######## muldiv_unit ########
### Gate families picked out, muldiv_unit

Scale bar: 100 um.
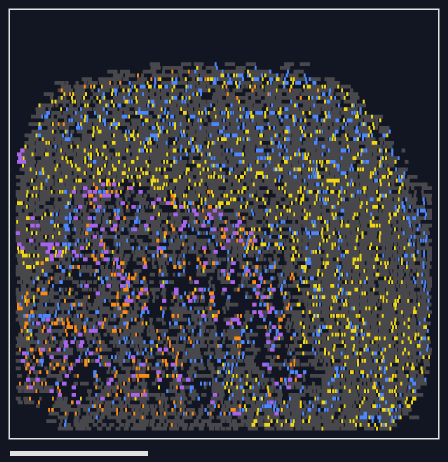

**config.mk**
```make
export PLATFORM = sky130hd
export DESIGN_NAME = muldiv_unit
export DESIGN_NICKNAME = d
export VERILOG_FILES = /design/src/rtl/muldiv_unit.sv
export SDC_FILE = /design/constraint.sdc
export NUM_CORES = 2
export LEC_CHECK = 0
export ABC_AREA = 0
export CAP_MARGIN = 15
export CORE_MARGIN = 4
export CORE_UTILIZATION = 56
export DETAILED_ROUTE_END_ITERATION = 12
export MAX_ROUTING_LAYER = met4
export PLACE_DENSITY = 0.86
export SYNTH_ARGS = -nofsm -noshare
export SYNTH_HDL_FRONTEND = slang
export SYNTH_SLANG_ARGS = --single-unit
```
**constraint.sdc**
```tcl
create_clock -name clk -period 9.1 [get_ports clk]
set_clock_uncertainty 0.15 [all_clocks]
set_input_delay 2.73 -clock clk [delete_from_list [all_inputs] [get_ports clk]]
set_output_delay 2.73 -clock clk [all_outputs]
set_load 0.05 [all_outputs]
```
**src/rtl/muldiv_unit.sv**
```systemverilog
// muldiv_unit: HI/LO multiply/divide unit with a fixed-latency multiply and a 32-step restoring divide
module muldiv_unit #(
  parameter int MUL_LAT = 4
) (
  input  logic        clk,
  input  logic        reset,
  input  logic        start,
  input  logic [1:0]  op,
  input  logic [31:0] a,
  input  logic [31:0] b,
  input  logic        flush,
  input  logic        hi_we,
  input  logic        lo_we,
  input  logic [31:0] wdata,
  output logic        busy,
  output logic        done,
  output logic [31:0] hi,
  output logic [31:0] lo
);
  typedef enum logic [1:0] {IDLE, MUL, DIV, FIX} state_t;
  state_t state, nxt;
  logic [31:0] a_q, b_q, rem, quo, bm, q_fix, r_fix;
  logic [1:0]  op_q;
  logic [4:0]  cnt;
  logic [65:0] prod;
  logic [32:0] shl, diff;
  logic        accept, fin, sgn, a_neg, b_neg;
  assign accept = state == IDLE && start && !flush;
  assign fin    = !flush && ((state == MUL && cnt == 5'd0) || state == FIX);
  assign sgn    = !op_q[0];
  assign a_neg  = sgn && a_q[31];
  assign b_neg  = sgn && b_q[31];
  assign bm     = b_neg ? -b_q : b_q;
  assign prod   = $signed({{34{sgn & a_q[31]}}, a_q}) * $signed({{34{sgn & b_q[31]}}, b_q});
  assign shl    = {rem, quo[31]};
  assign diff   = shl - {1'b0, bm};
  assign q_fix  = (a_neg ^ b_neg) ? -quo : quo;
  assign r_fix  = a_neg ? -rem : rem;
  always_comb begin
    nxt = state;
    if (flush) nxt = IDLE;
    else if (state == IDLE) nxt = start ? (op[1] ? DIV : MUL) : IDLE;
    else if (state == MUL) nxt = cnt == 5'd0 ? IDLE : MUL;
    else if (state == DIV) nxt = cnt == 5'd0 ? FIX : DIV;
    else nxt = IDLE;
  end
  always_ff @(posedge clk) begin
    if (reset) begin
      state <= IDLE;
      busy  <= 1'b0;
      done  <= 1'b0;
    end else begin
      state <= nxt;
      busy  <= nxt != IDLE;
      done  <= fin;
    end
  end
  always_ff @(posedge clk) begin
    if (reset) begin
      hi   <= '0;
      lo   <= '0;
      a_q  <= '0;
      b_q  <= '0;
      op_q <= '0;
      rem  <= '0;
      quo  <= '0;
      cnt  <= '0;
    end else begin
      if (state == IDLE && hi_we) hi <= wdata;
      if (state == IDLE && lo_we) lo <= wdata;
      if (accept) begin
        a_q  <= a;
        b_q  <= b;
        op_q <= op;
        rem  <= '0;
        quo  <= (op == 2'd2 && a[31]) ? -a : a;
        cnt  <= op[1] ? 5'd31 : 5'(MUL_LAT - 1);
      end
      if (!flush && (state == MUL || state == DIV)) cnt <= cnt - 5'd1;
      if (state == DIV) begin
        rem <= diff[32] ? shl[31:0] : diff[31:0];
        quo <= {quo[30:0], !diff[32]};
      end
      if (fin && state == MUL) begin
        hi <= prod[63:32];
        lo <= prod[31:0];
      end
      if (fin && state == FIX) begin
        hi <= b_q == '0 ? a_q : r_fix;
        lo <= b_q == '0 ? 32'hFFFF_FFFF : q_fix;
      end
    end
  end
endmodule

```
######## sc_io_input_cond ########
### src/rtl/sc_io_pkg.sv
// Shared constants for the single-cycle computer's I/O input conditioning.
package sc_io_pkg;

  localparam int unsigned IO_W              = 32;
  localparam int unsigned DB_CYCLES_DEFAULT = 50000;
  localparam int unsigned KEY_LEVEL_LSB     = 0;

  // Sticky press flags sit directly above the key levels in in_port1.
  function automatic int unsigned key_sticky_lsb(input int unsigned key_w);
    return KEY_LEVEL_LSB + key_w;
  endfunction

endpackage

### src/rtl/sc_debounce_bit.sv
// One-bit two-flop synchroniser followed by a stability-counter debouncer.
module sc_debounce_bit
  import sc_io_pkg::*;
#(
  parameter int unsigned DB_CYCLES = DB_CYCLES_DEFAULT,
  parameter logic        RST_VAL   = 1'b0
) (
  input  logic clock,
  input  logic clrn,
  input  logic din,
  output logic dout
);

  localparam int unsigned CNT_W = $clog2(DB_CYCLES);

  logic             r_s1;
  logic             r_s2;
  logic             r_stable;
  logic [CNT_W-1:0] r_cnt;

  always_ff @(posedge clock or negedge clrn) begin
    if (!clrn) begin
      r_s1     <= RST_VAL;
      r_s2     <= RST_VAL;
      r_stable <= RST_VAL;
      r_cnt    <= '0;
    end else begin
      r_s1 <= din;
      r_s2 <= r_s1;
      if (r_s2 == r_stable) begin
        r_cnt <= '0;
      end else if (r_cnt == CNT_W'(DB_CYCLES - 1)) begin
        r_stable <= r_s2;
        r_cnt    <= '0;
      end else begin
        r_cnt <= r_cnt + 1'b1;
      end
    end
  end

  assign dout = r_stable;

endmodule

### src/rtl/sc_io_input_cond.sv
// Switch/key conditioning feeding the memory-mapped input ports.
// Optional sticky key-press flags are built when SC_IO_KEY_STICKY_EN is defined.
module sc_io_input_cond
  import sc_io_pkg::*;
#(
  parameter int unsigned SW_W      = 10,
  parameter int unsigned KEY_W     = 4,
  parameter int unsigned DB_CYCLES = DB_CYCLES_DEFAULT
) (
  input  logic             clock,
  input  logic             clrn,
  input  logic [SW_W-1:0]  sw_raw,
  input  logic [KEY_W-1:0] key_n_raw,
  input  logic             ack,
  input  logic [KEY_W-1:0] ack_mask,
  output logic [IO_W-1:0]  in_port0,
  output logic [IO_W-1:0]  in_port1
);

  logic [SW_W-1:0]  w_sw_db;
  logic [KEY_W-1:0] w_key_db;
  logic [SW_W-1:0]  r_sw_lvl;
  logic [KEY_W-1:0] r_key_lvl;
  logic [IO_W-1:0]  w_port1;

  for (genvar gi = 0; gi < SW_W; gi++) begin : g_sw
    sc_debounce_bit #(.DB_CYCLES(DB_CYCLES), .RST_VAL(1'b0)) u_db (
      .clock (clock),
      .clrn  (clrn),
      .din   (sw_raw[gi]),
      .dout  (w_sw_db[gi])
    );
  end

  // Keys are inverted before synchronising so everything downstream is 1 = pressed.
  for (genvar gk = 0; gk < KEY_W; gk++) begin : g_key
    sc_debounce_bit #(.DB_CYCLES(DB_CYCLES), .RST_VAL(1'b0)) u_db (
      .clock (clock),
      .clrn  (clrn),
      .din   (~key_n_raw[gk]),
      .dout  (w_key_db[gk])
    );
  end

  always_ff @(posedge clock or negedge clrn) begin
    if (!clrn) begin
      r_sw_lvl  <= '0;
      r_key_lvl <= '0;
    end else begin
      r_sw_lvl  <= w_sw_db;
      r_key_lvl <= w_key_db;
    end
  end

`ifdef SC_IO_KEY_STICKY_EN
  localparam int unsigned KEY_STICKY_LSB = key_sticky_lsb(KEY_W);

  logic [KEY_W-1:0] r_sticky;
  logic [KEY_W-1:0] w_press;
  logic [KEY_W-1:0] w_clr;

  // r_key_lvl is last cycle's stable level, so the flag and the level appear together.
  assign w_press = w_key_db & ~r_key_lvl;
  assign w_clr   = {KEY_W{ack}} & ack_mask;

  always_ff @(posedge clock or negedge clrn) begin
    if (!clrn) begin
      r_sticky <= '0;
    end else begin
      r_sticky <= (r_sticky & ~w_clr) | w_press;
    end
  end

  always_comb begin
    w_port1 = '0;
    w_port1[KEY_LEVEL_LSB +: KEY_W]  = r_key_lvl;
    w_port1[KEY_STICKY_LSB +: KEY_W] = r_sticky;
  end
`else
  logic w_unused_ack;
  assign w_unused_ack = ^{ack, ack_mask};

  always_comb begin
    w_port1 = '0;
    w_port1[KEY_LEVEL_LSB +: KEY_W] = r_key_lvl;
  end
`endif

  assign in_port0 = IO_W'(r_sw_lvl);
  assign in_port1 = w_port1;

endmodule

### config.mk
export PLATFORM = sky130hd
export DESIGN_NAME = sc_io_input_cond
export DESIGN_NICKNAME = d
export VERILOG_FILES = /design/src/rtl/sc_io_pkg.sv /design/src/rtl/sc_debounce_bit.sv /design/src/rtl/sc_io_input_cond.sv
export SDC_FILE = /design/constraint.sdc
export NUM_CORES = 1
export LEC_CHECK = 0
export CORE_MARGIN = 3
export CORE_UTILIZATION = 50
export DETAILED_ROUTE_END_ITERATION = 6
export GPL_TIMING_DRIVEN = 0
export PLACE_DENSITY_LB_ADDON = 0.25
export SYNTH_ARGS = -nofsm -noshare
export SYNTH_HDL_FRONTEND = slang
export SYNTH_SLANG_ARGS = --single-unit
### constraint.sdc
create_clock -name clock -period 1.7 [get_ports clock]
set_input_delay 0.17 -clock clock [delete_from_list [all_inputs] [get_ports clock]]
set_output_delay 0.17 -clock clock [all_outputs]
set_load 0.02 [all_outputs]
######## line_align_ctrl_flat ########
[src/rtl/line_align_ctrl_if.sv]
// line_align_ctrl_if
// Groups every pixel-path and status signal of the line-alignment frame
// sequencer so the controller and its environment connect with one port.
//   slave  : the sequencer (line_align_ctrl) side
//   master : the environment side (pixel source + aligner + status sink)
// Signals:
//   src_data/src_valid/src_ready : pixel source handshake
//   la_data/la_valid             : pixel stream into the aligner
//   la_out_valid                 : aligned column valid from the aligner
//   win_*                        : position/marker tags for each aligned column
//   frame_done/busy/err          : frame status
interface line_align_ctrl_if #(
    parameter int DATA_WIDTH = 14,
    parameter int COL_W      = 7,
    parameter int ROW_W      = 7
);
    logic [DATA_WIDTH-1:0] src_data;
    logic                  src_valid;
    logic                  src_ready;
    logic [DATA_WIDTH-1:0] la_data;
    logic                  la_valid;
    logic                  la_out_valid;
    logic                  win_valid;
    logic [COL_W-1:0]      win_col;
    logic [ROW_W-1:0]      win_row;
    logic                  win_sof;
    logic                  win_eol;
    logic                  win_eof;
    logic                  frame_done;
    logic                  busy;
    logic                  err;

    modport slave (
        input  src_data, src_valid, la_out_valid,
        output src_ready, la_data, la_valid,
        output win_valid, win_col, win_row, win_sof, win_eol, win_eof,
        output frame_done, busy, err
    );

    modport master (
        output src_data, src_valid, la_out_valid,
        input  src_ready, la_data, la_valid,
        input  win_valid, win_col, win_row, win_sof, win_eol, win_eof,
        input  frame_done, busy, err
    );
endinterface

[src/rtl/line_align_ctrl.sv]
// line_align_ctrl
// Frame sequencer in front of the line-alignment buffer array. Forwards one
// IMAGE_WIDTH x IMAGE_HEIGHT frame from the source to the aligner with one
// cycle of latency, then injects (LINE_NUM-1) lines of PAD_VALUE so the
// aligner can drain its last rows, and tags every aligned output column with
// its column/row position and sof/eol/eof markers.
// Ports:
//   clk   : rising-edge clock
//   arstn : asynchronous active-low reset
//   bus   : line_align_ctrl_if.slave (source handshake, aligner stream,
//           aligner output valid, window tags, frame status)
module line_align_ctrl #(
    parameter int                    DATA_WIDTH   = 14,
    parameter int                    LINE_NUM     = 3,
    parameter int                    IMAGE_WIDTH  = 128,
    parameter int                    IMAGE_HEIGHT = 96,
    parameter logic [DATA_WIDTH-1:0] PAD_VALUE    = '0
) (
    input logic               clk,
    input logic               arstn,
    line_align_ctrl_if.slave  bus
);
    // Width needed to hold value N-1 is $clog2(N)
    localparam int CW   = $clog2(IMAGE_WIDTH);
    localparam int RW   = $clog2(IMAGE_HEIGHT);
    localparam int PADS = (LINE_NUM - 1) * IMAGE_WIDTH;
    localparam int PW   = $clog2(PADS);

    localparam logic [CW-1:0] COL_LAST = CW'(IMAGE_WIDTH - 1);
    localparam logic [RW-1:0] ROW_LAST = RW'(IMAGE_HEIGHT - 1);
    localparam logic [PW-1:0] PAD_LAST = PW'(PADS - 1);

    typedef enum logic [1:0] {IDLE, RUN, FLUSH, DONE} state_t;

    state_t                state, state_nxt;
    logic [CW-1:0]         in_col, in_col_nxt;
    logic [RW-1:0]         in_row, in_row_nxt;
    logic [PW-1:0]         pad_cnt, pad_cnt_nxt;
    logic                  pads_done, pads_done_nxt;
    logic [CW-1:0]         out_col, out_col_nxt;
    logic [RW-1:0]         out_row, out_row_nxt;
    logic [DATA_WIDTH-1:0] la_data_q, la_data_nxt;
    logic                  la_valid_q, la_valid_nxt;
    logic                  err_q, err_nxt;
    logic                  rdy_en;     // keeps src_ready low until the first edge after reset
    logic                  src_ready;
    logic                  accept;
    logic                  win_valid;

    // Ready is a function of registered state only, never of src_valid
    assign src_ready = rdy_en & ((state == IDLE) | (state == RUN));
    assign accept    = bus.src_valid & src_ready;
    assign win_valid = bus.la_out_valid & ((state == RUN) | (state == FLUSH));

    assign bus.src_ready  = src_ready;
    assign bus.la_data    = la_data_q;
    assign bus.la_valid   = la_valid_q;
    assign bus.win_valid  = win_valid;
    assign bus.win_col    = out_col;
    assign bus.win_row    = out_row;
    assign bus.win_sof    = win_valid & (out_col == '0) & (out_row == '0);
    assign bus.win_eol    = win_valid & (out_col == COL_LAST);
    assign bus.win_eof    = win_valid & (out_col == COL_LAST) & (out_row == ROW_LAST);
    assign bus.frame_done = (state == DONE);
    assign bus.busy       = (state != IDLE);
    assign bus.err        = err_q;

    always_ff @(posedge clk or negedge arstn) begin
        if (!arstn) begin
            state      <= IDLE;
            in_col     <= '0;
            in_row     <= '0;
            pad_cnt    <= '0;
            pads_done  <= 1'b0;
            out_col    <= '0;
            out_row    <= '0;
            la_data_q  <= '0;
            la_valid_q <= 1'b0;
            err_q      <= 1'b0;
            rdy_en     <= 1'b0;
        end else begin
            state      <= state_nxt;
            in_col     <= in_col_nxt;
            in_row     <= in_row_nxt;
            pad_cnt    <= pad_cnt_nxt;
            pads_done  <= pads_done_nxt;
            out_col    <= out_col_nxt;
            out_row    <= out_row_nxt;
            la_data_q  <= la_data_nxt;
            la_valid_q <= la_valid_nxt;
            err_q      <= err_nxt;
            rdy_en     <= 1'b1;
        end
    end

    always_comb begin
        state_nxt     = state;
        in_col_nxt    = in_col;
        in_row_nxt    = in_row;
        pad_cnt_nxt   = pad_cnt;
        pads_done_nxt = pads_done;
        out_col_nxt   = out_col;
        out_row_nxt   = out_row;
        la_data_nxt   = la_data_q;
        la_valid_nxt  = 1'b0;
        // Aligner output with no frame in flight is a system fault; latch it
        err_nxt       = err_q | (bus.la_out_valid & (state == IDLE));

        unique case (state)
            IDLE: begin
                if (accept) begin
                    state_nxt    = RUN;
                    in_col_nxt   = CW'(1);
                    la_valid_nxt = 1'b1;
                    la_data_nxt  = bus.src_data;
                end
            end
            RUN: begin
                if (accept) begin
                    la_valid_nxt = 1'b1;
                    la_data_nxt  = bus.src_data;
                    if (in_col == COL_LAST) begin
                        in_col_nxt = '0;
                        if (in_row == ROW_LAST) begin
                            in_row_nxt = '0;
                            state_nxt  = FLUSH;
                        end else begin
                            in_row_nxt = in_row + 1'b1;
                        end
                    end else begin
                        in_col_nxt = in_col + 1'b1;
                    end
                end
            end
            FLUSH: begin
                // Pads run at full rate independent of aligner output timing
                if (!pads_done) begin
                    la_valid_nxt = 1'b1;
                    la_data_nxt  = PAD_VALUE;
                    if (pad_cnt == PAD_LAST) begin
                        pad_cnt_nxt   = '0;
                        pads_done_nxt = 1'b1;
                    end else begin
                        pad_cnt_nxt = pad_cnt + 1'b1;
                    end
                end
            end
            DONE: begin
                state_nxt     = IDLE;
                in_col_nxt    = '0;
                in_row_nxt    = '0;
                pad_cnt_nxt   = '0;
                pads_done_nxt = 1'b0;
                out_col_nxt   = '0;
                out_row_nxt   = '0;
            end
            default: state_nxt = IDLE;
        endcase

        // Output position counters advance on each tagged column; the last
        // column of the last row closes the frame once pads are flowing.
        if (win_valid) begin
            if (out_col == COL_LAST) begin
                out_col_nxt = '0;
                if (out_row == ROW_LAST) begin
                    out_row_nxt = '0;
                    if (state == FLUSH)
                        state_nxt = DONE;
                end else begin
                    out_row_nxt = out_row + 1'b1;
                end
            end else begin
                out_col_nxt = out_col + 1'b1;
            end
        end
    end
endmodule

[src/flat_wrapper.sv]
// flat-port wrapper written by rule: the top's interface ports become plain ports
module line_align_ctrl_flat 
#(
    parameter int                    DATA_WIDTH   = 14,
    parameter int                    LINE_NUM     = 3,
    parameter int                    IMAGE_WIDTH  = 128,
    parameter int                    IMAGE_HEIGHT = 96,
    parameter logic [DATA_WIDTH-1:0] PAD_VALUE    = '0
)
  (clk, arstn, bus_src_data, bus_src_valid, bus_la_out_valid, bus_src_ready, bus_la_data, bus_la_valid, bus_win_valid, bus_win_col, bus_win_row, bus_win_sof, bus_win_eol, bus_win_eof, bus_frame_done, bus_busy, bus_err);
  line_align_ctrl_if #(.DATA_WIDTH(DATA_WIDTH), .COL_W(($clog2((8)))), .ROW_W(($clog2((4))))) bus_i ();
  input logic clk;
  input logic arstn;
  input wire logic [$bits(bus_i.src_data)-1:0] bus_src_data;
  input wire logic [$bits(bus_i.src_valid)-1:0] bus_src_valid;
  input wire logic [$bits(bus_i.la_out_valid)-1:0] bus_la_out_valid;
  output wire logic [$bits(bus_i.src_ready)-1:0] bus_src_ready;
  output wire logic [$bits(bus_i.la_data)-1:0] bus_la_data;
  output wire logic [$bits(bus_i.la_valid)-1:0] bus_la_valid;
  output wire logic [$bits(bus_i.win_valid)-1:0] bus_win_valid;
  output wire logic [$bits(bus_i.win_col)-1:0] bus_win_col;
  output wire logic [$bits(bus_i.win_row)-1:0] bus_win_row;
  output wire logic [$bits(bus_i.win_sof)-1:0] bus_win_sof;
  output wire logic [$bits(bus_i.win_eol)-1:0] bus_win_eol;
  output wire logic [$bits(bus_i.win_eof)-1:0] bus_win_eof;
  output wire logic [$bits(bus_i.frame_done)-1:0] bus_frame_done;
  output wire logic [$bits(bus_i.busy)-1:0] bus_busy;
  output wire logic [$bits(bus_i.err)-1:0] bus_err;
  assign bus_i.src_data = bus_src_data;
  assign bus_i.src_valid = bus_src_valid;
  assign bus_i.la_out_valid = bus_la_out_valid;
  assign bus_src_ready = bus_i.src_ready;
  assign bus_la_data = bus_i.la_data;
  assign bus_la_valid = bus_i.la_valid;
  assign bus_win_valid = bus_i.win_valid;
  assign bus_win_col = bus_i.win_col;
  assign bus_win_row = bus_i.win_row;
  assign bus_win_sof = bus_i.win_sof;
  assign bus_win_eol = bus_i.win_eol;
  assign bus_win_eof = bus_i.win_eof;
  assign bus_frame_done = bus_i.frame_done;
  assign bus_busy = bus_i.busy;
  assign bus_err = bus_i.err;
  line_align_ctrl #(.DATA_WIDTH(DATA_WIDTH), .LINE_NUM(LINE_NUM), .IMAGE_WIDTH(IMAGE_WIDTH), .IMAGE_HEIGHT(IMAGE_HEIGHT), .PAD_VALUE(PAD_VALUE)) u_core (.clk(clk), .arstn(arstn), .bus(bus_i));
endmodule
[config.mk]
export PLATFORM = sky130hd
export DESIGN_NAME = line_align_ctrl_flat
export DESIGN_NICKNAME = d
export VERILOG_FILES = /design/src/rtl/line_align_ctrl_if.sv /design/src/rtl/line_align_ctrl.sv /design/src/flat_wrapper.sv
export SDC_FILE = /design/constraint.sdc
export NUM_CORES = 1
export LEC_CHECK = 0
export CAP_MARGIN = 20
export CELL_PAD_IN_SITES_DETAIL_PLACEMENT = 1
export CELL_PAD_IN_SITES_GLOBAL_PLACEMENT = 1
export CORE_MARGIN = 8
export CORE_UTILIZATION = 45
export DETAILED_ROUTE_END_ITERATION = 7
export GPL_TIMING_DRIVEN = 0
export HOLD_SLACK_MARGIN = 0.03
export PLACE_DENSITY_LB_ADDON = 0.15
export SLEW_MARGIN = 20
export SYNTH_ARGS = -nofsm -noshare
export SYNTH_HDL_FRONTEND = slang
export SYNTH_SLANG_ARGS = --single-unit
[constraint.sdc]
create_clock -name clk -period 4.53 [get_ports clk]
set_input_delay 1.359 -clock clk [delete_from_list [all_inputs] [get_ports clk]]
set_output_delay 1.359 -clock clk [all_outputs]
set_load 0.02 [all_outputs]
######## counter_control ########
File: config.mk
export PLATFORM = sky130hd
export DESIGN_NAME = counter_control
export DESIGN_NICKNAME = d
export VERILOG_FILES = /design/src/rtl/counter_control.sv
export SDC_FILE = /design/constraint.sdc
export NUM_CORES = 1
export LEC_CHECK = 0
export CAP_MARGIN = 20
export CORE_UTILIZATION = 49
export CTS_CLUSTER_DIAMETER = 60
export DETAILED_ROUTE_END_ITERATION = 12
export GPL_ROUTABILITY_DRIVEN = 0
export GPL_TIMING_DRIVEN = 1
export PLACE_DENSITY = 0.81
export SYNTH_ARGS = -nofsm -noshare
export SYNTH_HDL_FRONTEND = slang
export SYNTH_SLANG_ARGS = --single-unit
File: constraint.sdc
create_clock -name cc_clk -period 2.3 [get_ports cc_clk]
set_input_delay 0.345 -clock cc_clk [delete_from_list [all_inputs] [get_ports cc_clk]]
set_output_delay 0.345 -clock cc_clk [all_outputs]
set_load 0.01 [all_outputs]
File: src/rtl/counter_control.sv
// counter_control: 8-bit timer count engine, prescaled tick, sticky OVF/UDF flags.
// Option COUNTER_CONTROL_ONE_SHOT_EN: halt after a wrap until reload or disable.
module counter_control (
  input  logic       cc_clk,
  input  logic       cc_reset_n,
  input  logic       cc_load,
  input  logic       cc_up_down,
  input  logic       cc_enable,
  input  logic [1:0] cc_cks,
  input  logic [7:0] cc_tdr,
  input  logic [1:0] cc_clear_flag,
  output logic [7:0] cc_tcnt,
  output logic       cc_ovf_flag,
  output logic       cc_udf_flag,
  output logic       cc_tick
);

`ifdef COUNTER_CONTROL_ONE_SHOT_EN
  typedef enum logic [1:0] {
    IDLE, LOAD, COUNT, HALT
  } state_t;
`else
  typedef enum logic [1:0] {
    IDLE, LOAD, COUNT
  } state_t;
`endif

  state_t     state;
  state_t     state_d;
  logic [3:0] pre;
  logic [3:0] pre_d;
  logic [3:0] last;
  logic [1:0] cks_q;
  logic [7:0] tcnt_d;
  logic       cks_chg;
  logic       step;
  logic       ovf_set;
  logic       udf_set;
  logic       ovf_d;
  logic       udf_d;

  // Terminal prescaler value for the selected divide ratio
  always_comb begin
    last = 4'd1;
    unique case (cc_cks)
      2'b00: last = 4'd1;
      2'b01: last = 4'd3;
      2'b10: last = 4'd7;
      2'b11: last = 4'd15;
    endcase
  end

  assign cks_chg = (cc_cks != cks_q);
  assign cc_tick = (state == COUNT) && !cks_chg
                && (pre == last);
  assign step    = cc_tick && !cc_load;
  assign ovf_set = step && !cc_up_down
                && (cc_tcnt == 8'hFF);
  assign udf_set = step && cc_up_down
                && (cc_tcnt == 8'h00);

  // Next state: load beats enable; one-shot parks in HALT after a wrap
  always_comb begin
    state_d = IDLE;
    if (cc_load)
      state_d = LOAD;
    else if (cc_enable)
      state_d = COUNT;
`ifdef COUNTER_CONTROL_ONE_SHOT_EN
    if (state == HALT && state_d == COUNT)
      state_d = HALT;
    if ((ovf_set || udf_set) && state_d == COUNT)
      state_d = HALT;
`endif
  end

  // Prescaler advances only while counting continues with a stable cks
  always_comb begin
    pre_d = pre + 4'd1;
    if (state_d != COUNT || state != COUNT
        || cks_chg || pre == last)
      pre_d = 4'd0;
  end

  // Count and flag next values; load wins over a step, set wins over clear
  always_comb begin
    tcnt_d = cc_tcnt;
    if (cc_load)
      tcnt_d = cc_tdr;
    else if (step)
      tcnt_d = cc_up_down ? cc_tcnt - 8'd1
                          : cc_tcnt + 8'd1;
    ovf_d = ovf_set
         || (cc_ovf_flag && !cc_clear_flag[0]);
    udf_d = udf_set
         || (cc_udf_flag && !cc_clear_flag[1]);
  end

  // State, prescaler and count registers
  always_ff @(posedge cc_clk or negedge cc_reset_n) begin
    if (!cc_reset_n) begin
      state       <= IDLE;
      pre         <= 4'd0;
      cks_q       <= 2'b00;
      cc_tcnt     <= 8'h00;
      cc_ovf_flag <= 1'b0;
      cc_udf_flag <= 1'b0;
    end else begin
      state       <= state_d;
      pre         <= pre_d;
      cks_q       <= cc_cks;
      cc_tcnt     <= tcnt_d;
      cc_ovf_flag <= ovf_d;
      cc_udf_flag <= udf_d;
    end
  end

endmodule

### Routing congestion map, muldiv_unit

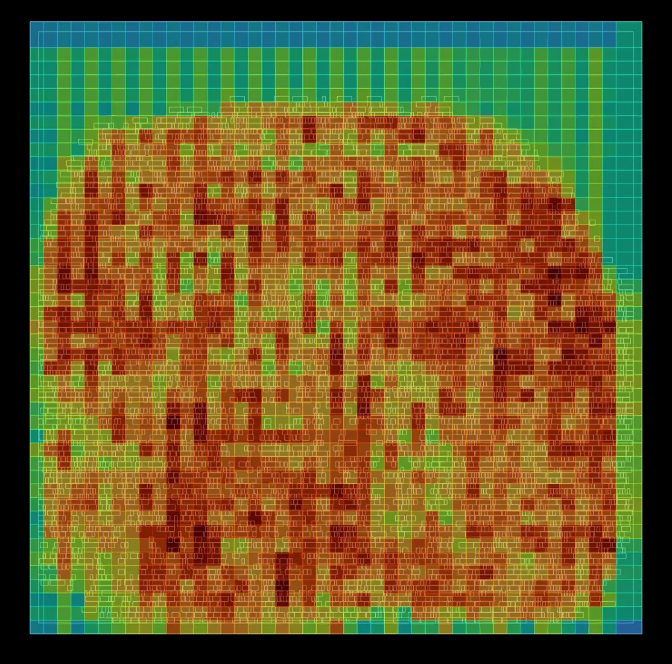
Wirelength per Cell: 22.0 um
busiest grt layer: met2

## Picture notes: 'Gate families picked out' of muldiv_unit
[nor cells] orange | cells: 355
[xor and xnor cells] purple | cells: 204
[inv cells] yellow | cells: 1149 | where: all over the die
[nand cells] blue | cells: 1099 | where: all over the die
Finished Layout Cells: 7187
Commonest Layout Cell: inv_1
logic share of the area: 74.7%

==> results_dict.tcl, muldiv_unit <==
# collected from the flow reports
set metrics [dict create \
    synthXorXnorAreaFrac_pct 3.50 \
    grt_pass1_wl_um 253000 \
    cp.arrival_ps 9080 \
    power.total_mw 4.11 \
    fa_ha_area_share_pct 50.4 \
    final_cell_mix "inv_1, fa_1, nand2_1, and2_1, a21oi_1" \
    r2r_setup_slack_ps 350 \
    syn_area_sq_um 51000 \
    drc 0 \
    drv_cap 0 \
    ctsRootBufferMaster "clkbuf_16" \
    ios 170 \
    rsz0062_at_grt "false" \
    worst_slack_ps 347 \
    hpwl_um 130000 \
    synth.distinct_cells 77 \
    ys_cells 6016 \
    edf_count 0 \
    hold_viol_final 0 \
    io_buffer_count 169 \
    yosys.cell_count.top_type "inv_1" \
    final_net_count 7470 \
    hold_end "lo[23]" \
    grt_max_degree 122 \
    dieWidth_um 310 \
    grt-ovfl-total 0 \
    worst_hold_path.num_cells 2 \
    syn_inst 6016 \
    outcome "finished, final reports clean" \
    timing.hold.ws_ps 300 \
    area_growth_syn_to_layout_pct 8.16 \
    final_cell_area_sq_um 55200 \
    antenna_found_initial 6 \
    core_util_floorplan_pct 56.6 \
    layout-drive-gt1-share_pct 4.50 \
    max_freq_mhz 114 \
    crit_type "flip-flop to flip-flop" \
    top_layer_used "met4" \
    cpMaxStageDelayCell "dfxtp_1" \
    place_congestion 1.05 \
    post-route-min-period_ps 8750 \
    fin_tns_setup_ps 0 \
    synth.top_cells.by_count "inv_1, fa_1, nand2_1" \
    first_pass_iters 7 \
    min_from "lo[23]" \
    ys_sh_mux_pct 0.650 \
    core_area_sq_um 90100 \
    worstPathMaxFanout 11 \
    clkTransAtPathRegs_ps 70 \
]
## muldiv_unit: final cells by class
class | count | area [sq um]
clock buffers | 27 | 642
well taps | 1176 | 1470
multi-input cells | 4264 | 41200
flip-flops and latches | 202 | 4060
diodes | 7 | 17.5
inverters | 1149 | 4310
clock inverters | 17 | 255
repair buffers | 345 | 3210
fillers | 7447 | 35000
## muldiv_unit: what timing repair did
item                       4_1_cts  5_1_grt
setup endpoints to repair        0       16
resized                          0       14
buffers inserted                 0        0
hold endpoints to repair         0        0
## muldiv_unit: layer usage
metal	vias to the layer above	GRT usage (%)
li1	18200	-
met4	0	17.9
met2	2406	55.6
met1	21300	43.4
met3	609	6.25
met5	-	-
## muldiv_unit: critical path: cells and delay by family (launching register included)
| kind | cells | cell delay [ps] |
|---|---|---|
| xor gates and xnor gates | 1 | 290 |
| buffers and inverters | 7 | 670 |
| DFF | 1 | 640 |
| AOI/OAI and AO/OA | 7 | 1670 |
| and+or+nand+nor | 3 | 750 |
| adders and majority gates | 9 | 4430 |
## muldiv_unit: power by group
part           internal [mW]  switching (mW)  total [mW]
Combinational          0.709            1.20        1.91
Clock                  0.659           0.493        1.15
Sequential             0.932           0.114        1.05
Total                   2.30            1.81        4.11
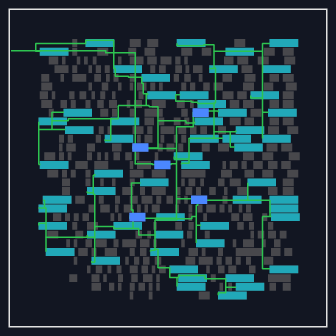
*Clock network drawn from the DEF, line_align_ctrl_flat*
[clock wires] green | length: 738 um
[clock drivers] blue | count: 5
[flip-flops] cyan | count: 56
routed clock nets: 6
flops lie: all over the die
Clk pwr share: 16.9%
clock distribution power: 284 uW
clk_skew: 10.4 ps
clock latency (worst-skew pair): 310 ps

==> results_dict.tcl, line_align_ctrl_flat <==
# collected from the flow reports
set metrics [dict create \
    outcome "finished, final reports clean" \
    worst_ep_required_time_ps 3170 \
    clkTransAtPathRegs_ps 110 \
    top_layer_used "met4" \
    hpwl_um 6240 \
    dp_cells 453 \
    n_fill_cell 799 \
    maxSlewHeadroom_pct 61.5 \
    core_util_floorplan_pct 45.8 \
    io_buffer_count 45 \
    max_stage_delay_ps 640 \
    warning_count 31 \
    die_h_um 98.7 \
    yosys_area_sq_um 3080 \
    nClkBuffers 6 \
    async_reset_ff_share_pct 100 \
    cp_cell_sequence "clkdlybuf4s50_1, nand3_2, nor3_1, clkdlybuf4s50_1" \
    placed_area_sq_um 3650 \
    power.density_nw_per_um2 447 \
    report.final.slew_viol_count 0 \
    met1_usage_pct 23.5 \
    syn_inst 327 \
    first_global_vias 2902 \
    syn_nets 356 \
    synth_top_area_share_pct 45.5 \
    grt.busiest_layer "met2" \
    cts_setup_buffers 0 \
    core_area_sq_um 6720 \
    edf_count 0 \
    leakagePower_nw 1.62 \
    buffer_area_share_pct 15.2 \
    power.total_mw 1.68 \
    grt_use_met2_pct 29.0 \
]
==> line_align_ctrl_flat: logic make-up after synthesis <==
kind of cell             synth area share [%]
buffers and inverters                    5.77
other                                   0.122
multiplexers                             1.34
flip-flops                               45.5
AND-OR/OR-AND                            22.1
adder cells (fa/ha/maj)                  4.47
XOR/XNOR                                0.284
AND/OR/NAND/NOR                          20.4
==> line_align_ctrl_flat: power breakdown <==
group,switching (mW),internal [mW],leakage [nW]
clock network,0.173,0.111,0.0414
registers,0.0927,0.601,0.717
logic,0.375,0.327,0.861
==> line_align_ctrl_flat: final timing paths <==
| check | from | end | slack, ps |
|---|---|---|---|
| min in group asynchronous | arstn | u_core.pad_cnt[7] | 930 |
| max | bus_la_out_valid | bus_win_eof | 200 |
| min | u_core.bus.err | u_core.bus.err | 480 |
| max in group asynchronous | arstn | u_core.state[1] | 3110 |
| min reg2reg | u_core.bus.err | u_core.bus.err | 480 |
| max reg2reg | u_core.state[1] | u_core.in_row[3] | 2290 |
==> line_align_ctrl_flat: worst max-delay path, delay by kind of cell <==
| kind | cells | cell delay, ps |
|---|---|---|
| buf+inv | 2 | 1200 |
| simple gates | 2 | 410 |
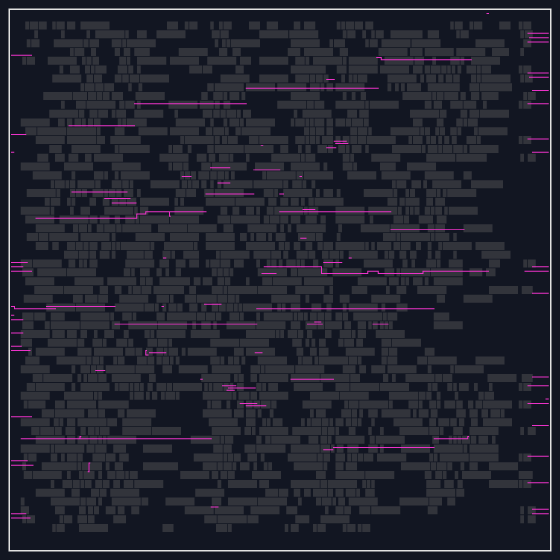
*Signal wires on met3, sc_io_input_cond*
share of all routed wire: 4.0%
nets with wire on the layer: 67
vias after detailed routing: 8926
final wirelength: 22700 um
GR met3 Demand/Resource: 2.80%

==> results_dict.tcl, sc_io_input_cond <==
# collected from the flow reports
set metrics [dict create \
    cp_cell_sequence "or4b_1, or4_4, mux2_4" \
    core_util_floorplan_pct 51.1 \
    aoi_share_pct 0.708 \
    antennaDiodeCount 0 \
    numCtsBuffers 30 \
    hold_path.class "input port to flip-flop" \
    p_switching_mw 3.09 \
    edf_count 0 \
    grt_max_degree 83 \
    switching_share_pct 21.6 \
    first_pass_iters 4 \
    final_cell_mix "dfrtp_1, nor2_1, xnor2_1, buf_4, nand3_1" \
    flop_cell "dfrtp_1" \
    fa_ha_area_share_pct 1.36 \
    ir_worst_vdd_mv 0.854 \
    synth.top_cells.by_count "dfrtp_1, nor2_1, xnor2_1" \
    layout_top_cell "dfrtp_1" \
    power_frac_seq_pct 48.1 \
    vias_per_cell 5.11 \
    yosys.cell_count.top_type "dfrtp_1" \
    violations "negative setup slack" \
    worst_slack_ps -197 \
    first_global_vias 8679 \
    worstPathMaxFanout 4 \
    fin_tns_setup_ps -2870 \
    leakagePower_nw 6.55 \
    finalClockPeriodUsage_pct 112 \
    ys_sh_simple_pct 23.7 \
    report.final.slew_viol_count 0 \
    syn_inst 1242 \
    cpMaxStageDelayCell "or4_4" \
    hpwl_um 14400 \
    combPwrFrac_pct 4.8 \
    power_frac_clock_pct 47.1 \
    met1_usage_pct 22.9 \
    crit_path_end_kind "flip-flop" \
    holdBufCountCts 1 \
    final_net_count 1430 \
    ctsResizeCount 35 \
    place_congestion 0.802 \
    finalSetupViolCount 17 \
    core_area_sq_um 25300 \
    outcome "finished with violations" \
    synth_warnings 0 \
]
sc_io_input_cond: sequential cells by signal (all words and copies together), names as in the netlist:
name,flops
g_sw.u_db.r_s2,10
g_sw.u_db.dout,10
r_key_lvl,4
g_sw.u_db.r_cnt,160
g_key.u_db.r_s2,4
g_key.u_db.r_cnt,64
g_sw.u_db.r_s1,10
g_key.u_db.r_s1,4
g_key.u_db.dout,4
r_sw_lvl,10
sc_io_input_cond: final timing paths:
path | startpoint | end | slack (ps) | cells after the start
hold reg to reg | g_sw[4].u_db.r_s1 | g_sw[4].u_db.r_s2 | 350 | 0
hold / removal | sw_raw[9] | g_sw[9].u_db.r_s1 | 60 | 1
min in group asynchronous | clrn | g_key[1].u_db.r_cnt[5] | 150 | 2
setup / recovery | g_key[2].u_db.r_cnt[5] | g_key[2].u_db.dout | -200 | 3
setup reg to reg | g_key[2].u_db.r_cnt[5] | g_key[2].u_db.dout | -200 | 3
max in group asynchronous | clrn | r_key_lvl[3] | 510 | 4
sc_io_input_cond: area by class of cell:
type                    count  area [sq um]
fillers                  2116          9770
flip-flops and latches    280          7010
multi-input cells         901          5650
clock buffers              42           867
repair buffers             72           698
plain buffers              64           489
well taps                 330           413
clock inverters            13           179
inverters                  46           173
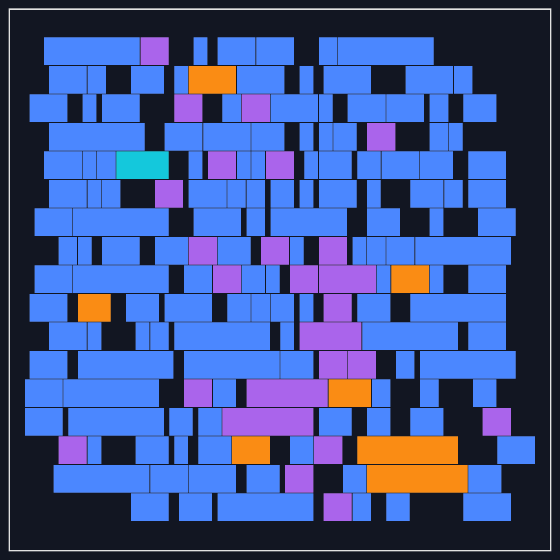
*Drive-strength map, counter_control*
[_3 and _4 cells] purple | cells: 25 | share: 15% | most used: buf_4
[_2 cells] orange | cells: 7 | share: 4.1% | most used: dfrtp_2
[_0 and _1 cells] blue | cells: 139 | share: 81% | most used: clkdlybuf4s50_1
[_6 and larger] cyan | cells: 1 | share: 0.58% | most used: clkbuf_8
Final Cell Area: 1690 sq um
worst setup margin: 189 ps

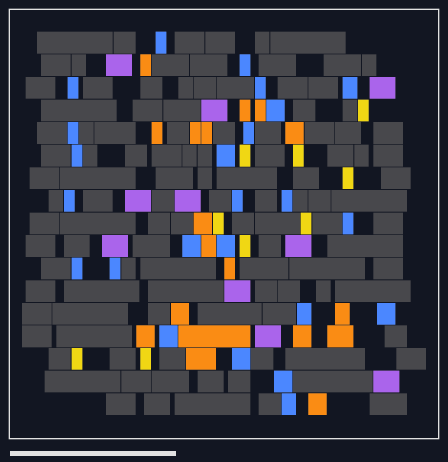
*Gate families picked out, counter_control*
Scale bar: 20 um.
[nand cells] blue | cells: 24 | where: all over the die
[nor cells] orange | cells: 18
[inv cells] yellow | cells: 9
[xor and xnor cells] purple | cells: 10
logic share of the area: 43.0%
Finished Layout Cells: 200
Commonest Layout Cell: clkdlybuf4s50_1

==> results_dict.tcl, counter_control <==
# collected from the flow reports
set metrics [dict create \
    outcome "finished, final reports clean" \
    area_leaders "dfrtp_1, ha_1, mux2i_1, nand2_1, xnor2_1" \
    first_pass_iters 4 \
    syn_nets 151 \
    final_net_count 198 \
    core_util_floorplan_pct 53.3 \
    pre_cts_slack_ps -166 \
    synth_top_area_share_pct 37.5 \
    totalWireLength_um 3010 \
    intPower_uw 570 \
    power_frac_clock_pct 25.2 \
    finClkSkew_ps 7.61 \
    row_count 17 \
    timing.hold.ws_ps 396 \
    vias_per_cell 5.63 \
    drv_cap 0 \
    wl_met3_um 110 \
    holdBufCountCts 0 \
    grt_max_degree 19 \
    worst_ep_required_time_ps 2500 \
    maxSlewHeadroom_pct 45.4 \
    top_layer_used "met4" \
    r2r_setup_slack_ps 350 \
    chipArea_sq_um 2660 \
    ir_worst_vdd_mv 0.392 \
    startpoint_type "input port" \
    max_freq_mhz 474 \
    hold_path.class "input port to flip-flop" \
    yosys_area_sq_um 1200 \
    antennaDiodeCount 0 \
    met1_usage_pct 36.0 \
    cp.arrival_ps 2310 \
    io_buffer_count 27 \
    vias 1126 \
    finalClockPeriodUsage_pct 91.8 \
    grt-ovfl-total 0 \
    routed-wl-met2_um 1460 \
    logic_family "simple AND/OR/NAND/NOR gates" \
    drt_iter0_markers 16 \
    top_power_group "sequential cells" \
    combPwrFrac_pct 32.2 \
    ys_sh_mux_pct 5.41 \
]
==> counter_control: state kept, by name, indices dropped and copies added (netlist names) <==
register and flops:
cc_tcnt 8, cc_udf_flag 1, state 2, cc_ovf_flag 1, cks_q 2, pre 4
==> counter_control: layout make-up <==
cell class | instances | area, sq um | share of cell area [%]
inverter | 9 | 33.8 | 2.00
multi-input combinational | 96 | 726 | 43.0
tap | 28 | 35.0 | 2.07
clock buffer | 4 | 36.3 | 2.15
timing repair buffer | 45 | 405 | 24.0
sequential | 18 | 453 | 26.8
==> counter_control: how the worst min path moves through the flow <==
stage,from,to,cells after the start
after CTS,cc_cks[0],cks_q[0],1
final,cc_cks[0],cks_q[0],1
after detailed placement,cc_udf_flag,cc_udf_flag,2
after global routing,cc_cks[0],cks_q[0],1
after floorplan,cc_reset_n,cc_ovf_flag,0
after global placement,cc_udf_flag,cc_udf_flag,2
==> counter_control: critical path: cells and delay by family <==
| kind | cells | cell delay, ps |
|---|---|---|
| AOI/OAI and AO/OA | 5 | 1070 |
| adders and majority gates | 1 | 280 |
| buffers and inverters | 2 | 610 |

######## if_fetch ########
### Drive-strength map, if_fetch

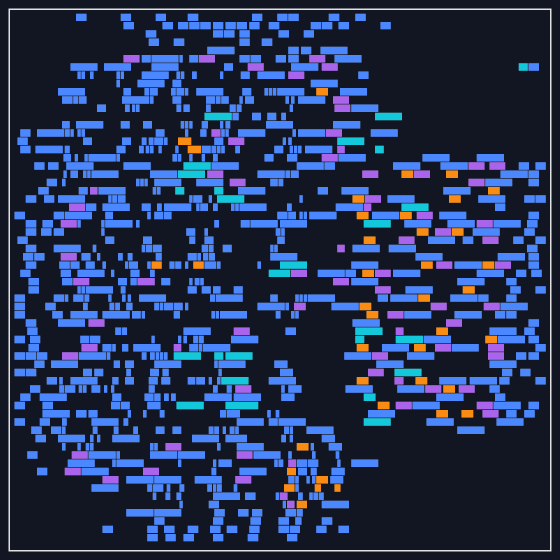

`src/rtl/if_fetch.sv`:
```
// if_fetch: instruction-fetch stage. Reads four bytes per instruction
// from a byte-wide memory port and presents {inst, pc} to IF/ID.
//
// Ports:
//   clk, rst      clock, asynchronous active-high reset
//   stall[1:0]    stage control: 00 pass, 01/11 hold, 10 bubble
//   branch        taken-branch flush from EX
//   pc_i          current PC from the PC register
//   pc_next_o     fetch_pc + 4, back to the PC register
//   mem_req       level read request, held until mem_ack
//   mem_addr      byte address of the outstanding request
//   mem_ack       one-cycle strobe, mem_data valid with it
//   mem_data      returned byte
//   stall_req_o   high while a fetch is in flight or draining
//   inst_valid_o  inst_o / inst_pc_o hold a complete instruction
//   inst_o        assembled little-endian instruction
//   inst_pc_o     PC the instruction was fetched from
module if_fetch #(
  parameter int InstAddrW = 32,
  parameter int InstW     = 32
) (
  input  logic                 clk,
  input  logic                 rst,
  input  logic [1:0]           stall,
  input  logic                 branch,
  input  logic [InstAddrW-1:0] pc_i,
  output logic [InstAddrW-1:0] pc_next_o,
  output logic                 mem_req,
  output logic [InstAddrW-1:0] mem_addr,
  input  logic                 mem_ack,
  input  logic [7:0]           mem_data,
  output logic                 stall_req_o,
  output logic                 inst_valid_o,
  output logic [InstW-1:0]     inst_o,
  output logic [InstAddrW-1:0] inst_pc_o
);

  typedef enum logic [1:0] {
    S_IDLE,
    S_FETCH,
    S_DONE,
    S_DRAIN
  } state_t;

  localparam logic [1:0] StPass = 2'b00;
  localparam logic [1:0] StBubb = 2'b10;

  state_t                 r_state;
  logic [1:0]             r_idx;
  logic [InstAddrW-1:0]   r_fetch_pc;
  logic                   r_mem_req;
  logic [InstAddrW-1:0]   r_mem_addr;
  logic [InstW-9:0]       r_buf;
  logic [InstW-1:0]       r_inst;
  logic [InstAddrW-1:0]   r_inst_pc;
  logic                   r_valid;

  logic                   w_idle_go;
  logic                   w_done_go;
  logic                   w_capture;
  logic [InstAddrW-1:0]   w_next_addr;

  // A Pass in DONE consumes the instruction and starts the
  // next fetch on the same edge, exactly as IDLE would.
  assign w_idle_go = (r_state == S_IDLE)
                  && (stall != StBubb);
  assign w_done_go = (r_state == S_DONE)
                  && (stall == StPass);
  assign w_capture = !branch
                  && (w_idle_go || w_done_go);

  // Address of the byte after the one being acked.
  assign w_next_addr = r_fetch_pc
                     + InstAddrW'(r_idx)
                     + InstAddrW'(1);

  always_ff @(posedge clk or posedge rst) begin
    if (rst) begin
      r_state    <= S_IDLE;
      r_idx      <= 2'd0;
      r_fetch_pc <= '0;
      r_mem_req  <= 1'b0;
      r_mem_addr <= '0;
      r_buf      <= '0;
      r_inst     <= '0;
      r_inst_pc  <= '0;
      r_valid    <= 1'b0;
    end else if (branch) begin
      // Flush wins over everything. A request the memory
      // has not acked yet must still be drained so its
      // late ack is not taken for a new fetch.
      r_valid <= 1'b0;
      r_idx   <= 2'd0;
      if (r_mem_req && !mem_ack) begin
        r_state <= S_DRAIN;
      end else begin
        r_state   <= S_IDLE;
        r_mem_req <= 1'b0;
      end
    end else if (w_capture) begin
      r_fetch_pc <= pc_i;
      r_idx      <= 2'd0;
      r_mem_req  <= 1'b1;
      r_mem_addr <= pc_i;
      r_valid    <= 1'b0;
      r_state    <= S_FETCH;
    end else begin
      unique case (r_state)
        S_IDLE: begin
        end
        S_FETCH: begin
          if (mem_ack) begin
            r_idx      <= r_idx + 2'd1;
            r_mem_addr <= w_next_addr;
            unique case (r_idx)
              2'd0: r_buf[7:0]   <= mem_data;
              2'd1: r_buf[15:8]  <= mem_data;
              2'd2: r_buf[23:16] <= mem_data;
              2'd3: begin
                r_inst    <= {mem_data, r_buf};
                r_inst_pc <= r_fetch_pc;
                r_valid   <= 1'b1;
                r_mem_req <= 1'b0;
                r_state   <= S_DONE;
              end
            endcase
          end
        end
        S_DONE: begin
          if (stall == StBubb) begin
            r_valid <= 1'b0;
            r_state <= S_IDLE;
          end
        end
        S_DRAIN: begin
          if (mem_ack) begin
            r_mem_req <= 1'b0;
            r_state   <= S_IDLE;
          end
        end
      endcase
    end
  end

  assign pc_next_o    = r_fetch_pc
                      + InstAddrW'(InstW / 8);
  assign mem_req      = r_mem_req;
  assign mem_addr     = r_mem_addr;
  assign stall_req_o  = (r_state == S_FETCH)
                     || (r_state == S_DRAIN);
  assign inst_valid_o = r_valid;
  assign inst_o       = r_inst;
  assign inst_pc_o    = r_inst_pc;

endmodule

```
`config.mk`:
```
export PLATFORM = sky130hd
export DESIGN_NAME = if_fetch
export DESIGN_NICKNAME = d
export VERILOG_FILES = /design/src/rtl/if_fetch.sv
export SDC_FILE = /design/constraint.sdc
export NUM_CORES = 1
export LEC_CHECK = 0
export CAP_MARGIN = 20
export CORE_UTILIZATION = 25
export CTS_CLUSTER_SIZE = 25
export DETAILED_ROUTE_END_ITERATION = 12
export PLACE_DENSITY = 0.43
export SYNTH_ARGS = -nofsm -noshare
export SYNTH_HDL_FRONTEND = slang
export SYNTH_SLANG_ARGS = --single-unit
```
`constraint.sdc`:
```
create_clock -name clk -period 7.4 [get_ports clk]
set_input_delay 1.48 -clock clk [delete_from_list [all_inputs] [get_ports clk]]
set_output_delay 1.48 -clock clk [all_outputs]
set_load 0.05 [all_outputs]
```
######## mem_loader ########
<file path="config.mk">
export PLATFORM = sky130hd
export DESIGN_NAME = mem_loader
export DESIGN_NICKNAME = d
export VERILOG_FILES = /design/src/rtl/sup1_pkg.sv /design/src/rtl/mem_loader.sv
export SDC_FILE = /design/constraint.sdc
export NUM_CORES = 1
export LEC_CHECK = 0
export CAP_MARGIN = 25
export CORE_UTILIZATION = 40
export CTS_CLUSTER_SIZE = 14
export DETAILED_ROUTE_END_ITERATION = 8
export GPL_TIMING_DRIVEN = 0
export PLACE_DENSITY = 0.83
export SETUP_SLACK_MARGIN = 0.1
export SYNTH_ARGS = -nofsm -noshare
export SYNTH_HDL_FRONTEND = slang
export SYNTH_SLANG_ARGS = --single-unit
</file>
<file path="constraint.sdc">
create_clock -name clk -period 2.7 [get_ports clk]
set_input_delay 0.27 -clock clk [delete_from_list [all_inputs] [get_ports clk]]
set_output_delay 0.27 -clock clk [all_outputs]
set_load 0.01 [all_outputs]
</file>
<file path="src/rtl/sup1_pkg.sv">
// sup1_pkg: shared SUP-1 constants, control-bit positions and loader state encoding
package sup1_pkg;

    localparam int BUS_W     = 8;
    localparam int RAM_AW    = 4;
    localparam int RAM_DEPTH = 1 << RAM_AW;

    // Control-word bit positions, shared with the control unit
    localparam int CTL_HLT = 0;
    localparam int CTL_MI  = 1;
    localparam int CTL_RI  = 2;
    localparam int CTL_RO  = 3;
    localparam int CTL_PCC = 4;
    localparam int CTL_W   = 5;

    typedef enum logic [2:0] {
        ST_IDLE,
        ST_HOLD,
        ST_WAIT,
        ST_ADDR,
        ST_DATA,
        ST_VERIFY,
        ST_FINISH
    } ld_state_t;

endpackage

</file>
<file path="src/rtl/mem_loader.sv">
// mem_loader: boot loader that freezes the CPU, streams bytes into RAM over the shared bus, then clears PC
// Optional readback check enabled by defining LOADER_VERIFY_EN.
module mem_loader
    import sup1_pkg::*;
#(
    parameter int ADDR_W = RAM_AW,
    parameter int DATA_W = BUS_W
) (
    input  logic              clk,
    input  logic              rst_n,
    input  logic              start,
    input  logic [ADDR_W:0]   len,
    input  logic [DATA_W-1:0] in_data,
    input  logic              in_valid,
    output logic              in_ready,
    output logic              cpu_hold,
    input  logic              cpu_idle,
    output logic [DATA_W-1:0] bus_out,
    output logic              bus_oe,
    input  logic [DATA_W-1:0] bus_in,
    output logic              mi,
    output logic              ri,
    output logic              ro,
    output logic              pc_clr,
    output logic              busy,
    output logic              done,
    output logic              err
);

    localparam logic [ADDR_W:0] DEPTH = {1'b1, {ADDR_W{1'b0}}};
    localparam logic [ADDR_W:0] ONE   = (ADDR_W+1)'(1);

    ld_state_t         state_q, state_d;
    logic [ADDR_W-1:0] addr_q, addr_d;
    logic [ADDR_W:0]   rem_q, rem_d;
    logic [DATA_W-1:0] data_q, data_d;
    logic              zero_q, zero_d;
    logic              err_q, err_d;
    logic [CTL_W-1:0]  ctl;

    // Next-state, counter and data-register logic
    always_comb begin
        state_d = state_q;
        addr_d  = addr_q;
        rem_d   = rem_q;
        data_d  = data_q;
        zero_d  = zero_q;
        err_d   = err_q;
        case (state_q)
            ST_IDLE: if (start) begin
                addr_d  = '0;
                rem_d   = (len > DEPTH) ? DEPTH : len;
                zero_d  = (len == '0);
                err_d   = 1'b0;
                state_d = (len == '0) ? ST_FINISH : ST_HOLD;
            end
            ST_HOLD: state_d = cpu_idle ? ST_WAIT : ST_HOLD;
            ST_WAIT: if (in_valid) begin
                data_d  = in_data;
                state_d = ST_ADDR;
            end
            ST_ADDR: state_d = ST_DATA;
            ST_DATA: begin
                addr_d  = addr_q + ADDR_W'(1);
                rem_d   = rem_q - ONE;
`ifdef LOADER_VERIFY_EN
                state_d = ST_VERIFY;
`else
                state_d = (rem_q == ONE) ? ST_FINISH : ST_WAIT;
`endif
            end
`ifdef LOADER_VERIFY_EN
            ST_VERIFY: begin
                err_d   = err_q | (bus_in != data_q);
                state_d = (rem_q == '0) ? ST_FINISH : ST_WAIT;
            end
`endif
            ST_FINISH: state_d = ST_IDLE;
            default:   state_d = ST_IDLE;
        endcase
    end

    // State and datapath registers with synchronous active-low reset
    always_ff @(posedge clk) begin
        if (!rst_n) begin
            state_q <= ST_IDLE;
            addr_q  <= '0;
            rem_q   <= '0;
            data_q  <= '0;
            zero_q  <= 1'b0;
            err_q   <= 1'b0;
        end else begin
            state_q <= state_d;
            addr_q  <= addr_d;
            rem_q   <= rem_d;
            data_q  <= data_d;
            zero_q  <= zero_d;
            err_q   <= err_d;
        end
    end

    // Control strobes decoded from the registered state, so each is stable for a whole cycle
    always_comb begin
        ctl          = '0;
        ctl[CTL_HLT] = (state_q != ST_IDLE) && (state_q != ST_FINISH);
        ctl[CTL_MI]  = (state_q == ST_ADDR);
        ctl[CTL_RI]  = (state_q == ST_DATA);
`ifdef LOADER_VERIFY_EN
        ctl[CTL_RO]  = (state_q == ST_VERIFY);
`endif
        ctl[CTL_PCC] = (state_q == ST_FINISH) && !zero_q;
    end

`ifndef LOADER_VERIFY_EN
    logic unused_bus;
    assign unused_bus = ^bus_in;
`endif

    assign cpu_hold = ctl[CTL_HLT];
    assign mi       = ctl[CTL_MI];
    assign ri       = ctl[CTL_RI];
    assign ro       = ctl[CTL_RO];
    assign pc_clr   = ctl[CTL_PCC];
    assign in_ready = (state_q == ST_WAIT);
    assign bus_oe   = mi | ri;
    assign bus_out  = mi ? DATA_W'(addr_q) : (ri ? data_q : '0);
    assign busy     = (state_q != ST_IDLE);
    assign done     = (state_q == ST_FINISH);
    assign err      = err_q;

endmodule

</file>
### Routing congestion map, if_fetch

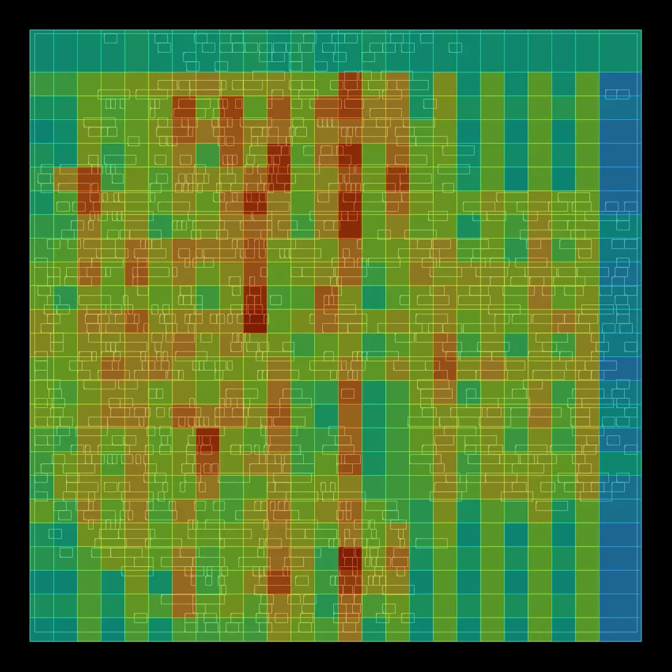
fin util: 33.8%
M1 GR Usage: 21.6%
busiest grt layer: met2
GR met3 Demand/Resource: 2.83%

Notes on 'Drive-strength map' of if_fetch above:
[_3 and _4 cells] purple | cells: 73 | share: 8.6% | most used: mux2_4
[_2 cells] orange | cells: 39 | share: 4.6% | most used: mux2_2
[_0 and _1 cells] blue | cells: 708 | share: 84% | most used: clkdlybuf4s50_1
[_6 and larger] cyan | cells: 26 | share: 3.1% | most used: clkbuf_16
bufs w/o clock: 181
Final Cell Area: 10300 sq um
worst setup margin: 2510 ps
area grow syn2layout: 33.5%

==> results_dict.tcl, if_fetch <==
# collected from the flow reports
set metrics [dict create \
    place_congestion 0.761 \
    synth_seq_share_pct 51.1 \
    ys_cells 683 \
    power.density_nw_per_um2 379 \
    grt_use_total_pct 14.8 \
    synth_top_area_share_pct 51.1 \
    syn_inst 683 \
    edf_count 0 \
    yosys.cell_count.top_type "dfrtp_1" \
    hold_path.class "flip-flop to flip-flop" \
    outcome "finished, final reports clean" \
    totalWireLength_um 22700 \
    holdBufCountCts 0 \
    logic_family "multiplexers" \
    nClkBuffers 18 \
    chipArea_sq_um 31600 \
    fin_tns_setup_ps 0 \
    power_frac_seq_pct 34.8 \
    worst_ep_required_time_ps 5920 \
    cts_tree "done" \
    pre_cts_slack_ps 2640 \
    ctsLongestPathBuffers 2 \
    post-route-min-period_ps 4890 \
    fa_ha_area_share_pct 2.04 \
    ant_nets 0 \
    leakagePower_nw 4.67 \
    core_util_floorplan_pct 25.3 \
    dieWidth_um 178 \
    timing.hold.ws_ps 498 \
    power_frac_clock_pct 22.1 \
    crit_type "flip-flop to output port" \
    synth_warnings 0 \
    comb_cells 466 \
    crit_path_end_kind "output port" \
    antennaDiodeCount 0 \
    numClockSinks 158 \
    final_cell_mix "clkdlybuf4s50_1, dfrtp_1, nand2_1, mux2_4, o21ai_0" \
    synth.top_cells.by_count "dfrtp_1, nand2_1, mux2_4" \
    ys_sh_simple_pct 13.6 \
    r2r-end "inst_o[30]" \
    dp_cells 1211 \
    row_count 64 \
    cp_cell_sequence "ha_1, and3_1, nand3_1, nor3_4, nand2_1, xnor2_1, clkdlybuf4s50_1" \
    vias_per_cell 4.46 \
    worstRegToRegCells 9 \
    grt_max_degree 88 \
    ys_sh_mux_pct 16.5 \
]
-- if_fetch: power groups by stage --
| stage | logic [mW] | clock network [mW] | registers [mW] |
|---|---|---|---|
| after floorplan | 0.984 | 0 | 1.50 |
| after global placement | 1.70 | 0 | 1.38 |
| after detailed placement | 1.69 | 0 | 1.37 |
| after CTS | 1.70 | 0.887 | 1.36 |
| after global routing | 1.80 | 0.919 | 1.40 |
| final | 1.69 | 0.865 | 1.36 |
-- if_fetch: per-layer routing --
metal / track usage [%] / vias up / wire [um]
met4: 4.95 / 0 / 374
met1: 21.6 / 2719 / 11500
met5: 0 / - / 0
met2: 21.7 / 173 / 9690
met3: 2.83 / 22 / 1110
li1: - / 2620 / -
-- if_fetch: worst max-delay path: cells and delay by family (launching register included) --
kind	cells	cell delay [ps]
xor gates and xnor gates	1	300
buffers and inverters	1	880
adders and majority gates	1	260
and+or+nand+nor	4	1060
DFF	1	470
-- if_fetch: cells by family (layout without fill, tap and decap cells) --
kind of cell / Yosys count / after routing
buffers and inverters: 59 / 222
AND-OR/OR-AND: 76 / 76
multiplexers: 94 / 94
flip-flops: 158 / 158
adder cells (fa/ha/maj): 12 / 12
XOR/XNOR: 58 / 58
AND/OR/NAND/NOR: 226 / 226
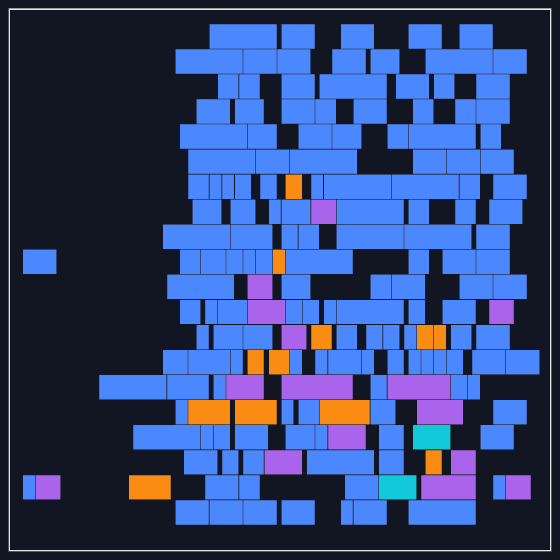
*Drive-strength map, mem_loader*
[_2 cells] orange | cells: 12 | share: 6.7% | most used: buf_2
[_6 and larger] cyan | cells: 2 | share: 1.1% | most used: buf_6
[_0 and _1 cells] blue | cells: 149 | share: 84% | most used: clkdlybuf4s50_1
[_3 and _4 cells] purple | cells: 15 | share: 8.4% | most used: buf_4
worst setup margin: 253 ps
area grow syn2layout: 32.5%
bufs w/o clock: 43

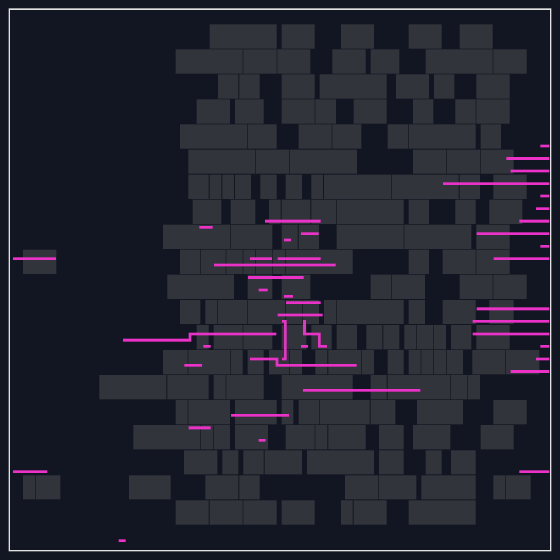
*Signal wires on met3, mem_loader*
longest straight run: 12.9 um
share of all routed wire: 6.2%
final wirelength: 2960 um
GR met3 Demand/Resource: 3.52%

==> results_dict.tcl, mem_loader <==
# collected from the flow reports
set metrics [dict create \
    outcome "finished, final reports clean" \
    yosysTopAreaCell "dfxtp_1" \
    chipArea_sq_um 3440 \
    ys_sh_mux_pct 7.80 \
    leakagePower_nw 0.648 \
    crit_path_end_kind "output port" \
    synth_seq_share_pct 32.8 \
    top_layer_used "met4" \
    async_reset_ff_share_pct 0 \
    ys_sh_simple_pct 30.1 \
    worst_hold_path.num_cells 2 \
    grt-ovfl-total 0 \
    r2r-end "rem_q[0]" \
    largest_reg_flops 8 \
    first_global_vias 1132 \
    clkLatencyLatePin_ps 320 \
    vias_per_cell 5.28 \
    synth_warnings 0 \
    numCtsBuffers 3 \
    syn_area_per_cell_sq_um 9.16 \
    first_pass_iters 4 \
    crit_cells 7 \
    finalClockPeriodUsage_pct 90.6 \
    synth.distinct_cells 47 \
    grt_use_total_pct 18.5 \
    fin_tns_setup_ps 0 \
    top_regs "data_q (8), rem_q (5), addr_q (4)" \
    wl_met1_um 1200 \
    inv_count 5 \
    grt_use_met2_pct 34.5 \
    finalSetupViolCount 0 \
    logic_family "simple AND/OR/NAND/NOR gates" \
    cp.arrival_ps 2180 \
    antennaDiodeCount 0 \
    crit_type "flip-flop to output port" \
    n_fill_cell 286 \
    buffer_area_share_pct 23.6 \
    ant_nets 0 \
    edf_count 0 \
    drc 0 \
    worstPathMaxFanout 10 \
    logic_area_sq_um 776 \
]
mem_loader: power by group:
part | total [mW] | switching (mW) | internal, mW
Clock | 0.157 | 0.102 | 0.0554
Sequential | 0.333 | 0.0118 | 0.321
Combinational | 0.171 | 0.0815 | 0.0893
Total | 0.660 | 0.195 | 0.465
mem_loader: how the worst max path moves through the flow:
| stage | start | to | slack [ps] |
|---|---|---|---|
| finish | state_q[0] | bus_out[2] | 250 |
| global placement | state_q[1] | bus_out[0] | 670 |
| detailed placement | state_q[1] | bus_out[2] | 650 |
| CTS | state_q[0] | bus_out[2] | 280 |
| global route | state_q[0] | bus_out[1] | 180 |
| floorplan | state_q[1] | bus_out[0] | 1260 |
mem_loader: metrics by stage:
| step | total power, mW | util, % | instance area (sq um) | worst slack, ps | std cells |
|---|---|---|---|---|---|
| final | 0.660 | 55.7 | 1700 | 253 | 222 |
| after floorplan | 0.445 | - | 1290 | 1260 | 141 |
| after detailed placement | 0.508 | 54.8 | 1670 | 653 | 218 |
| after global placement | 0.502 | 54.8 | 1670 | 673 | 218 |
| after CTS | 0.660 | 55.7 | 1700 | 285 | 222 |
| after global routing | 0.689 | 55.7 | 1700 | 184 | 222 |

==> layout pictures side by side <==
Gate families picked out.
image #1
Scale bar: 50 um.
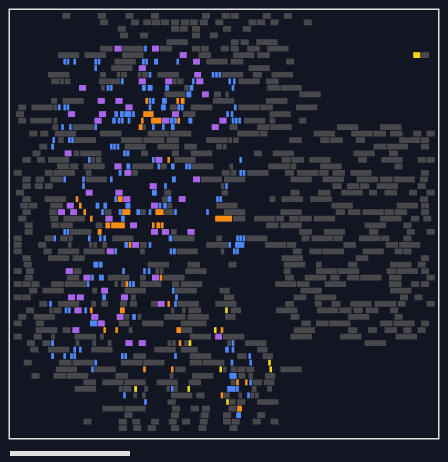
image #2
Scale bar: 20 um.
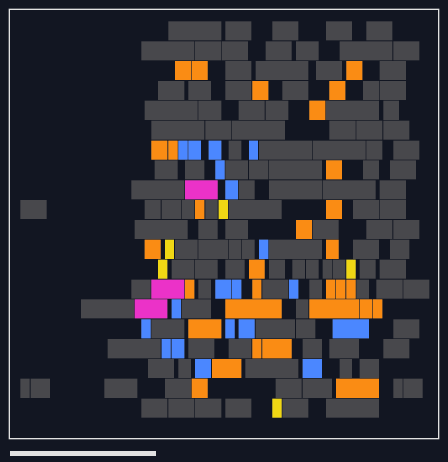
mem_loader -> image #2
if_fetch -> image #1
- most cells: image #1


######## sram_1rw_rr_arbiter ########
### Clock network drawn from the DEF, sram_1rw_rr_arbiter

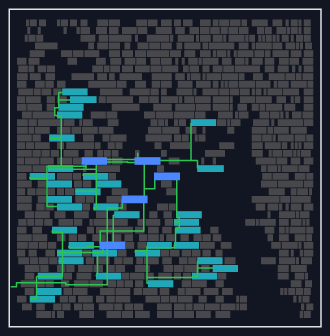

<file path="config.mk">
export PLATFORM = sky130hd
export DESIGN_NAME = sram_1rw_rr_arbiter
export DESIGN_NICKNAME = d
export VERILOG_FILES = /design/src/rtl/sram_1rw_rr_arbiter.sv
export SDC_FILE = /design/constraint.sdc
export NUM_CORES = 1
export LEC_CHECK = 0
export CORE_AREA = 2 2 108 110
export DETAILED_ROUTE_END_ITERATION = 6
export DIE_AREA = 0 0 110 112
export GPL_TIMING_DRIVEN = 0
export PLACE_DENSITY = 0.8
export SETUP_SLACK_MARGIN = 0.5
export SLEW_MARGIN = 20
export SYNTH_ARGS = -nofsm -noshare
export SYNTH_HDL_FRONTEND = slang
export SYNTH_SLANG_ARGS = --single-unit
</file>
<file path="constraint.sdc">
create_clock -name clk -period 1.8 [get_ports clk]
set_clock_uncertainty 0.05 [all_clocks]
set_input_delay 0.18 -clock clk [delete_from_list [all_inputs] [get_ports clk]]
set_output_delay 0.18 -clock clk [all_outputs]
set_load 0.05 [all_outputs]
</file>
<file path="src/rtl/sram_1rw_rr_arbiter.sv">
// Purpose: shares one 1rw SRAM between two val/rdy clients with round-robin arbitration, one transaction in flight.
// Latency: read accepted at t -> resp_val at t+2; write accepted at t -> zero-data ack at t+1.
// Backpressure: requests are accepted only in IDLE; the response is held in a buffer until the owner's resp_rdy.
// Optional feature macro: SRAM_ARB_GRANT_CNT_EN (saturating 16-bit per-port grant counters).
module sram_1rw_rr_arbiter #(
    parameter int  p_data_nbits  = 32,
    parameter int  p_num_entries = 256,
    localparam int c_addr_nbits  = $clog2(p_num_entries),
    localparam int c_data_nbytes = (p_data_nbits + 7) / 8
) (
    input  logic                     clk,
    input  logic                     reset,

    input  logic                     req0_val,
    output logic                     req0_rdy,
    input  logic                     req0_type,
    input  logic [c_addr_nbits-1:0]  req0_addr,
    input  logic [p_data_nbits-1:0]  req0_data,
    input  logic [c_data_nbytes-1:0] req0_byte_en,

    input  logic                     req1_val,
    output logic                     req1_rdy,
    input  logic                     req1_type,
    input  logic [c_addr_nbits-1:0]  req1_addr,
    input  logic [p_data_nbits-1:0]  req1_data,
    input  logic [c_data_nbytes-1:0] req1_byte_en,

    output logic                     resp0_val,
    input  logic                     resp0_rdy,
    output logic [p_data_nbits-1:0]  resp0_data,

    output logic                     resp1_val,
    input  logic                     resp1_rdy,
    output logic [p_data_nbits-1:0]  resp1_data,

    output logic                     sram_read_en,
    output logic [c_addr_nbits-1:0]  sram_read_addr,
    input  logic [p_data_nbits-1:0]  sram_read_data,
    output logic                     sram_write_en,
    output logic [c_data_nbytes-1:0] sram_write_byte_en,
    output logic [c_addr_nbits-1:0]  sram_write_addr,
    output logic [p_data_nbits-1:0]  sram_write_data,

    output logic [15:0]              grant_cnt0,
    output logic [15:0]              grant_cnt1
);

    typedef enum logic [1:0] {
        ST_IDLE    = 2'd0,
        ST_RD_WAIT = 2'd1,
        ST_RESP    = 2'd2
    } state_t;

    state_t                    state_q, state_d;
    logic                      prio_q, prio_d;     // port that wins if both are valid
    logic                      owner_q, owner_d;   // port owning the in-flight transaction
    logic [p_data_nbits-1:0]   resp_buf_q, resp_buf_d;

    logic                      gnt0, gnt1, any_gnt;
    logic                      sel_type;
    logic [c_addr_nbits-1:0]   sel_addr;
    logic [p_data_nbits-1:0]   sel_data;
    logic [c_data_nbytes-1:0]  sel_byte_en;
    logic                      resp_active;
    logic                      owner_rdy;

    // Arbitration: grants only in IDLE and never while reset is held, so all outputs read 0 during reset.
    always_comb begin
        gnt0 = 1'b0;
        gnt1 = 1'b0;
        if (state_q == ST_IDLE && !reset) begin
            gnt0 = req0_val && (!prio_q || !req1_val);
            gnt1 = req1_val && ( prio_q || !req0_val);
        end
        any_gnt     = gnt0 | gnt1;
        sel_type    = gnt1 ? req1_type    : req0_type;
        sel_addr    = gnt1 ? req1_addr    : req0_addr;
        sel_data    = gnt1 ? req1_data    : req0_data;
        sel_byte_en = gnt1 ? req1_byte_en : req0_byte_en;
        req0_rdy    = gnt0;
        req1_rdy    = gnt1;
    end

    // SRAM access is issued in the grant cycle itself; address/data buses are zeroed when idle.
    always_comb begin
        sram_read_en       = 1'b0;
        sram_read_addr     = '0;
        sram_write_en      = 1'b0;
        sram_write_addr    = '0;
        sram_write_data    = '0;
        sram_write_byte_en = '0;
        if (any_gnt) begin
            if (sel_type) begin
                sram_write_en      = 1'b1;
                sram_write_addr    = sel_addr;
                sram_write_data    = sel_data;
                sram_write_byte_en = sel_byte_en;
            end else begin
                sram_read_en   = 1'b1;
                sram_read_addr = sel_addr;
            end
        end
    end

    // Response presentation: only the owner sees resp_val, data reads 0 whenever not valid.
    always_comb begin
        resp_active = (state_q == ST_RESP) && !reset;
        resp0_val   = resp_active && !owner_q;
        resp1_val   = resp_active &&  owner_q;
        resp0_data  = resp0_val ? resp_buf_q : '0;
        resp1_data  = resp1_val ? resp_buf_q : '0;
        owner_rdy   = owner_q ? resp1_rdy : resp0_rdy;
    end

    // Next-state logic: priority flips to the other port after every grant; resp_rdy only matters in RESP.
    always_comb begin
        state_d    = state_q;
        prio_d     = prio_q;
        owner_d    = owner_q;
        resp_buf_d = resp_buf_q;
        case (state_q)
            ST_IDLE: begin
                if (any_gnt) begin
                    owner_d = gnt1;
                    prio_d  = ~gnt1;
                    if (sel_type) begin
                        resp_buf_d = '0;
                        state_d    = ST_RESP;
                    end else begin
                        state_d = ST_RD_WAIT;
                    end
                end
            end
            ST_RD_WAIT: begin
                resp_buf_d = sram_read_data;
                state_d    = ST_RESP;
            end
            ST_RESP: begin
                if (owner_rdy) begin
                    state_d = ST_IDLE;
                end
            end
            default: state_d = ST_IDLE;
        endcase
    end

    // FSM and datapath registers; reset drops any in-flight transaction.
    always_ff @(posedge clk or posedge reset) begin
        if (reset) begin
            state_q    <= ST_IDLE;
            prio_q     <= 1'b0;
            owner_q    <= 1'b0;
            resp_buf_q <= '0;
        end else begin
            state_q    <= state_d;
            prio_q     <= prio_d;
            owner_q    <= owner_d;
            resp_buf_q <= resp_buf_d;
        end
    end

`ifdef SRAM_ARB_GRANT_CNT_EN
    logic [15:0] grant_cnt0_q, grant_cnt0_d;
    logic [15:0] grant_cnt1_q, grant_cnt1_d;

    // Saturating grant counters, one per port.
    always_comb begin
        grant_cnt0_d = grant_cnt0_q;
        grant_cnt1_d = grant_cnt1_q;
        if (gnt0 && grant_cnt0_q != 16'hFFFF) grant_cnt0_d = grant_cnt0_q + 16'd1;
        if (gnt1 && grant_cnt1_q != 16'hFFFF) grant_cnt1_d = grant_cnt1_q + 16'd1;
    end

    // Counter registers, cleared by reset.
    always_ff @(posedge clk or posedge reset) begin
        if (reset) begin
            grant_cnt0_q <= '0;
            grant_cnt1_q <= '0;
        end else begin
            grant_cnt0_q <= grant_cnt0_d;
            grant_cnt1_q <= grant_cnt1_d;
        end
    end

    assign grant_cnt0 = grant_cnt0_q;
    assign grant_cnt1 = grant_cnt1_q;
`else
    assign grant_cnt0 = '0;
    assign grant_cnt1 = '0;
`endif

endmodule

</file>
######## window_dma_engine ########
$ cat src/rtl/window_dma_engine.sv
// window_dma_engine: memory-side responder for the CNN controller's DMA
// start/finish handshake. One command per handshake: gather a KxK window,
// write one word, or stream filters/biases from RAM into the filter buffer.
// RAM outputs are registered; read data returns two edges after the edge
// that drives the address, and one access is issued every cycle.
module window_dma_engine #(
    parameter int DATA_W = 16,
    parameter int ADDR_W = 16,
    parameter int K      = 5
) (
    input  logic                  clk,
    input  logic                  reset,
    input  logic                  start,
    output logic                  finish,
    input  logic [1:0]            cmd_mode,
    input  logic [ADDR_W-1:0]     cmd_addr,
    input  logic [ADDR_W-1:0]     cmd_offset,
    input  logic [15:0]           cmd_count,
    input  logic [DATA_W-1:0]     cmd_wdata,
    output logic [K*K*DATA_W-1:0] win_data,
    output logic                  mem_en,
    output logic                  mem_we,
    output logic [ADDR_W-1:0]     mem_addr,
    output logic [DATA_W-1:0]     mem_wdata,
    input  logic [DATA_W-1:0]     mem_rdata,
    output logic                  fb_write,
    output logic                  fb_sel,
    output logic [15:0]           fb_index,
    output logic [K*K*DATA_W-1:0] fb_filter,
    output logic [DATA_W-1:0]     fb_bias
);

    localparam int KK = K * K;
    localparam int EW = $clog2(KK);
    localparam int CW = (K > 1) ? $clog2(K) : 1;
    localparam int TW = 16 + EW;   // wide enough for cmd_count * KK reads

    localparam logic [1:0] M_READ  = 2'd0;
    localparam logic [1:0] M_WRITE = 2'd1;
    localparam logic [1:0] M_FILT  = 2'd2;
    localparam logic [1:0] M_BIAS  = 2'd3;

    typedef enum logic [1:0] {IDLE, RUN, DONE} state_t;
    state_t state, state_nxt;

    // command registered at acceptance
    logic [1:0]        mode;
    logic [ADDR_W-1:0] offset;
    logic [15:0]       count;
    logic [TW-1:0]     total;

    // issue side
    logic [TW-1:0]     issued;
    logic [CW-1:0]     col;
    logic [ADDR_W-1:0] row_base;

    // capture side
    logic              rd_pend;   // read data on mem_rdata this cycle
    logic              tail;      // command finished; go DONE on next edge
    logic [EW-1:0]     elem;
    logic [15:0]       idx;

    logic [KK-1:0][DATA_W-1:0] win_q, filt_buf, filt_q;

    logic          accept, capture, issue, last_elem, last_idx;
    logic [TW-1:0] total_new;

    assign win_data  = win_q;
    assign fb_filter = filt_q;

    // total reads implied by the command being presented
    always_comb begin
        total_new = '0;
        case (cmd_mode)
            M_READ:  total_new = TW'(KK);
            M_FILT:  total_new = TW'(cmd_count) * TW'(KK);
            M_BIAS:  total_new = TW'(cmd_count);
            default: total_new = '0;
        endcase
    end

    // state register
    always_ff @(posedge clk or negedge reset) begin
        if (!reset) state <= IDLE;
        else        state <= state_nxt;
    end

    // next-state logic
    always_comb begin
        state_nxt = state;
        case (state)
            IDLE: if (start) state_nxt = RUN;
            RUN:  if (tail || (capture && mode == M_READ && last_elem)) state_nxt = DONE;
            DONE: if (!start) state_nxt = IDLE;
            default: state_nxt = IDLE;
        endcase
    end

    // FSM-decoded controls
    always_comb begin
        accept    = (state == IDLE) && start;
        capture   = (state == RUN) && rd_pend;
        issue     = (state == RUN) && (mode != M_WRITE) && (issued != total);
        last_elem = (elem == EW'(KK - 1));
        last_idx  = (idx == count - 16'd1);
        finish    = (state == DONE);
    end

    // datapath: command capture, address generation, read capture, fb strobes
    always_ff @(posedge clk or negedge reset) begin
        if (!reset) begin
            mode      <= '0;
            offset    <= '0;
            count     <= '0;
            total     <= '0;
            issued    <= '0;
            col       <= '0;
            row_base  <= '0;
            rd_pend   <= 1'b0;
            tail      <= 1'b0;
            elem      <= '0;
            idx       <= '0;
            mem_en    <= 1'b0;
            mem_we    <= 1'b0;
            mem_addr  <= '0;
            mem_wdata <= '0;
            fb_write  <= 1'b0;
            fb_sel    <= 1'b0;
            fb_index  <= '0;
            fb_bias   <= '0;
            win_q     <= '0;
            filt_buf  <= '0;
            filt_q    <= '0;
        end else begin
            mem_en   <= 1'b0;
            mem_we   <= 1'b0;
            fb_write <= 1'b0;
            tail     <= 1'b0;
            rd_pend  <= mem_en & ~mem_we;

            if (accept) begin
                mode     <= cmd_mode;
                offset   <= cmd_offset;
                count    <= cmd_count;
                total    <= total_new;
                mem_addr <= cmd_addr;
                row_base <= cmd_addr;
                col      <= '0;
                elem     <= '0;
                idx      <= '0;
                issued   <= '0;
                if (cmd_mode == M_WRITE) begin
                    mem_en    <= 1'b1;
                    mem_we    <= 1'b1;
                    mem_wdata <= cmd_wdata;
                    tail      <= 1'b1;
                end else if (total_new == '0) begin
                    tail <= 1'b1;
                end else begin
                    mem_en <= 1'b1;
                    issued <= TW'(1);
                end
            end

            if (issue) begin
                mem_en <= 1'b1;
                issued <= issued + TW'(1);
                if (mode == M_READ) begin
                    // row base advances by the stride; no multiplier needed
                    if (col == CW'(K - 1)) begin
                        row_base <= row_base + offset;
                        mem_addr <= row_base + offset;
                        col      <= '0;
                    end else begin
                        mem_addr <= mem_addr + ADDR_W'(1);
                        col      <= col + CW'(1);
                    end
                end else begin
                    mem_addr <= mem_addr + ADDR_W'(1);
                end
            end

            if (capture) begin
                case (mode)
                    M_READ: begin
                        win_q[elem] <= mem_rdata;
                        elem        <= last_elem ? '0 : elem + EW'(1);
                    end
                    M_FILT: begin
                        filt_buf[elem] <= mem_rdata;
                        if (last_elem) begin
                            // publish the filter including the word arriving now
                            for (int i = 0; i < KK - 1; i++) filt_q[i] <= filt_buf[i];
                            filt_q[KK-1] <= mem_rdata;
                            fb_write     <= 1'b1;
                            fb_sel       <= 1'b0;
                            fb_index     <= idx;
                            elem         <= '0;
                            idx          <= idx + 16'd1;
                            if (last_idx) tail <= 1'b1;
                        end else begin
                            elem <= elem + EW'(1);
                        end
                    end
                    M_BIAS: begin
                        fb_write <= 1'b1;
                        fb_sel   <= 1'b1;
                        fb_index <= idx;
                        fb_bias  <= mem_rdata;
                        idx      <= idx + 16'd1;
                        if (last_idx) tail <= 1'b1;
                    end
                    default: ;
                endcase
            end
        end
    end

endmodule

$ cat config.mk
export PLATFORM = sky130hd
export DESIGN_NAME = window_dma_engine
export DESIGN_NICKNAME = d
export VERILOG_FILES = /design/src/rtl/window_dma_engine.sv
export SDC_FILE = /design/constraint.sdc
export NUM_CORES = 2
export LEC_CHECK = 0
export CAP_MARGIN = 10
export CELL_PAD_IN_SITES_DETAIL_PLACEMENT = 0
export CELL_PAD_IN_SITES_GLOBAL_PLACEMENT = 1
export CORE_AREA = 2 2 376 378
export CTS_BUF_LIST = sky130_fd_sc_hd__clkbuf_2
export DETAILED_ROUTE_END_ITERATION = 10
export DIE_AREA = 0 0 378 380
export GPL_ROUTABILITY_DRIVEN = 0
export GPL_TIMING_DRIVEN = 0
export PLACE_DENSITY = 0.81
export SLEW_MARGIN = 30
export SYNTH_ARGS = -nofsm -noshare
export SYNTH_HDL_FRONTEND = slang
export SYNTH_SLANG_ARGS = --single-unit
$ cat constraint.sdc
create_clock -name clk -period 3.6 [get_ports clk]
set_clock_uncertainty 0.2 [all_clocks]
set_input_delay 1.08 -clock clk [delete_from_list [all_inputs] [get_ports clk]]
set_output_delay 1.08 -clock clk [all_outputs]
set_load 0.02 [all_outputs]
######## drawbridge_ctrl_v2_flat ########
[src/rtl/drawbridge_ctrl_v2_if.sv]
// ============================================================================
// Module  : drawbridge_ctrl_v2_if
// Brief   : Sensor/actuator bundle between bridge field I/O and the controller.
// Revision: 1.0 - initial release
// ============================================================================
`default_nettype none

interface drawbridge_ctrl_v2_if #(
    parameter int CNT_W  = 4,
    parameter int N_BOAT = 2
);
    logic              cain;
    logic              cao;
    logic              md;
    logic              pb;
    logic [N_BOAT-1:0] bs;
    logic              h;
    logic              l;
    logic              al_ack;
    logic              mt;
    logic              dir;
    logic              al;
    logic              tfl;
    logic [2:0]        state;
    logic [CNT_W-1:0]  car_cnt;

    // Field side: sensors, push button and operator acknowledge.
    modport master (
        output cain, cao, md, pb, bs, h, l, al_ack,
        input  mt, dir, al, tfl, state, car_cnt
    );

    // Controller side.
    modport slave (
        input  cain, cao, md, pb, bs, h, l, al_ack,
        output mt, dir, al, tfl, state, car_cnt
    );
endinterface

`default_nettype wire

[src/rtl/drawbridge_ctrl_v2.sv]
// ============================================================================
// Module  : drawbridge_ctrl_v2
// Brief   : Drawbridge controller with car counting, travel watchdog and alarm.
// Revision: 1.0 - initial release
// ============================================================================
`default_nettype none

module drawbridge_ctrl_v2 #(
    parameter int CNT_W      = 4,
    parameter int N_BOAT     = 2,
    parameter int TRAVEL_MAX = 16
) (
    input  logic                 clk,
    input  logic                 rst_n,
    drawbridge_ctrl_v2_if.slave  bus
);
    localparam int               TMR_W    = (TRAVEL_MAX > 2) ? $clog2(TRAVEL_MAX) : 1;
    localparam logic [TMR_W-1:0] TMR_LAST = TMR_W'(TRAVEL_MAX - 1);
    localparam logic [CNT_W-1:0] CNT_MAX  = '1;

    typedef enum logic [2:0] {
        ST_FLAT     = 3'd0,
        ST_LIFTING  = 3'd1,
        ST_UPRIGHT  = 3'd2,
        ST_LOWERING = 3'd3,
        ST_FAULT    = 3'd4
    } state_t;

    state_t           state_q, state_d;
    logic [TMR_W-1:0] timer_q, timer_d;
    logic [CNT_W-1:0] cnt_q,   cnt_d;
    logic             pend_q,  pend_d;
    logic             pb_q;
    logic             al_q,    al_d;
    logic             mt_q,    mt_d;
    logic             dir_q,   dir_d;
    logic             tfl_q,   tfl_d;

    logic any_boat, pb_edge, raise_req, lower_req;
    logic inc, dec, ovf, udf, al_set;

    assign any_boat  = |bus.bs;
    assign pb_edge   = bus.pb & ~pb_q;
    assign raise_req = bus.md ? pb_edge : any_boat;
    assign lower_req = bus.md ? pb_edge : ~any_boat;
    assign inc       = bus.cain & ~bus.cao;
    assign dec       = bus.cao & ~bus.cain;
    assign ovf       = inc && (cnt_q == CNT_MAX);
    assign udf       = dec && (cnt_q == '0);

    always_ff @(posedge clk or negedge rst_n) begin
        if (!rst_n) begin
            state_q <= ST_FLAT;
            timer_q <= '0;
            cnt_q   <= '0;
            pend_q  <= 1'b0;
            pb_q    <= 1'b0;
            al_q    <= 1'b0;
            mt_q    <= 1'b0;
            dir_q   <= 1'b0;
            tfl_q   <= 1'b1;
        end else begin
            state_q <= state_d;
            timer_q <= timer_d;
            cnt_q   <= cnt_d;
            pend_q  <= pend_d;
            pb_q    <= bus.pb;
            al_q    <= al_d;
            mt_q    <= mt_d;
            dir_q   <= dir_d;
            tfl_q   <= tfl_d;
        end
    end

    always_comb begin
        state_d = state_q;
        pend_d  = pend_q;
        cnt_d   = cnt_q;
        timer_d = timer_q;

        if (inc && !ovf)
            cnt_d = cnt_q + 1'b1;
        else if (dec && !udf)
            cnt_d = cnt_q - 1'b1;

        case (state_q)
            ST_FLAT: begin
                if (!bus.md && !any_boat)
                    pend_d = 1'b0;
                else if (raise_req)
                    pend_d = 1'b1;
                // Lift decision uses the occupancy before this cycle's update.
                if (pend_q && (cnt_q == '0) && !bus.cain)
                    state_d = ST_LIFTING;
            end
            ST_LIFTING: begin
                if (bus.h)
                    state_d = ST_UPRIGHT;
                else if (timer_q == TMR_LAST)
                    state_d = ST_FAULT;
            end
            ST_UPRIGHT: begin
                if (lower_req)
                    state_d = ST_LOWERING;
            end
            ST_LOWERING: begin
                if (bus.l)
                    state_d = ST_FLAT;
                else if (!bus.md && any_boat)
                    state_d = ST_LIFTING;
                else if (timer_q == TMR_LAST)
                    state_d = ST_FAULT;
            end
            ST_FAULT: begin
                if (bus.al_ack && bus.md)
                    state_d = ST_LOWERING;
            end
            default: state_d = ST_FLAT;
        endcase

        if (state_d != ST_FLAT)
            pend_d = 1'b0;

        if (state_d != state_q)
            timer_d = '0;
        else if (state_q == ST_LIFTING || state_q == ST_LOWERING)
            timer_d = timer_q + 1'b1;

        al_set = (bus.h & bus.l)
               | (bus.h & (state_q == ST_LOWERING))
               | (bus.l & (state_q == ST_UPRIGHT))
               | ovf | udf
               | ((state_d == ST_FAULT) && (state_q != ST_FAULT));

        // Set beats acknowledge; FAULT holds the alarm until it is left.
        if (al_set)
            al_d = 1'b1;
        else if (bus.al_ack && (state_q != ST_FAULT))
            al_d = 1'b0;
        else
            al_d = al_q;

        mt_d  = (state_d == ST_LIFTING) || (state_d == ST_LOWERING);
        dir_d = (state_d == ST_LIFTING);
        tfl_d = (state_d == ST_FLAT) && !pend_d;
    end

    assign bus.state   = state_q;
    assign bus.mt      = mt_q;
    assign bus.dir     = dir_q;
    assign bus.al      = al_q;
    assign bus.tfl     = tfl_q;
    assign bus.car_cnt = cnt_q;

endmodule

`default_nettype wire

[src/flat_wrapper.sv]
// flat-port wrapper written by rule: the top's interface ports become plain ports
module drawbridge_ctrl_v2_flat 
#(
    parameter int CNT_W      = 4,
    parameter int N_BOAT     = 2,
    parameter int TRAVEL_MAX = 16
)
  (clk, rst_n, bus_cain, bus_cao, bus_md, bus_pb, bus_bs, bus_h, bus_l, bus_al_ack, bus_mt, bus_dir, bus_al, bus_tfl, bus_state, bus_car_cnt);
  drawbridge_ctrl_v2_if #(.CNT_W(CNT_W), .N_BOAT(N_BOAT)) bus_i ();
  input  logic clk;
  input  logic rst_n;
  input wire logic [$bits(bus_i.cain)-1:0] bus_cain;
  input wire logic [$bits(bus_i.cao)-1:0] bus_cao;
  input wire logic [$bits(bus_i.md)-1:0] bus_md;
  input wire logic [$bits(bus_i.pb)-1:0] bus_pb;
  input wire logic [$bits(bus_i.bs)-1:0] bus_bs;
  input wire logic [$bits(bus_i.h)-1:0] bus_h;
  input wire logic [$bits(bus_i.l)-1:0] bus_l;
  input wire logic [$bits(bus_i.al_ack)-1:0] bus_al_ack;
  output wire logic [$bits(bus_i.mt)-1:0] bus_mt;
  output wire logic [$bits(bus_i.dir)-1:0] bus_dir;
  output wire logic [$bits(bus_i.al)-1:0] bus_al;
  output wire logic [$bits(bus_i.tfl)-1:0] bus_tfl;
  output wire logic [$bits(bus_i.state)-1:0] bus_state;
  output wire logic [$bits(bus_i.car_cnt)-1:0] bus_car_cnt;
  assign bus_i.cain = bus_cain;
  assign bus_i.cao = bus_cao;
  assign bus_i.md = bus_md;
  assign bus_i.pb = bus_pb;
  assign bus_i.bs = bus_bs;
  assign bus_i.h = bus_h;
  assign bus_i.l = bus_l;
  assign bus_i.al_ack = bus_al_ack;
  assign bus_mt = bus_i.mt;
  assign bus_dir = bus_i.dir;
  assign bus_al = bus_i.al;
  assign bus_tfl = bus_i.tfl;
  assign bus_state = bus_i.state;
  assign bus_car_cnt = bus_i.car_cnt;
  drawbridge_ctrl_v2 #(.CNT_W(CNT_W), .N_BOAT(N_BOAT), .TRAVEL_MAX(TRAVEL_MAX)) u_core (.clk(clk), .rst_n(rst_n), .bus(bus_i));
endmodule
[config.mk]
export PLATFORM = sky130hd
export DESIGN_NAME = drawbridge_ctrl_v2_flat
export DESIGN_NICKNAME = d
export VERILOG_FILES = /design/src/rtl/drawbridge_ctrl_v2_if.sv /design/src/rtl/drawbridge_ctrl_v2.sv /design/src/flat_wrapper.sv
export SDC_FILE = /design/constraint.sdc
export NUM_CORES = 1
export LEC_CHECK = 0
export ABC_AREA = 1
export CAP_MARGIN = 20
export CORE_MARGIN = 2
export CORE_UTILIZATION = 30
export CTS_CLUSTER_DIAMETER = 150
export DETAILED_ROUTE_END_ITERATION = 10
export GPL_ROUTABILITY_DRIVEN = 1
export GPL_TIMING_DRIVEN = 0
export HOLD_SLACK_MARGIN = 0.05
export PLACE_DENSITY_LB_ADDON = 0.12
export SLEW_MARGIN = 20
export SYNTH_ARGS = -nofsm -noshare
export SYNTH_HDL_FRONTEND = slang
export SYNTH_SLANG_ARGS = --single-unit
[constraint.sdc]
create_clock -name clk -period 2.5 [get_ports clk]
set_input_delay 0.5 -clock clk [delete_from_list [all_inputs] [get_ports clk]]
set_output_delay 0.5 -clock clk [all_outputs]
set_load 0.02 [all_outputs]
### Routing congestion map, window_dma_engine

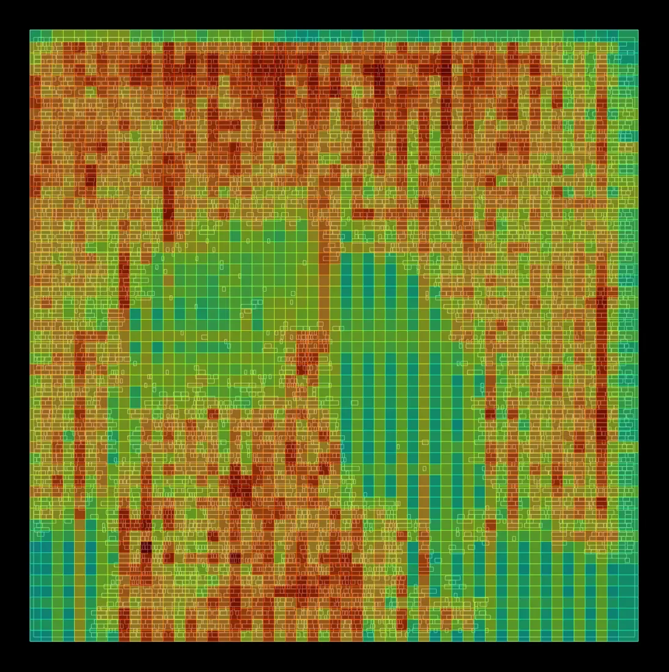
GR met3 Demand/Resource: 7.73%
fin util: 53.3%

==> results_dict.tcl, window_dma_engine <==
# collected from the flow reports
set metrics [dict create \
    cpMaxStageDelayCell "dlygate4sd3_1" \
    final_cell_mix "dfrtp_1, mux2_2, buf_6, clkbuf_2, nand2_1" \
    r2r-end "row_base[5]" \
    clkTransAtPathRegs_ps 90 \
    chipArea_sq_um 144000 \
    cp_cell_sequence "dlymetal6s2s_1, dlygate4sd3_1, inv_1, ha_1, inv_1, ha_1, ha_1, ha_1, nand2_1, o31ai_2, mux2i_2, o2111ai_1, nor4b_2, a41oi_1" \
    grt-ovfl-total 0 \
    timing.hold.ws_ps 137 \
    p_switching_mw 14.8 \
    drt_iter0_markers 2180 \
    met1_usage_pct 31.9 \
    fin_tns_setup_ps -179 \
    syn_area_per_cell_sq_um 14.3 \
    hold_end "total[13]" \
    ant_nets 0 \
    max_stage_delay_ps 720 \
    worst_pin_slew_ps 1090 \
    h-tree-depth 5 \
    dp_cells 6733 \
    synth.top_cells.by_count "dfrtp_1, mux2_2, nand2_1" \
    worst_hold_path.num_cells 4 \
    warning_count 65 \
    area_growth_syn_to_layout_pct 33.8 \
    async_reset_ff_share_pct 100 \
    worst_ep_required_time_ps 4870 \
    endpoint "mem_en" \
    ys_sh_mux_pct 24.9 \
    outcome "finished with violations" \
    startpoint_type "input port" \
    finalSetupViolCount 2 \
    violations "negative setup slack" \
    layoutNonFillerInstCount 7596 \
    fa_ha_area_share_pct 2.17 \
    core_util_floorplan_pct 39.9 \
    worst_slack_ps -143 \
    synth_top_area_share_pct 61.8 \
]
==> window_dma_engine: power groups by stage <==
stage | clock network [mW] | logic [mW] | registers [mW]
2_1_floorplan | 0 | 5.12 | 20.6
3_3_place_gp | 0 | 11.5 | 19.5
3_5_place_dp | 0 | 11.8 | 19.4
4_1_cts | 10.5 | 12.4 | 19.3
5_1_grt | 11.3 | 13.5 | 19.6
6_report | 10.1 | 12.6 | 19.4
==> window_dma_engine: metrics by stage <==
stage,setup slack [ps],power (mW)
2_1_floorplan,-718,25.7
3_5_place_dp,-2080,31.2
3_3_place_gp,-60830,31.0
4_1_cts,-285,42.2
6_report,-143,42.1
5_1_grt,-229,44.4
==> window_dma_engine: cell type report <==
class | instances | area (sq um)
Clock inverter | 69 | 295
Sequential cell | 1372 | 34300
Inverter | 27 | 101
Buffer | 243 | 1010
Multi-Input combinational cell | 2247 | 20600
Clock buffer | 514 | 2570
Timing Repair Buffer | 1230 | 13000
Fill cell | 11900 | 64900
Tap cell | 1876 | 2350
Antenna cell | 18 | 45.0
==> window_dma_engine: worst min-delay path, delay by kind of cell <==
family,cells,cell delay (ps)
compound gates,3,460
buf+inv,1,290
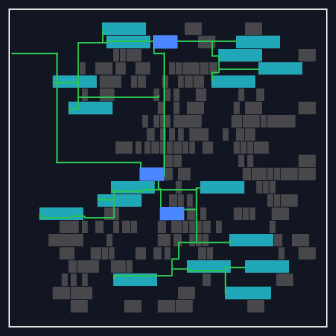
*Clock network drawn from the DEF, drawbridge_ctrl_v2_flat*
[clock drivers] blue | count: 3
[flip-flops] cyan | count: 17
[clock wires] green | length: 295 um
routed clock nets: 4
clock distribution power: 215 uW
clk_skew: 7.21 ps
clock latency (worst-skew pair): 260 ps
Clk pwr share: 15.9%

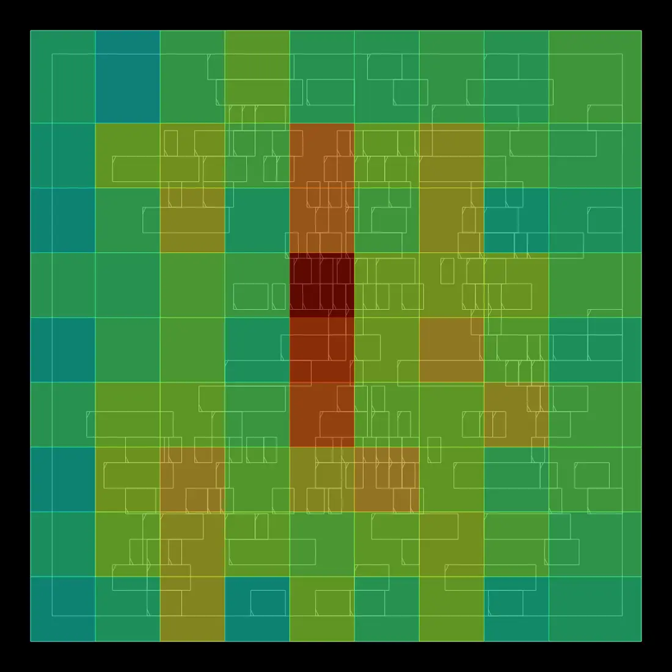
*Routing congestion map, drawbridge_ctrl_v2_flat*
Wirelength per Cell: 11.8 um
busiest grt layer: met2

==> results_dict.tcl, drawbridge_ctrl_v2_flat <==
# collected from the flow reports
set metrics [dict create \
    seq_share_pct 29.8 \
    ys.flops 17 \
    ant_nets 0 \
    crit_type "input port to flip-flop" \
    antennaDiodeCount 0 \
    top_power_group "combinational cells" \
    startpoint_type "input port" \
    p_switching_uw 575 \
    cpMaxStageDelayCell "clkdlybuf4s50_1" \
    inv_count 21 \
    startpoint "bus_cain" \
    logic_family "simple AND/OR/NAND/NOR gates" \
    critPathBufInv 1 \
    die_h_um 65.1 \
    power.density_nw_per_um2 941 \
    ios 22 \
    crit_cells 9 \
    outcome "finished, final reports clean" \
    syn_area_sq_um 1120 \
    report.final.slew_viol_count 0 \
    worst_slack_ps 463 \
    final_net_count 184 \
    yosys.cell_count.top_type "nand2_1" \
    cpMostUsedCell "nand2_1" \
    ir_worst_vdd_mv 0.355 \
    taps 48 \
    first_global_vias 968 \
    r2r_setup_slack_ps 690 \
    synth.distinct_cells 28 \
    holdBufCountCts 0 \
    dp_cells 212 \
    chipArea_sq_um 4230 \
    totalWireLength_um 2560 \
    worstPathMaxFanout 5 \
    antenna_found_initial 0 \
]
[drawbridge_ctrl_v2_flat: sequential cells by signal (all words and copies together), names as in the netlist]
name and count:
u_core.bus.al 1, u_core.bus.state 3, u_core.bus.car_cnt 4, u_core.bus.dir 1
u_core.pb_q 1, u_core.bus.tfl 1, u_core.bus.mt 1, u_core.timer_q 4
u_core.pend_q 1
[drawbridge_ctrl_v2_flat: placed cells by master (no fill, tap or decap), types with 2 or more instances in the layout]
master	n
a21oi_1	3
nor2_1	15
nor3_1	5
nand3_2	4
inv_1	19
nand4_1	5
nand3_1	15
inv_2	2
clkbuf_8	3
xor2_1	5
nor2_2	3
clkdlybuf4s50_1	21
nand2_1	31
dfrtp_1	16
o21ai_0	3
ha_1	3
[drawbridge_ctrl_v2_flat: worst min path at each step]
stage | endpoint | depth (start not counted)
after floorplan | u_core.bus.al | 0
after global placement | u_core.bus.al | 2
after detailed placement | u_core.bus.al | 2
after CTS | u_core.bus.al | 2
after global routing | u_core.bus.al | 2
final | u_core.bus.al | 2
[drawbridge_ctrl_v2_flat: metal layers]
layer,track usage (%),wire length [um]
met4,7.03,47
met3,2.43,178
met5,0,0
met2,21.4,1140
met1,18.3,1200
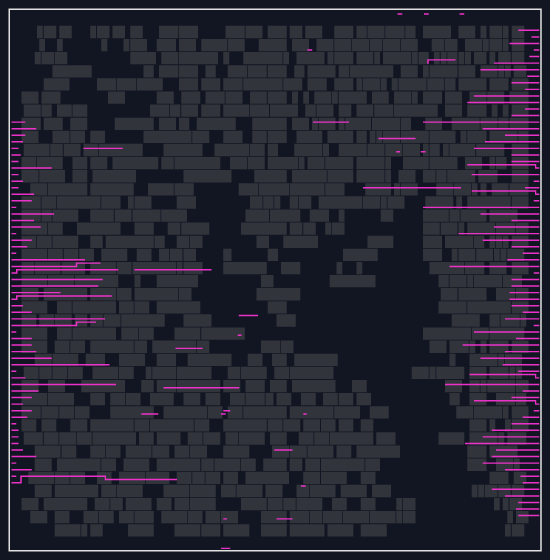
*Signal wires on met3, sram_1rw_rr_arbiter*
share of all routed wire: 7.3%
wire length on this layer: 1070 um
longest straight run: 23.8 um
main direction: horizontal
nets with wire on the layer: 144
final wirelength: 14600 um
vias after detailed routing: 3762
GR met3 Demand/Resource: 4.74%

Notes on 'Clock network drawn from the DEF' of sram_1rw_rr_arbiter above:
[clock wires] green | length: 516 um
[clock drivers] blue | count: 5
[flip-flops] cyan | count: 36
routed clock nets: 6
clock distribution power: 813 uW
clock latency (worst-skew pair): 270 ps
Clk pwr share: 10.9%

==> results_dict.tcl, sram_1rw_rr_arbiter <==
# collected from the flow reports
set metrics [dict create \
    cp_cell_sequence "nor3_4, nand3_4, inv_8, buf_12, buf_16, mux2i_4, nor2_2, buf_6" \
    outcome "finished with violations" \
    critPathBufInv 4 \
    ctsLongestPathBuffers 2 \
    dieWidth_um 110 \
    violations "negative setup slack" \
    worst_slack_ps -399 \
    report.final.slew_viol_count 0 \
    finalSetupViolCount 151 \
    numClockSinks 36 \
    max_stage_delay_ps 410 \
    r2r_setup_slack_ps -150 \
    yosysTopAreaCell "dfrtp_1" \
    n_fill_cell 746 \
    grt-ovfl-total 0 \
    logic_area_sq_um 2500 \
]
sram_1rw_rr_arbiter: per-stage QoR:
stage               setup WS [ps]  power (mW)
finish                       -399        7.43
global route                 -472        7.75
CTS                          -387        7.11
detailed placement          -1200        5.25
global placement            -1160        5.17
floorplan                   -61.4        4.11
sram_1rw_rr_arbiter: layout make-up:
cell class,count,area share (%)
repair buffers,305,45.2
multi-input cells,283,31.4
flip-flops and latches,36,11.4
plain buffers,58,7.60
well taps,143,2.25
clock buffers,6,1.62
inverters,6,0.456
clock inverters,1,0.0630
sram_1rw_rr_arbiter: logic make-up (layout without fill, tap and decap cells):
group / count (synthesis) / after routing / share of synthesized area [%]
simple gates: 168 / 168 / 30.2
compound gates: 73 / 74 / 18.7
buf+inv: 64 / 376 / 14.9
flops: 36 / 36 / 32.8
mux: 9 / 9 / 3.28
other cells: 1 / 32 / 0.136
sram_1rw_rr_arbiter: worst paths after layout:
kind                                endpoint  cells after the start
setup / recovery           sram_read_addr[6]                      8
hold / removal                        prio_q                      2
setup reg to reg              resp_buf_q[24]                      7
hold reg to reg               resp_buf_q[20]                      1
max in group asynchronous         state_q[0]                      2
min in group clk                      prio_q                      3

######## rv32i_run_monitor ########
### Signal wires on met3, rv32i_run_monitor

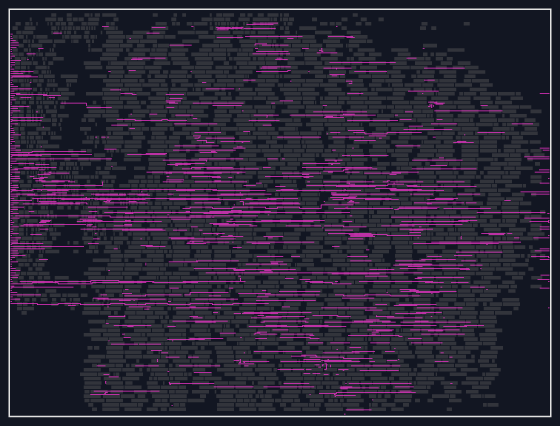

<file path="config.mk">
export PLATFORM = sky130hd
export DESIGN_NAME = rv32i_run_monitor
export DESIGN_NICKNAME = d
export VERILOG_FILES = /design/src/rtl/rv32i_run_monitor.sv
export SDC_FILE = /design/constraint.sdc
export NUM_CORES = 1
export LEC_CHECK = 0
export CORE_ASPECT_RATIO = 0.75
export CORE_MARGIN = 1
export CORE_UTILIZATION = 53
export DETAILED_ROUTE_END_ITERATION = 10
export PLACE_DENSITY = 0.77
export SLEW_MARGIN = 0
export SYNTH_ARGS = -nofsm -noshare
export SYNTH_HDL_FRONTEND = slang
export SYNTH_SLANG_ARGS = --single-unit
</file>
<file path="constraint.sdc">
create_clock -name clk_i -period 5.4 [get_ports clk_i]
set_clock_uncertainty 0.2 [all_clocks]
set_input_delay 1.62 -clock clk_i [delete_from_list [all_inputs] [get_ports clk_i]]
set_output_delay 1.62 -clock clk_i [all_outputs]
set_load 0.05 [all_outputs]
</file>
<file path="src/rtl/rv32i_run_monitor.sv">
// Run monitor for the rv32i retire trace: run-state FSM, retire/memory-write
// counters, register-write signature and a circular trace of the last DEPTH retires.
module rv32i_run_monitor #(
  parameter  int XLEN       = 32,
  parameter  int DEPTH      = 16,
  parameter  int MAX_CYCLES = 1024,
  localparam int CW         = $clog2(MAX_CYCLES + 1)
) (
  input  logic                     clk_i,
  input  logic                     rst_i,
  input  logic                     start_i,
  input  logic                     en_i,
  input  logic [XLEN-1:0]          pc_i,
  input  logic [31:0]              instr_i,
  input  logic                     reg_wrt_i,
  input  logic [4:0]               reg_addr_i,
  input  logic [XLEN-1:0]          reg_data_i,
  input  logic                     mem_wrt_i,
  input  logic                     illegal_i,
  input  logic [$clog2(DEPTH)-1:0] rd_idx_i,
  output logic [2:0]               state_o,
  output logic                     done_o,
  output logic [CW-1:0]            cycle_cnt_o,
  output logic [CW-1:0]            mem_wr_cnt_o,
  output logic [XLEN-1:0]          sig_o,
  output logic [XLEN-1:0]          end_pc_o,
  output logic [XLEN-1:0]          trace_pc_o,
  output logic [31:0]              trace_instr_o,
  output logic                     trace_valid_o
);

  localparam int PW = $clog2(DEPTH);
  localparam int FW = $clog2(DEPTH + 1);

  typedef enum logic [2:0] {
    IDLE    = 3'd0,
    RUN     = 3'd1,
    HALTED  = 3'd2,
    TIMEOUT = 3'd3,
    FAULT   = 3'd4
  } state_t;

  state_t          state;
  logic [CW-1:0]   cycle_cnt;
  logic [CW-1:0]   mem_wr_cnt;
  logic [XLEN-1:0] sig;
  logic [XLEN-1:0] end_pc;
  logic [PW-1:0]   wr_ptr;
  logic [FW-1:0]   fill_cnt;

  logic [XLEN-1:0] pc_mem    [DEPTH];
  logic [31:0]     instr_mem [DEPTH];

  logic            retire;
  logic [CW-1:0]   cnt_next;
  logic            is_fault;
  logic            is_halt;
  logic [PW-1:0]   rd_ptr;

  assign retire   = (state == RUN) && en_i;
  assign cnt_next = cycle_cnt + 1'b1;
  assign is_fault = illegal_i || (pc_i[1:0] != 2'b00);
  assign is_halt  = (instr_i == 32'h0000_006F) || (instr_i == 32'h0000_0073);

  always_ff @(posedge clk_i) begin
    // NOTE: sequential state uses non-blocking assignments so every register
    // samples the pre-edge values, independent of statement order.
    if (rst_i) begin
      state      <= IDLE;
      cycle_cnt  <= '0;
      mem_wr_cnt <= '0;
      sig        <= '0;
      end_pc     <= '0;
      wr_ptr     <= '0;
      fill_cnt   <= '0;
    end else begin
      case (state)
        IDLE: begin
          if (start_i) begin
            state      <= RUN;
            cycle_cnt  <= '0;
            mem_wr_cnt <= '0;
            sig        <= '0;
            end_pc     <= '0;
            wr_ptr     <= '0;
            fill_cnt   <= '0;
          end
        end
        RUN: begin
          if (en_i) begin
            wr_ptr    <= wr_ptr + 1'b1;
            cycle_cnt <= cnt_next;
            if (fill_cnt != FW'(DEPTH)) fill_cnt <= fill_cnt + 1'b1;
            if (mem_wrt_i) mem_wr_cnt <= mem_wr_cnt + 1'b1;
            if (reg_wrt_i && (reg_addr_i != 5'd0))
              sig <= {sig[XLEN-2:0], sig[XLEN-1]} ^ reg_data_i ^ XLEN'(reg_addr_i);
            // Termination priority: fault, then halt, then watchdog.
            if (is_fault) begin
              state  <= FAULT;
              end_pc <= pc_i;
            end else if (is_halt) begin
              state  <= HALTED;
              end_pc <= pc_i;
            end else if (cnt_next == CW'(MAX_CYCLES)) begin
              state  <= TIMEOUT;
              end_pc <= pc_i;
            end
          end
        end
        default: state <= state;
      endcase
    end
  end

  // NOTE: the trace arrays carry no reset; stale contents are hidden by
  // gating the read port with trace_valid_o, which keeps them plain RAM.
  always_ff @(posedge clk_i) begin
    if (!rst_i && retire) begin
      pc_mem[wr_ptr]    <= pc_i;
      instr_mem[wr_ptr] <= instr_i;
    end
  end

  // Index 0 is the most recent entry; PW-bit arithmetic wraps modulo DEPTH.
  assign rd_ptr        = wr_ptr - PW'(1) - rd_idx_i;
  assign trace_valid_o = FW'(rd_idx_i) < fill_cnt;
  assign trace_pc_o    = trace_valid_o ? pc_mem[rd_ptr]    : '0;
  assign trace_instr_o = trace_valid_o ? instr_mem[rd_ptr] : '0;

  assign state_o      = state;
  assign done_o       = (state == HALTED) || (state == TIMEOUT) || (state == FAULT);
  assign cycle_cnt_o  = cycle_cnt;
  assign mem_wr_cnt_o = mem_wr_cnt;
  assign sig_o        = sig;
  assign end_pc_o     = end_pc;

endmodule

</file>
######## pipe_skid_reg ########
`src/rtl/pipe_pkg.sv`:
```
// Shared types and default widths for the decode-to-execute skid register.
package pipe_pkg;

  typedef enum logic [1:0] {
    EMPTY = 2'd0,
    ONE   = 2'd1,
    FULL  = 2'd2
  } skid_state_e;

  localparam int unsigned PIPE_DATA_W = 152;
  localparam int unsigned PIPE_CTRL_W = 9;

endpackage

```
`src/rtl/pipe_sat_counter.sv`:
```
// Event counter that sticks at all-ones instead of wrapping.
module pipe_sat_counter #(
  parameter int unsigned CNT_W = 16
) (
  input  logic             clk,
  input  logic             rst_n,
  input  logic             inc,
  output logic [CNT_W-1:0] count
);

  logic [CNT_W-1:0] count_q;

  always_ff @(posedge clk or negedge rst_n) begin
    if (!rst_n) begin
      count_q <= '0;
    end else if (inc && (count_q != '1)) begin
      count_q <= count_q + CNT_W'(1);
    end
  end

  assign count = count_q;

endmodule

```
`src/rtl/pipe_skid_reg.sv`:
```
// Two-entry skid register between decode and execute; flush kills both entries.
// Optional stall/flush statistics counters are built when PIPE_SKID_STATS_EN is defined.
module pipe_skid_reg
  import pipe_pkg::*;
#(
  parameter int unsigned DATA_W = PIPE_DATA_W,
  parameter int unsigned CTRL_W = PIPE_CTRL_W,
  parameter int unsigned CNT_W  = 16
) (
  input  logic              clk,
  input  logic              rst_n,
  input  logic              flush,
  input  logic              in_valid,
  output logic              in_ready,
  input  logic [DATA_W-1:0] in_data,
  output logic              out_valid,
  input  logic              out_ready,
  output logic [DATA_W-1:0] out_data
`ifdef PIPE_SKID_STATS_EN
  ,
  output logic [CNT_W-1:0]  stall_cnt,
  output logic [CNT_W-1:0]  flush_cnt
`endif
);

  // Keeps only the non-control LSBs; the shift also covers CTRL_W == DATA_W.
  localparam logic [DATA_W-1:0] KEEP_MASK = {DATA_W{1'b1}} >> CTRL_W;

  if ((CTRL_W == 0) || (CTRL_W > DATA_W) || (CNT_W == 0)) begin : g_bad_param
    $error("pipe_skid_reg: illegal DATA_W/CTRL_W/CNT_W combination");
  end

  skid_state_e       state_q;
  logic [DATA_W-1:0] main_q;
  logic [DATA_W-1:0] skid_q;
  logic              in_xfer;
  logic              out_xfer;

  assign in_ready  = (state_q != FULL);
  assign out_valid = (state_q != EMPTY);
  assign out_data  = main_q;
  assign in_xfer   = in_valid && in_ready;
  assign out_xfer  = out_valid && out_ready;

  always_ff @(posedge clk or negedge rst_n) begin
    if (!rst_n) begin
      state_q <= EMPTY;
      main_q  <= '0;
      skid_q  <= '0;
    end else if (flush) begin
      state_q <= EMPTY;
      main_q  <= main_q & KEEP_MASK;
      skid_q  <= skid_q & KEEP_MASK;
    end else begin
      case (state_q)
        EMPTY: begin
          if (in_xfer) begin
            main_q  <= in_data;
            state_q <= ONE;
          end
        end
        ONE: begin
          case ({in_xfer, out_xfer})
            2'b10: begin
              skid_q  <= in_data;
              state_q <= FULL;
            end
            2'b01: state_q <= EMPTY;
            2'b11: main_q <= in_data;
            default: ;
          endcase
        end
        FULL: begin
          if (out_xfer) begin
            main_q  <= skid_q;
            state_q <= ONE;
          end
        end
        default: state_q <= EMPTY;
      endcase
    end
  end

`ifdef PIPE_SKID_STATS_EN
  // A flush only counts when it actually throws away a valid entry.
  pipe_sat_counter #(.CNT_W(CNT_W)) u_stall_cnt (
    .clk   (clk),
    .rst_n (rst_n),
    .inc   (out_valid && !out_ready),
    .count (stall_cnt)
  );

  pipe_sat_counter #(.CNT_W(CNT_W)) u_flush_cnt (
    .clk   (clk),
    .rst_n (rst_n),
    .inc   (flush && (state_q != EMPTY)),
    .count (flush_cnt)
  );
`endif

endmodule

```
`config.mk`:
```
export PLATFORM = sky130hd
export DESIGN_NAME = pipe_skid_reg
export DESIGN_NICKNAME = d
export VERILOG_FILES = /design/src/rtl/pipe_pkg.sv /design/src/rtl/pipe_sat_counter.sv /design/src/rtl/pipe_skid_reg.sv
export SDC_FILE = /design/constraint.sdc
export NUM_CORES = 1
export LEC_CHECK = 0
export CAP_MARGIN = 10
export CORE_AREA = 2 2 220 157
export CTS_CLUSTER_DIAMETER = 30
export DETAILED_ROUTE_END_ITERATION = 16
export DIE_AREA = 0 0 222 159
export PLACE_DENSITY_LB_ADDON = 0.12
export SLEW_MARGIN = 10
export SYNTH_ARGS = -nofsm -noshare
export SYNTH_HDL_FRONTEND = slang
export SYNTH_HIERARCHICAL = 1
export SYNTH_SLANG_ARGS = --single-unit
export TNS_END_PERCENT = 100
```
`constraint.sdc`:
```
create_clock -name clk -period 2.55 [get_ports clk]
set_clock_uncertainty 0.05 [all_clocks]
set_input_delay 0.255 -clock clk [delete_from_list [all_inputs] [get_ports clk]]
set_output_delay 0.255 -clock clk [all_outputs]
set_load 0.05 [all_outputs]
```
### Clock network drawn from the DEF, rv32i_run_monitor

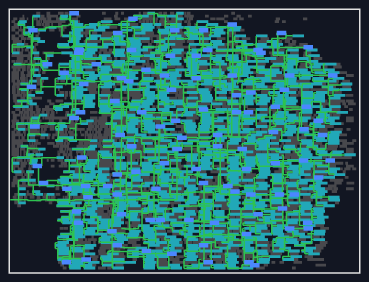
[flip-flops] cyan | count: 1122
[clock drivers] blue | count: 104
[clock wires] green | length: 12100 um
flops lie: all over the die
routed clock nets: 105
Clk pwr share: 38.5%
clock distribution power: 7.74 mW
clock latency (worst-skew pair): 660 ps

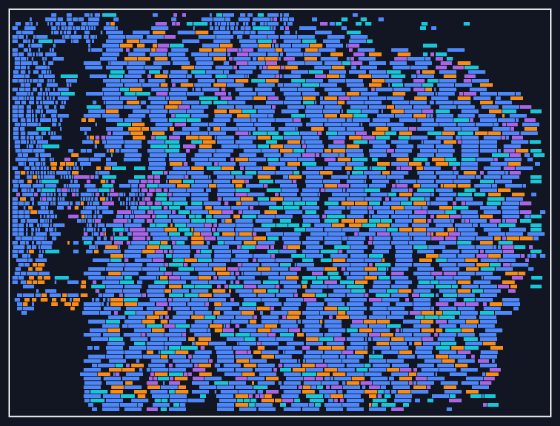
*Drive-strength map, rv32i_run_monitor*
[_6 and larger] cyan | cells: 322 | share: 11% | most used: buf_12
[_2 cells] orange | cells: 377 | share: 13% | most used: mux4_2
[_3 and _4 cells] purple | cells: 338 | share: 12% | most used: buf_4
[_0 and _1 cells] blue | cells: 1824 | share: 64% | most used: edfxtp_1
bufs w/o clock: 560
Final Cell Area: 57300 sq um

## Picture notes: 'Signal wires on met3' of rv32i_run_monitor
main direction: horizontal
nets with wire on the layer: 485
wire length on this layer: 10400 um
share of all routed wire: 8.8%
longest straight run: 152 um
vias after detailed routing: 25000
GR met3 Demand/Resource: 5.25%
final wirelength: 118000 um

==> results_dict.tcl, rv32i_run_monitor <==
# collected from the flow reports
set metrics [dict create \
    outcome "finished with violations" \
    violations "negative setup slack" \
    edf_count 1024 \
    layout_top_cell "edfxtp_1" \
    cp.arrival_ps 4230 \
    worst_ep_required_time_ps 3580 \
    leakagePower_nw 18.3 \
    hold_path.class "flip-flop to flip-flop" \
    finalSetupViolCount 64 \
    nClkBuffers 127 \
    final_net_count 2898 \
    maxSlewHeadroom_pct 29.9 \
    area_leaders "edfxtp_1, mux4_2, dfxtp_1, a211oi_1, mux2i_1" \
    worst_hold_path.num_cells 2 \
    first_global_vias 26100 \
    drt_iter0_markers 2704 \
    worst_slack_ps -652 \
    synth.distinct_cells 65 \
    report.final.slew_viol_count 0 \
    ys_sh_mux_pct 14.6 \
    worst_pin_slew_ps 1050 \
    intPower_mw 15.4 \
    flop_cell "edfxtp_1" \
    antenna_found_initial 1 \
    grt_pass1_wl_um 172000 \
    worstPathMaxFanout 7 \
    startpoint "rd_idx_i[0]" \
    power_frac_seq_pct 47.5 \
    taps 1116 \
    r2r-end "instr_mem[11][29]" \
    comb_cells 972 \
    power.total_mw 20.1 \
    yosysTopAreaCell "edfxtp_1" \
    final_util_pct 69.7 \
]
rv32i_run_monitor: synth_stat cells (all sizes together) (3+ instances only):
library cell / instances
a211oi: 128
a22oi: 3
nor2: 93
a311oi: 3
nor4: 4
xor2: 17
nor4b: 3
nand2: 23
nor3: 45
or3: 3
a31oi: 3
nand2b: 3
o211ai: 32
mux4: 256
a21o: 5
ha: 14
dfxtp: 98
a21oi: 79
and3: 6
clkbuf: 70
o21ai: 11
mux2i: 65
xnor2: 38
nor2b: 66
nand3: 45
nand4: 8
inv: 11
edfxtp: 1024
buf: 70
rv32i_run_monitor: metal layers:
metal	GRT usage, %	up-vias	part of all wire [%]
met5	0	-	0
met4	7.70	0	2.4
met3	5.25	196	8.8
met2	46.2	1418	50
met1	38.4	13200	39
li1	-	10200	-
rv32i_run_monitor: state kept, by name, summed over array words and instances (netlist names):
name and cells:
sig_o 32, state_o 3, mem_wr_cnt_o 11, end_pc_o 32, instr_mem 512, pc_mem 512, fill_cnt 5, cycle_cnt_o 11
wr_ptr 4
rv32i_run_monitor: repair_timing:
action,CTS,global route
setup endpoints to repair,65,65
pin swaps,88,34
cloned,16,4
hold endpoints to repair,0,0
gates resized,169,57
buffers inserted,25,19
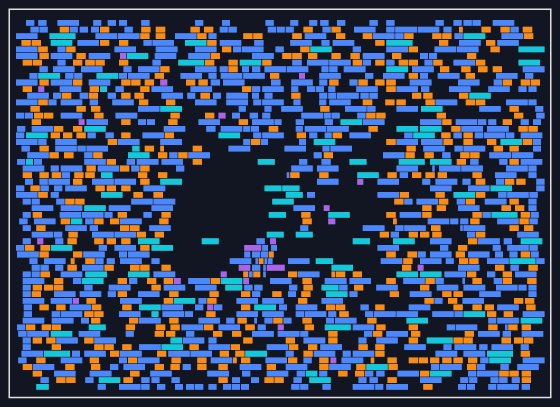
*Drive-strength map, pipe_skid_reg*
[_6 and larger] cyan | cells: 93 | share: 7.7% | most used: clkbuf_16
[_2 cells] orange | cells: 443 | share: 36% | most used: mux2_2
[_0 and _1 cells] blue | cells: 657 | share: 54% | most used: clkdlybuf4s50_1
[_3 and _4 cells] purple | cells: 22 | share: 1.8% | most used: buf_4
worst setup margin: 180 ps
bufs w/o clock: 332
area grow syn2layout: 44.3%
Final Cell Area: 18900 sq um

==> results_dict.tcl, pipe_skid_reg <==
# collected from the flow reports
set metrics [dict create \
    ff_count 306 \
    synth_warnings 6 \
    ys_sh_simple_pct 0.514 \
    dieWidth_um 222 \
    synth_seq_share_pct 58.3 \
    core_util_floorplan_pct 39.6 \
    outcome "finished, final reports clean" \
    inv_count 3 \
    synth_top_area_share_pct 58.3 \
    ir_worst_vdd_mv 0.722 \
    cts_tree "done" \
    drc 0 \
    fin_tns_setup_ps 0 \
    max_freq_mhz 422 \
    ys.flops 306 \
    place_congestion 0.747 \
    vias 8121 \
    cpMaxStageDelayCell "clkdlybuf4s50_1" \
    seq_share_pct 40.4 \
    flop_cell "dfrtp_1" \
    flop_area_sq_um 7660 \
    worstRegToRegCells 5 \
    yosys.cell_count.top_type "mux2_2" \
    antennaDiodeCount 3 \
    ios 311 \
    warning_count 26 \
    edf_count 0 \
    worst_pin_slew_ps 629 \
    dominant_cells "registers" \
    wire_per_inst_um 19.2 \
    grt_max_degree 75 \
    dp_cells 1547 \
    ctsResizeCount 0 \
    worstPathMaxFanout 7 \
    chipArea_sq_um 35300 \
    comb_area_share_pct 27.7 \
    syn_area_sq_um 13100 \
]
## pipe_skid_reg: worst reg2reg max path, stage by stage, from the launching register on
cell     delay, ps
dfrtp_1        440
nor2b_4        220
buf_4          300
buf_12         260
mux2_2         400
mux2_2         260
## pipe_skid_reg: power breakdown
part | total (mW) | switching (mW) | internal [mW] | leakage [nW]
Combinational | 4.85 | 2.73 | 2.12 | 3.15
Clock | 7.95 | 2.53 | 5.42 | 0.980
Sequential | 6.60 | 0.571 | 6.03 | 3.70
Total | 19.4 | 5.84 | 13.6 | 7.84
## pipe_skid_reg: metal layers
| layer | vias up | wire length [um] | GRT usage (%) |
|---|---|---|---|
| met1 | 4109 | 14200 | 24.2 |
| met4 | 0 | 931 | 6.36 |
| li1 | 3729 | - | - |
| met5 | - | 0 | 0 |
| met3 | 75 | 2400 | 6.50 |
| met2 | 208 | 14100 | 27.5 |
## pipe_skid_reg: cell usage in the layout (no fill, tap or decap), drive strengths merged, types with 3 or more instances in the layout
cell	n
diode	3
clkinvlp	7
a22o	18
clkinv	12
clkbuf	68
bufinv	11
buf	23
inv	6
dfrtp	306
clkdlybuf4s50	308
mux2	438
or2	3

==> screenshots <==
Routing congestion map.
Plate I
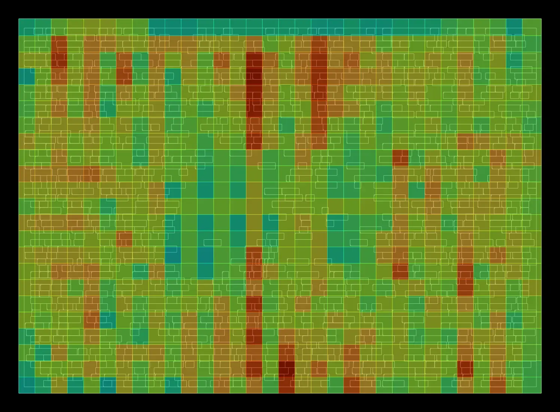
Plate II
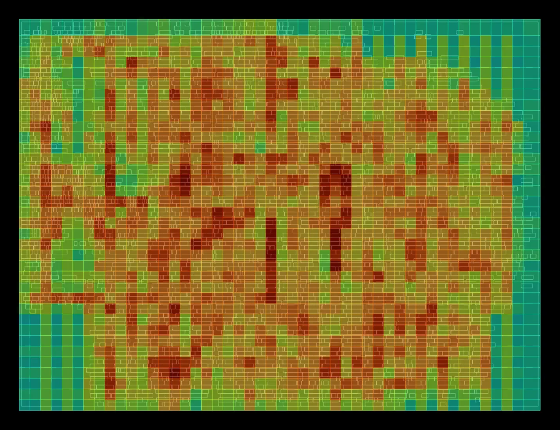
The one with the highest utilization is Plate II.
The one with the most wire per cell is Plate II.
| from | picture |
|---|---|
| pipe_skid_reg | Plate I |
| rv32i_run_monitor | Plate II |



==> gallery <==
Routing congestion map.
(a)
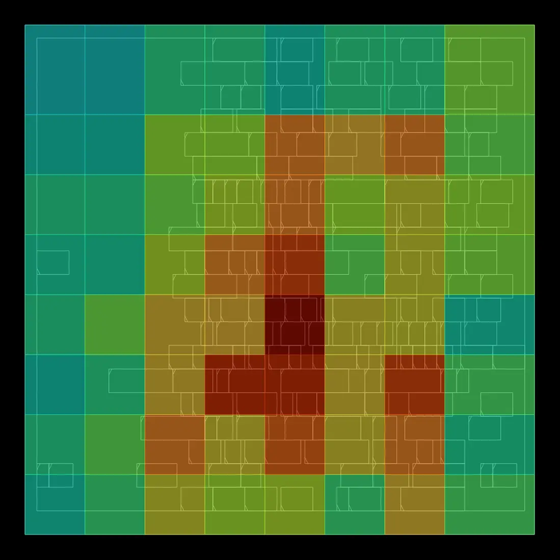
(b)
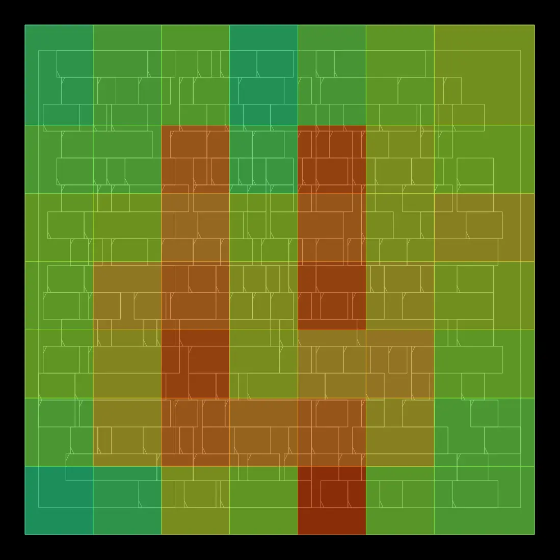
(c)
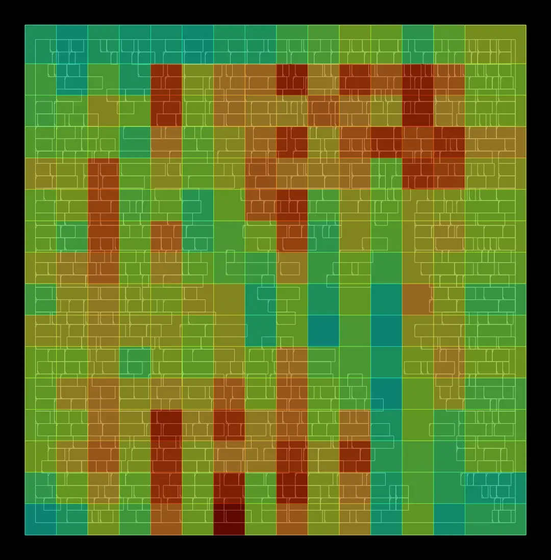
(d)
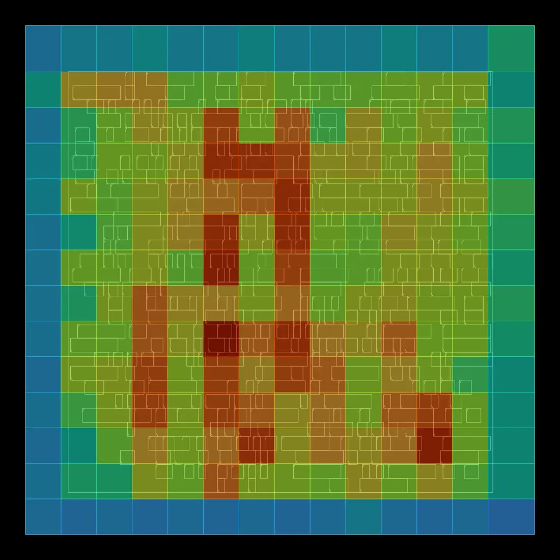
(e)
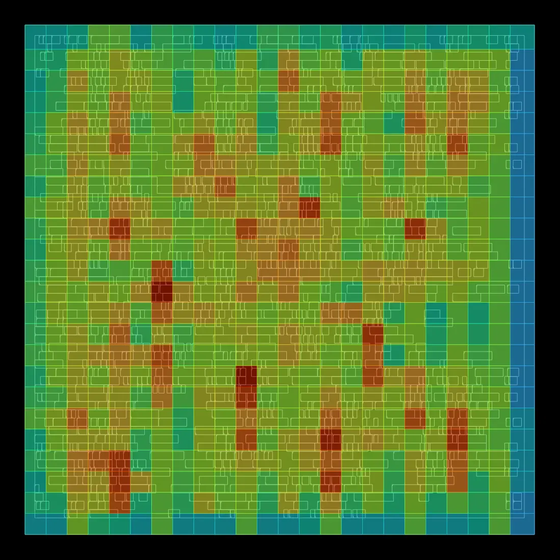
The one with the highest track usage is (b).
(b) is counter_control.
(d) is line_align_ctrl_flat.
(a) is mem_loader.
(c) is sram_1rw_rr_arbiter.
(e) is sc_io_input_cond.


==> gallery <==
Signal wires on met3.
panel A
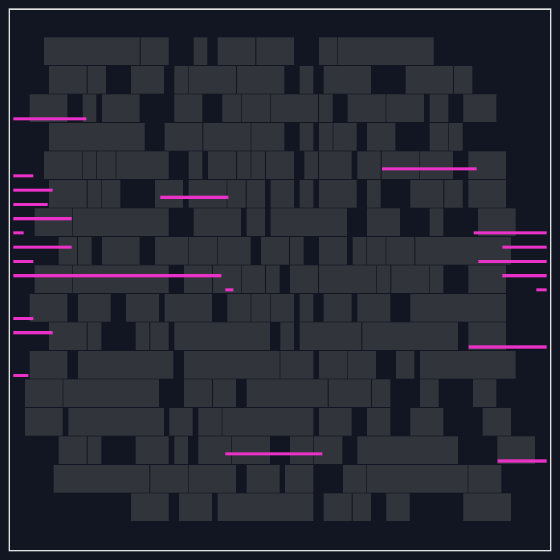
panel B
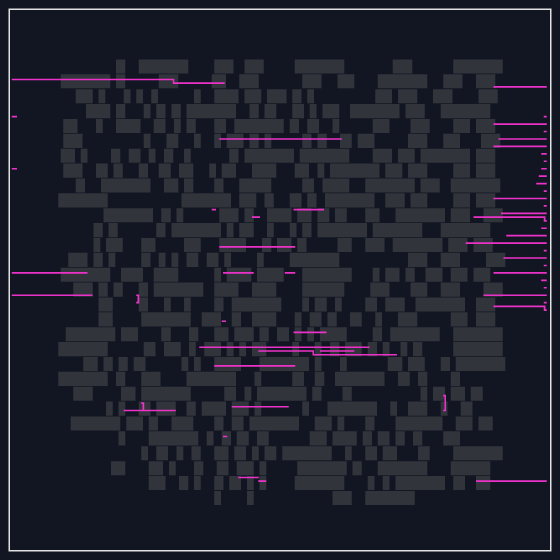
panel C
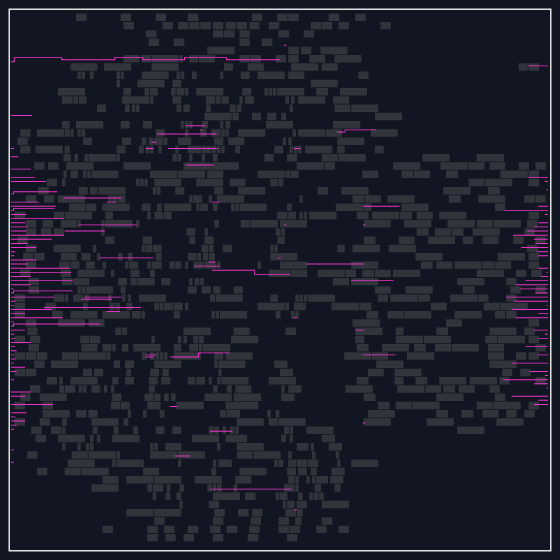
panel D
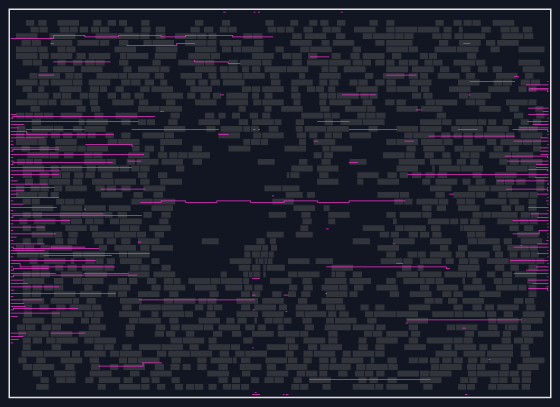
panel E
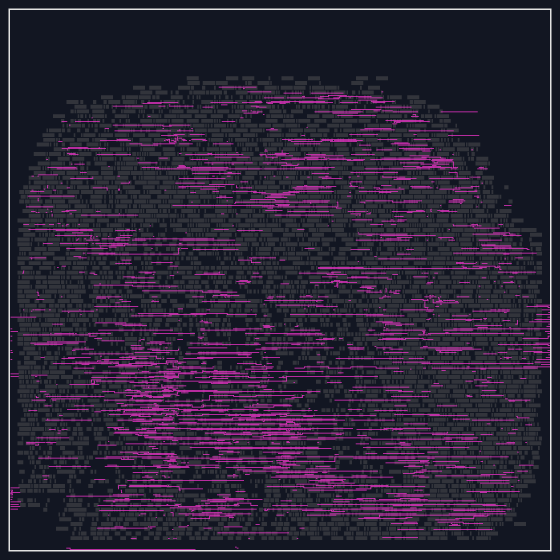
panel F
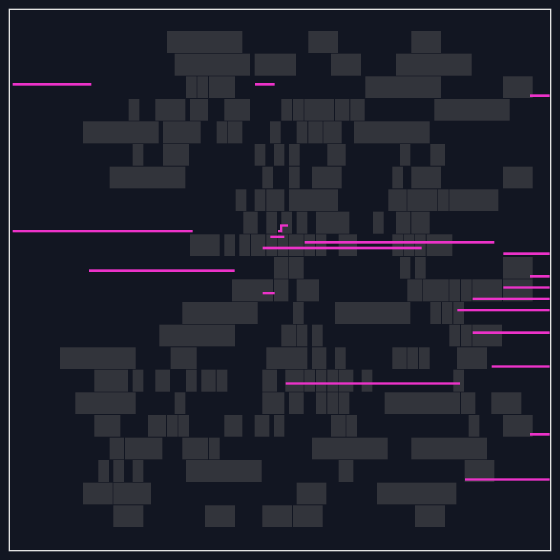
panel D: pipe_skid_reg
panel C: if_fetch
panel F: drawbridge_ctrl_v2_flat
panel B: line_align_ctrl_flat
panel E: muldiv_unit
panel A: counter_control

Power is estimated from default activity; no workload was simulated.
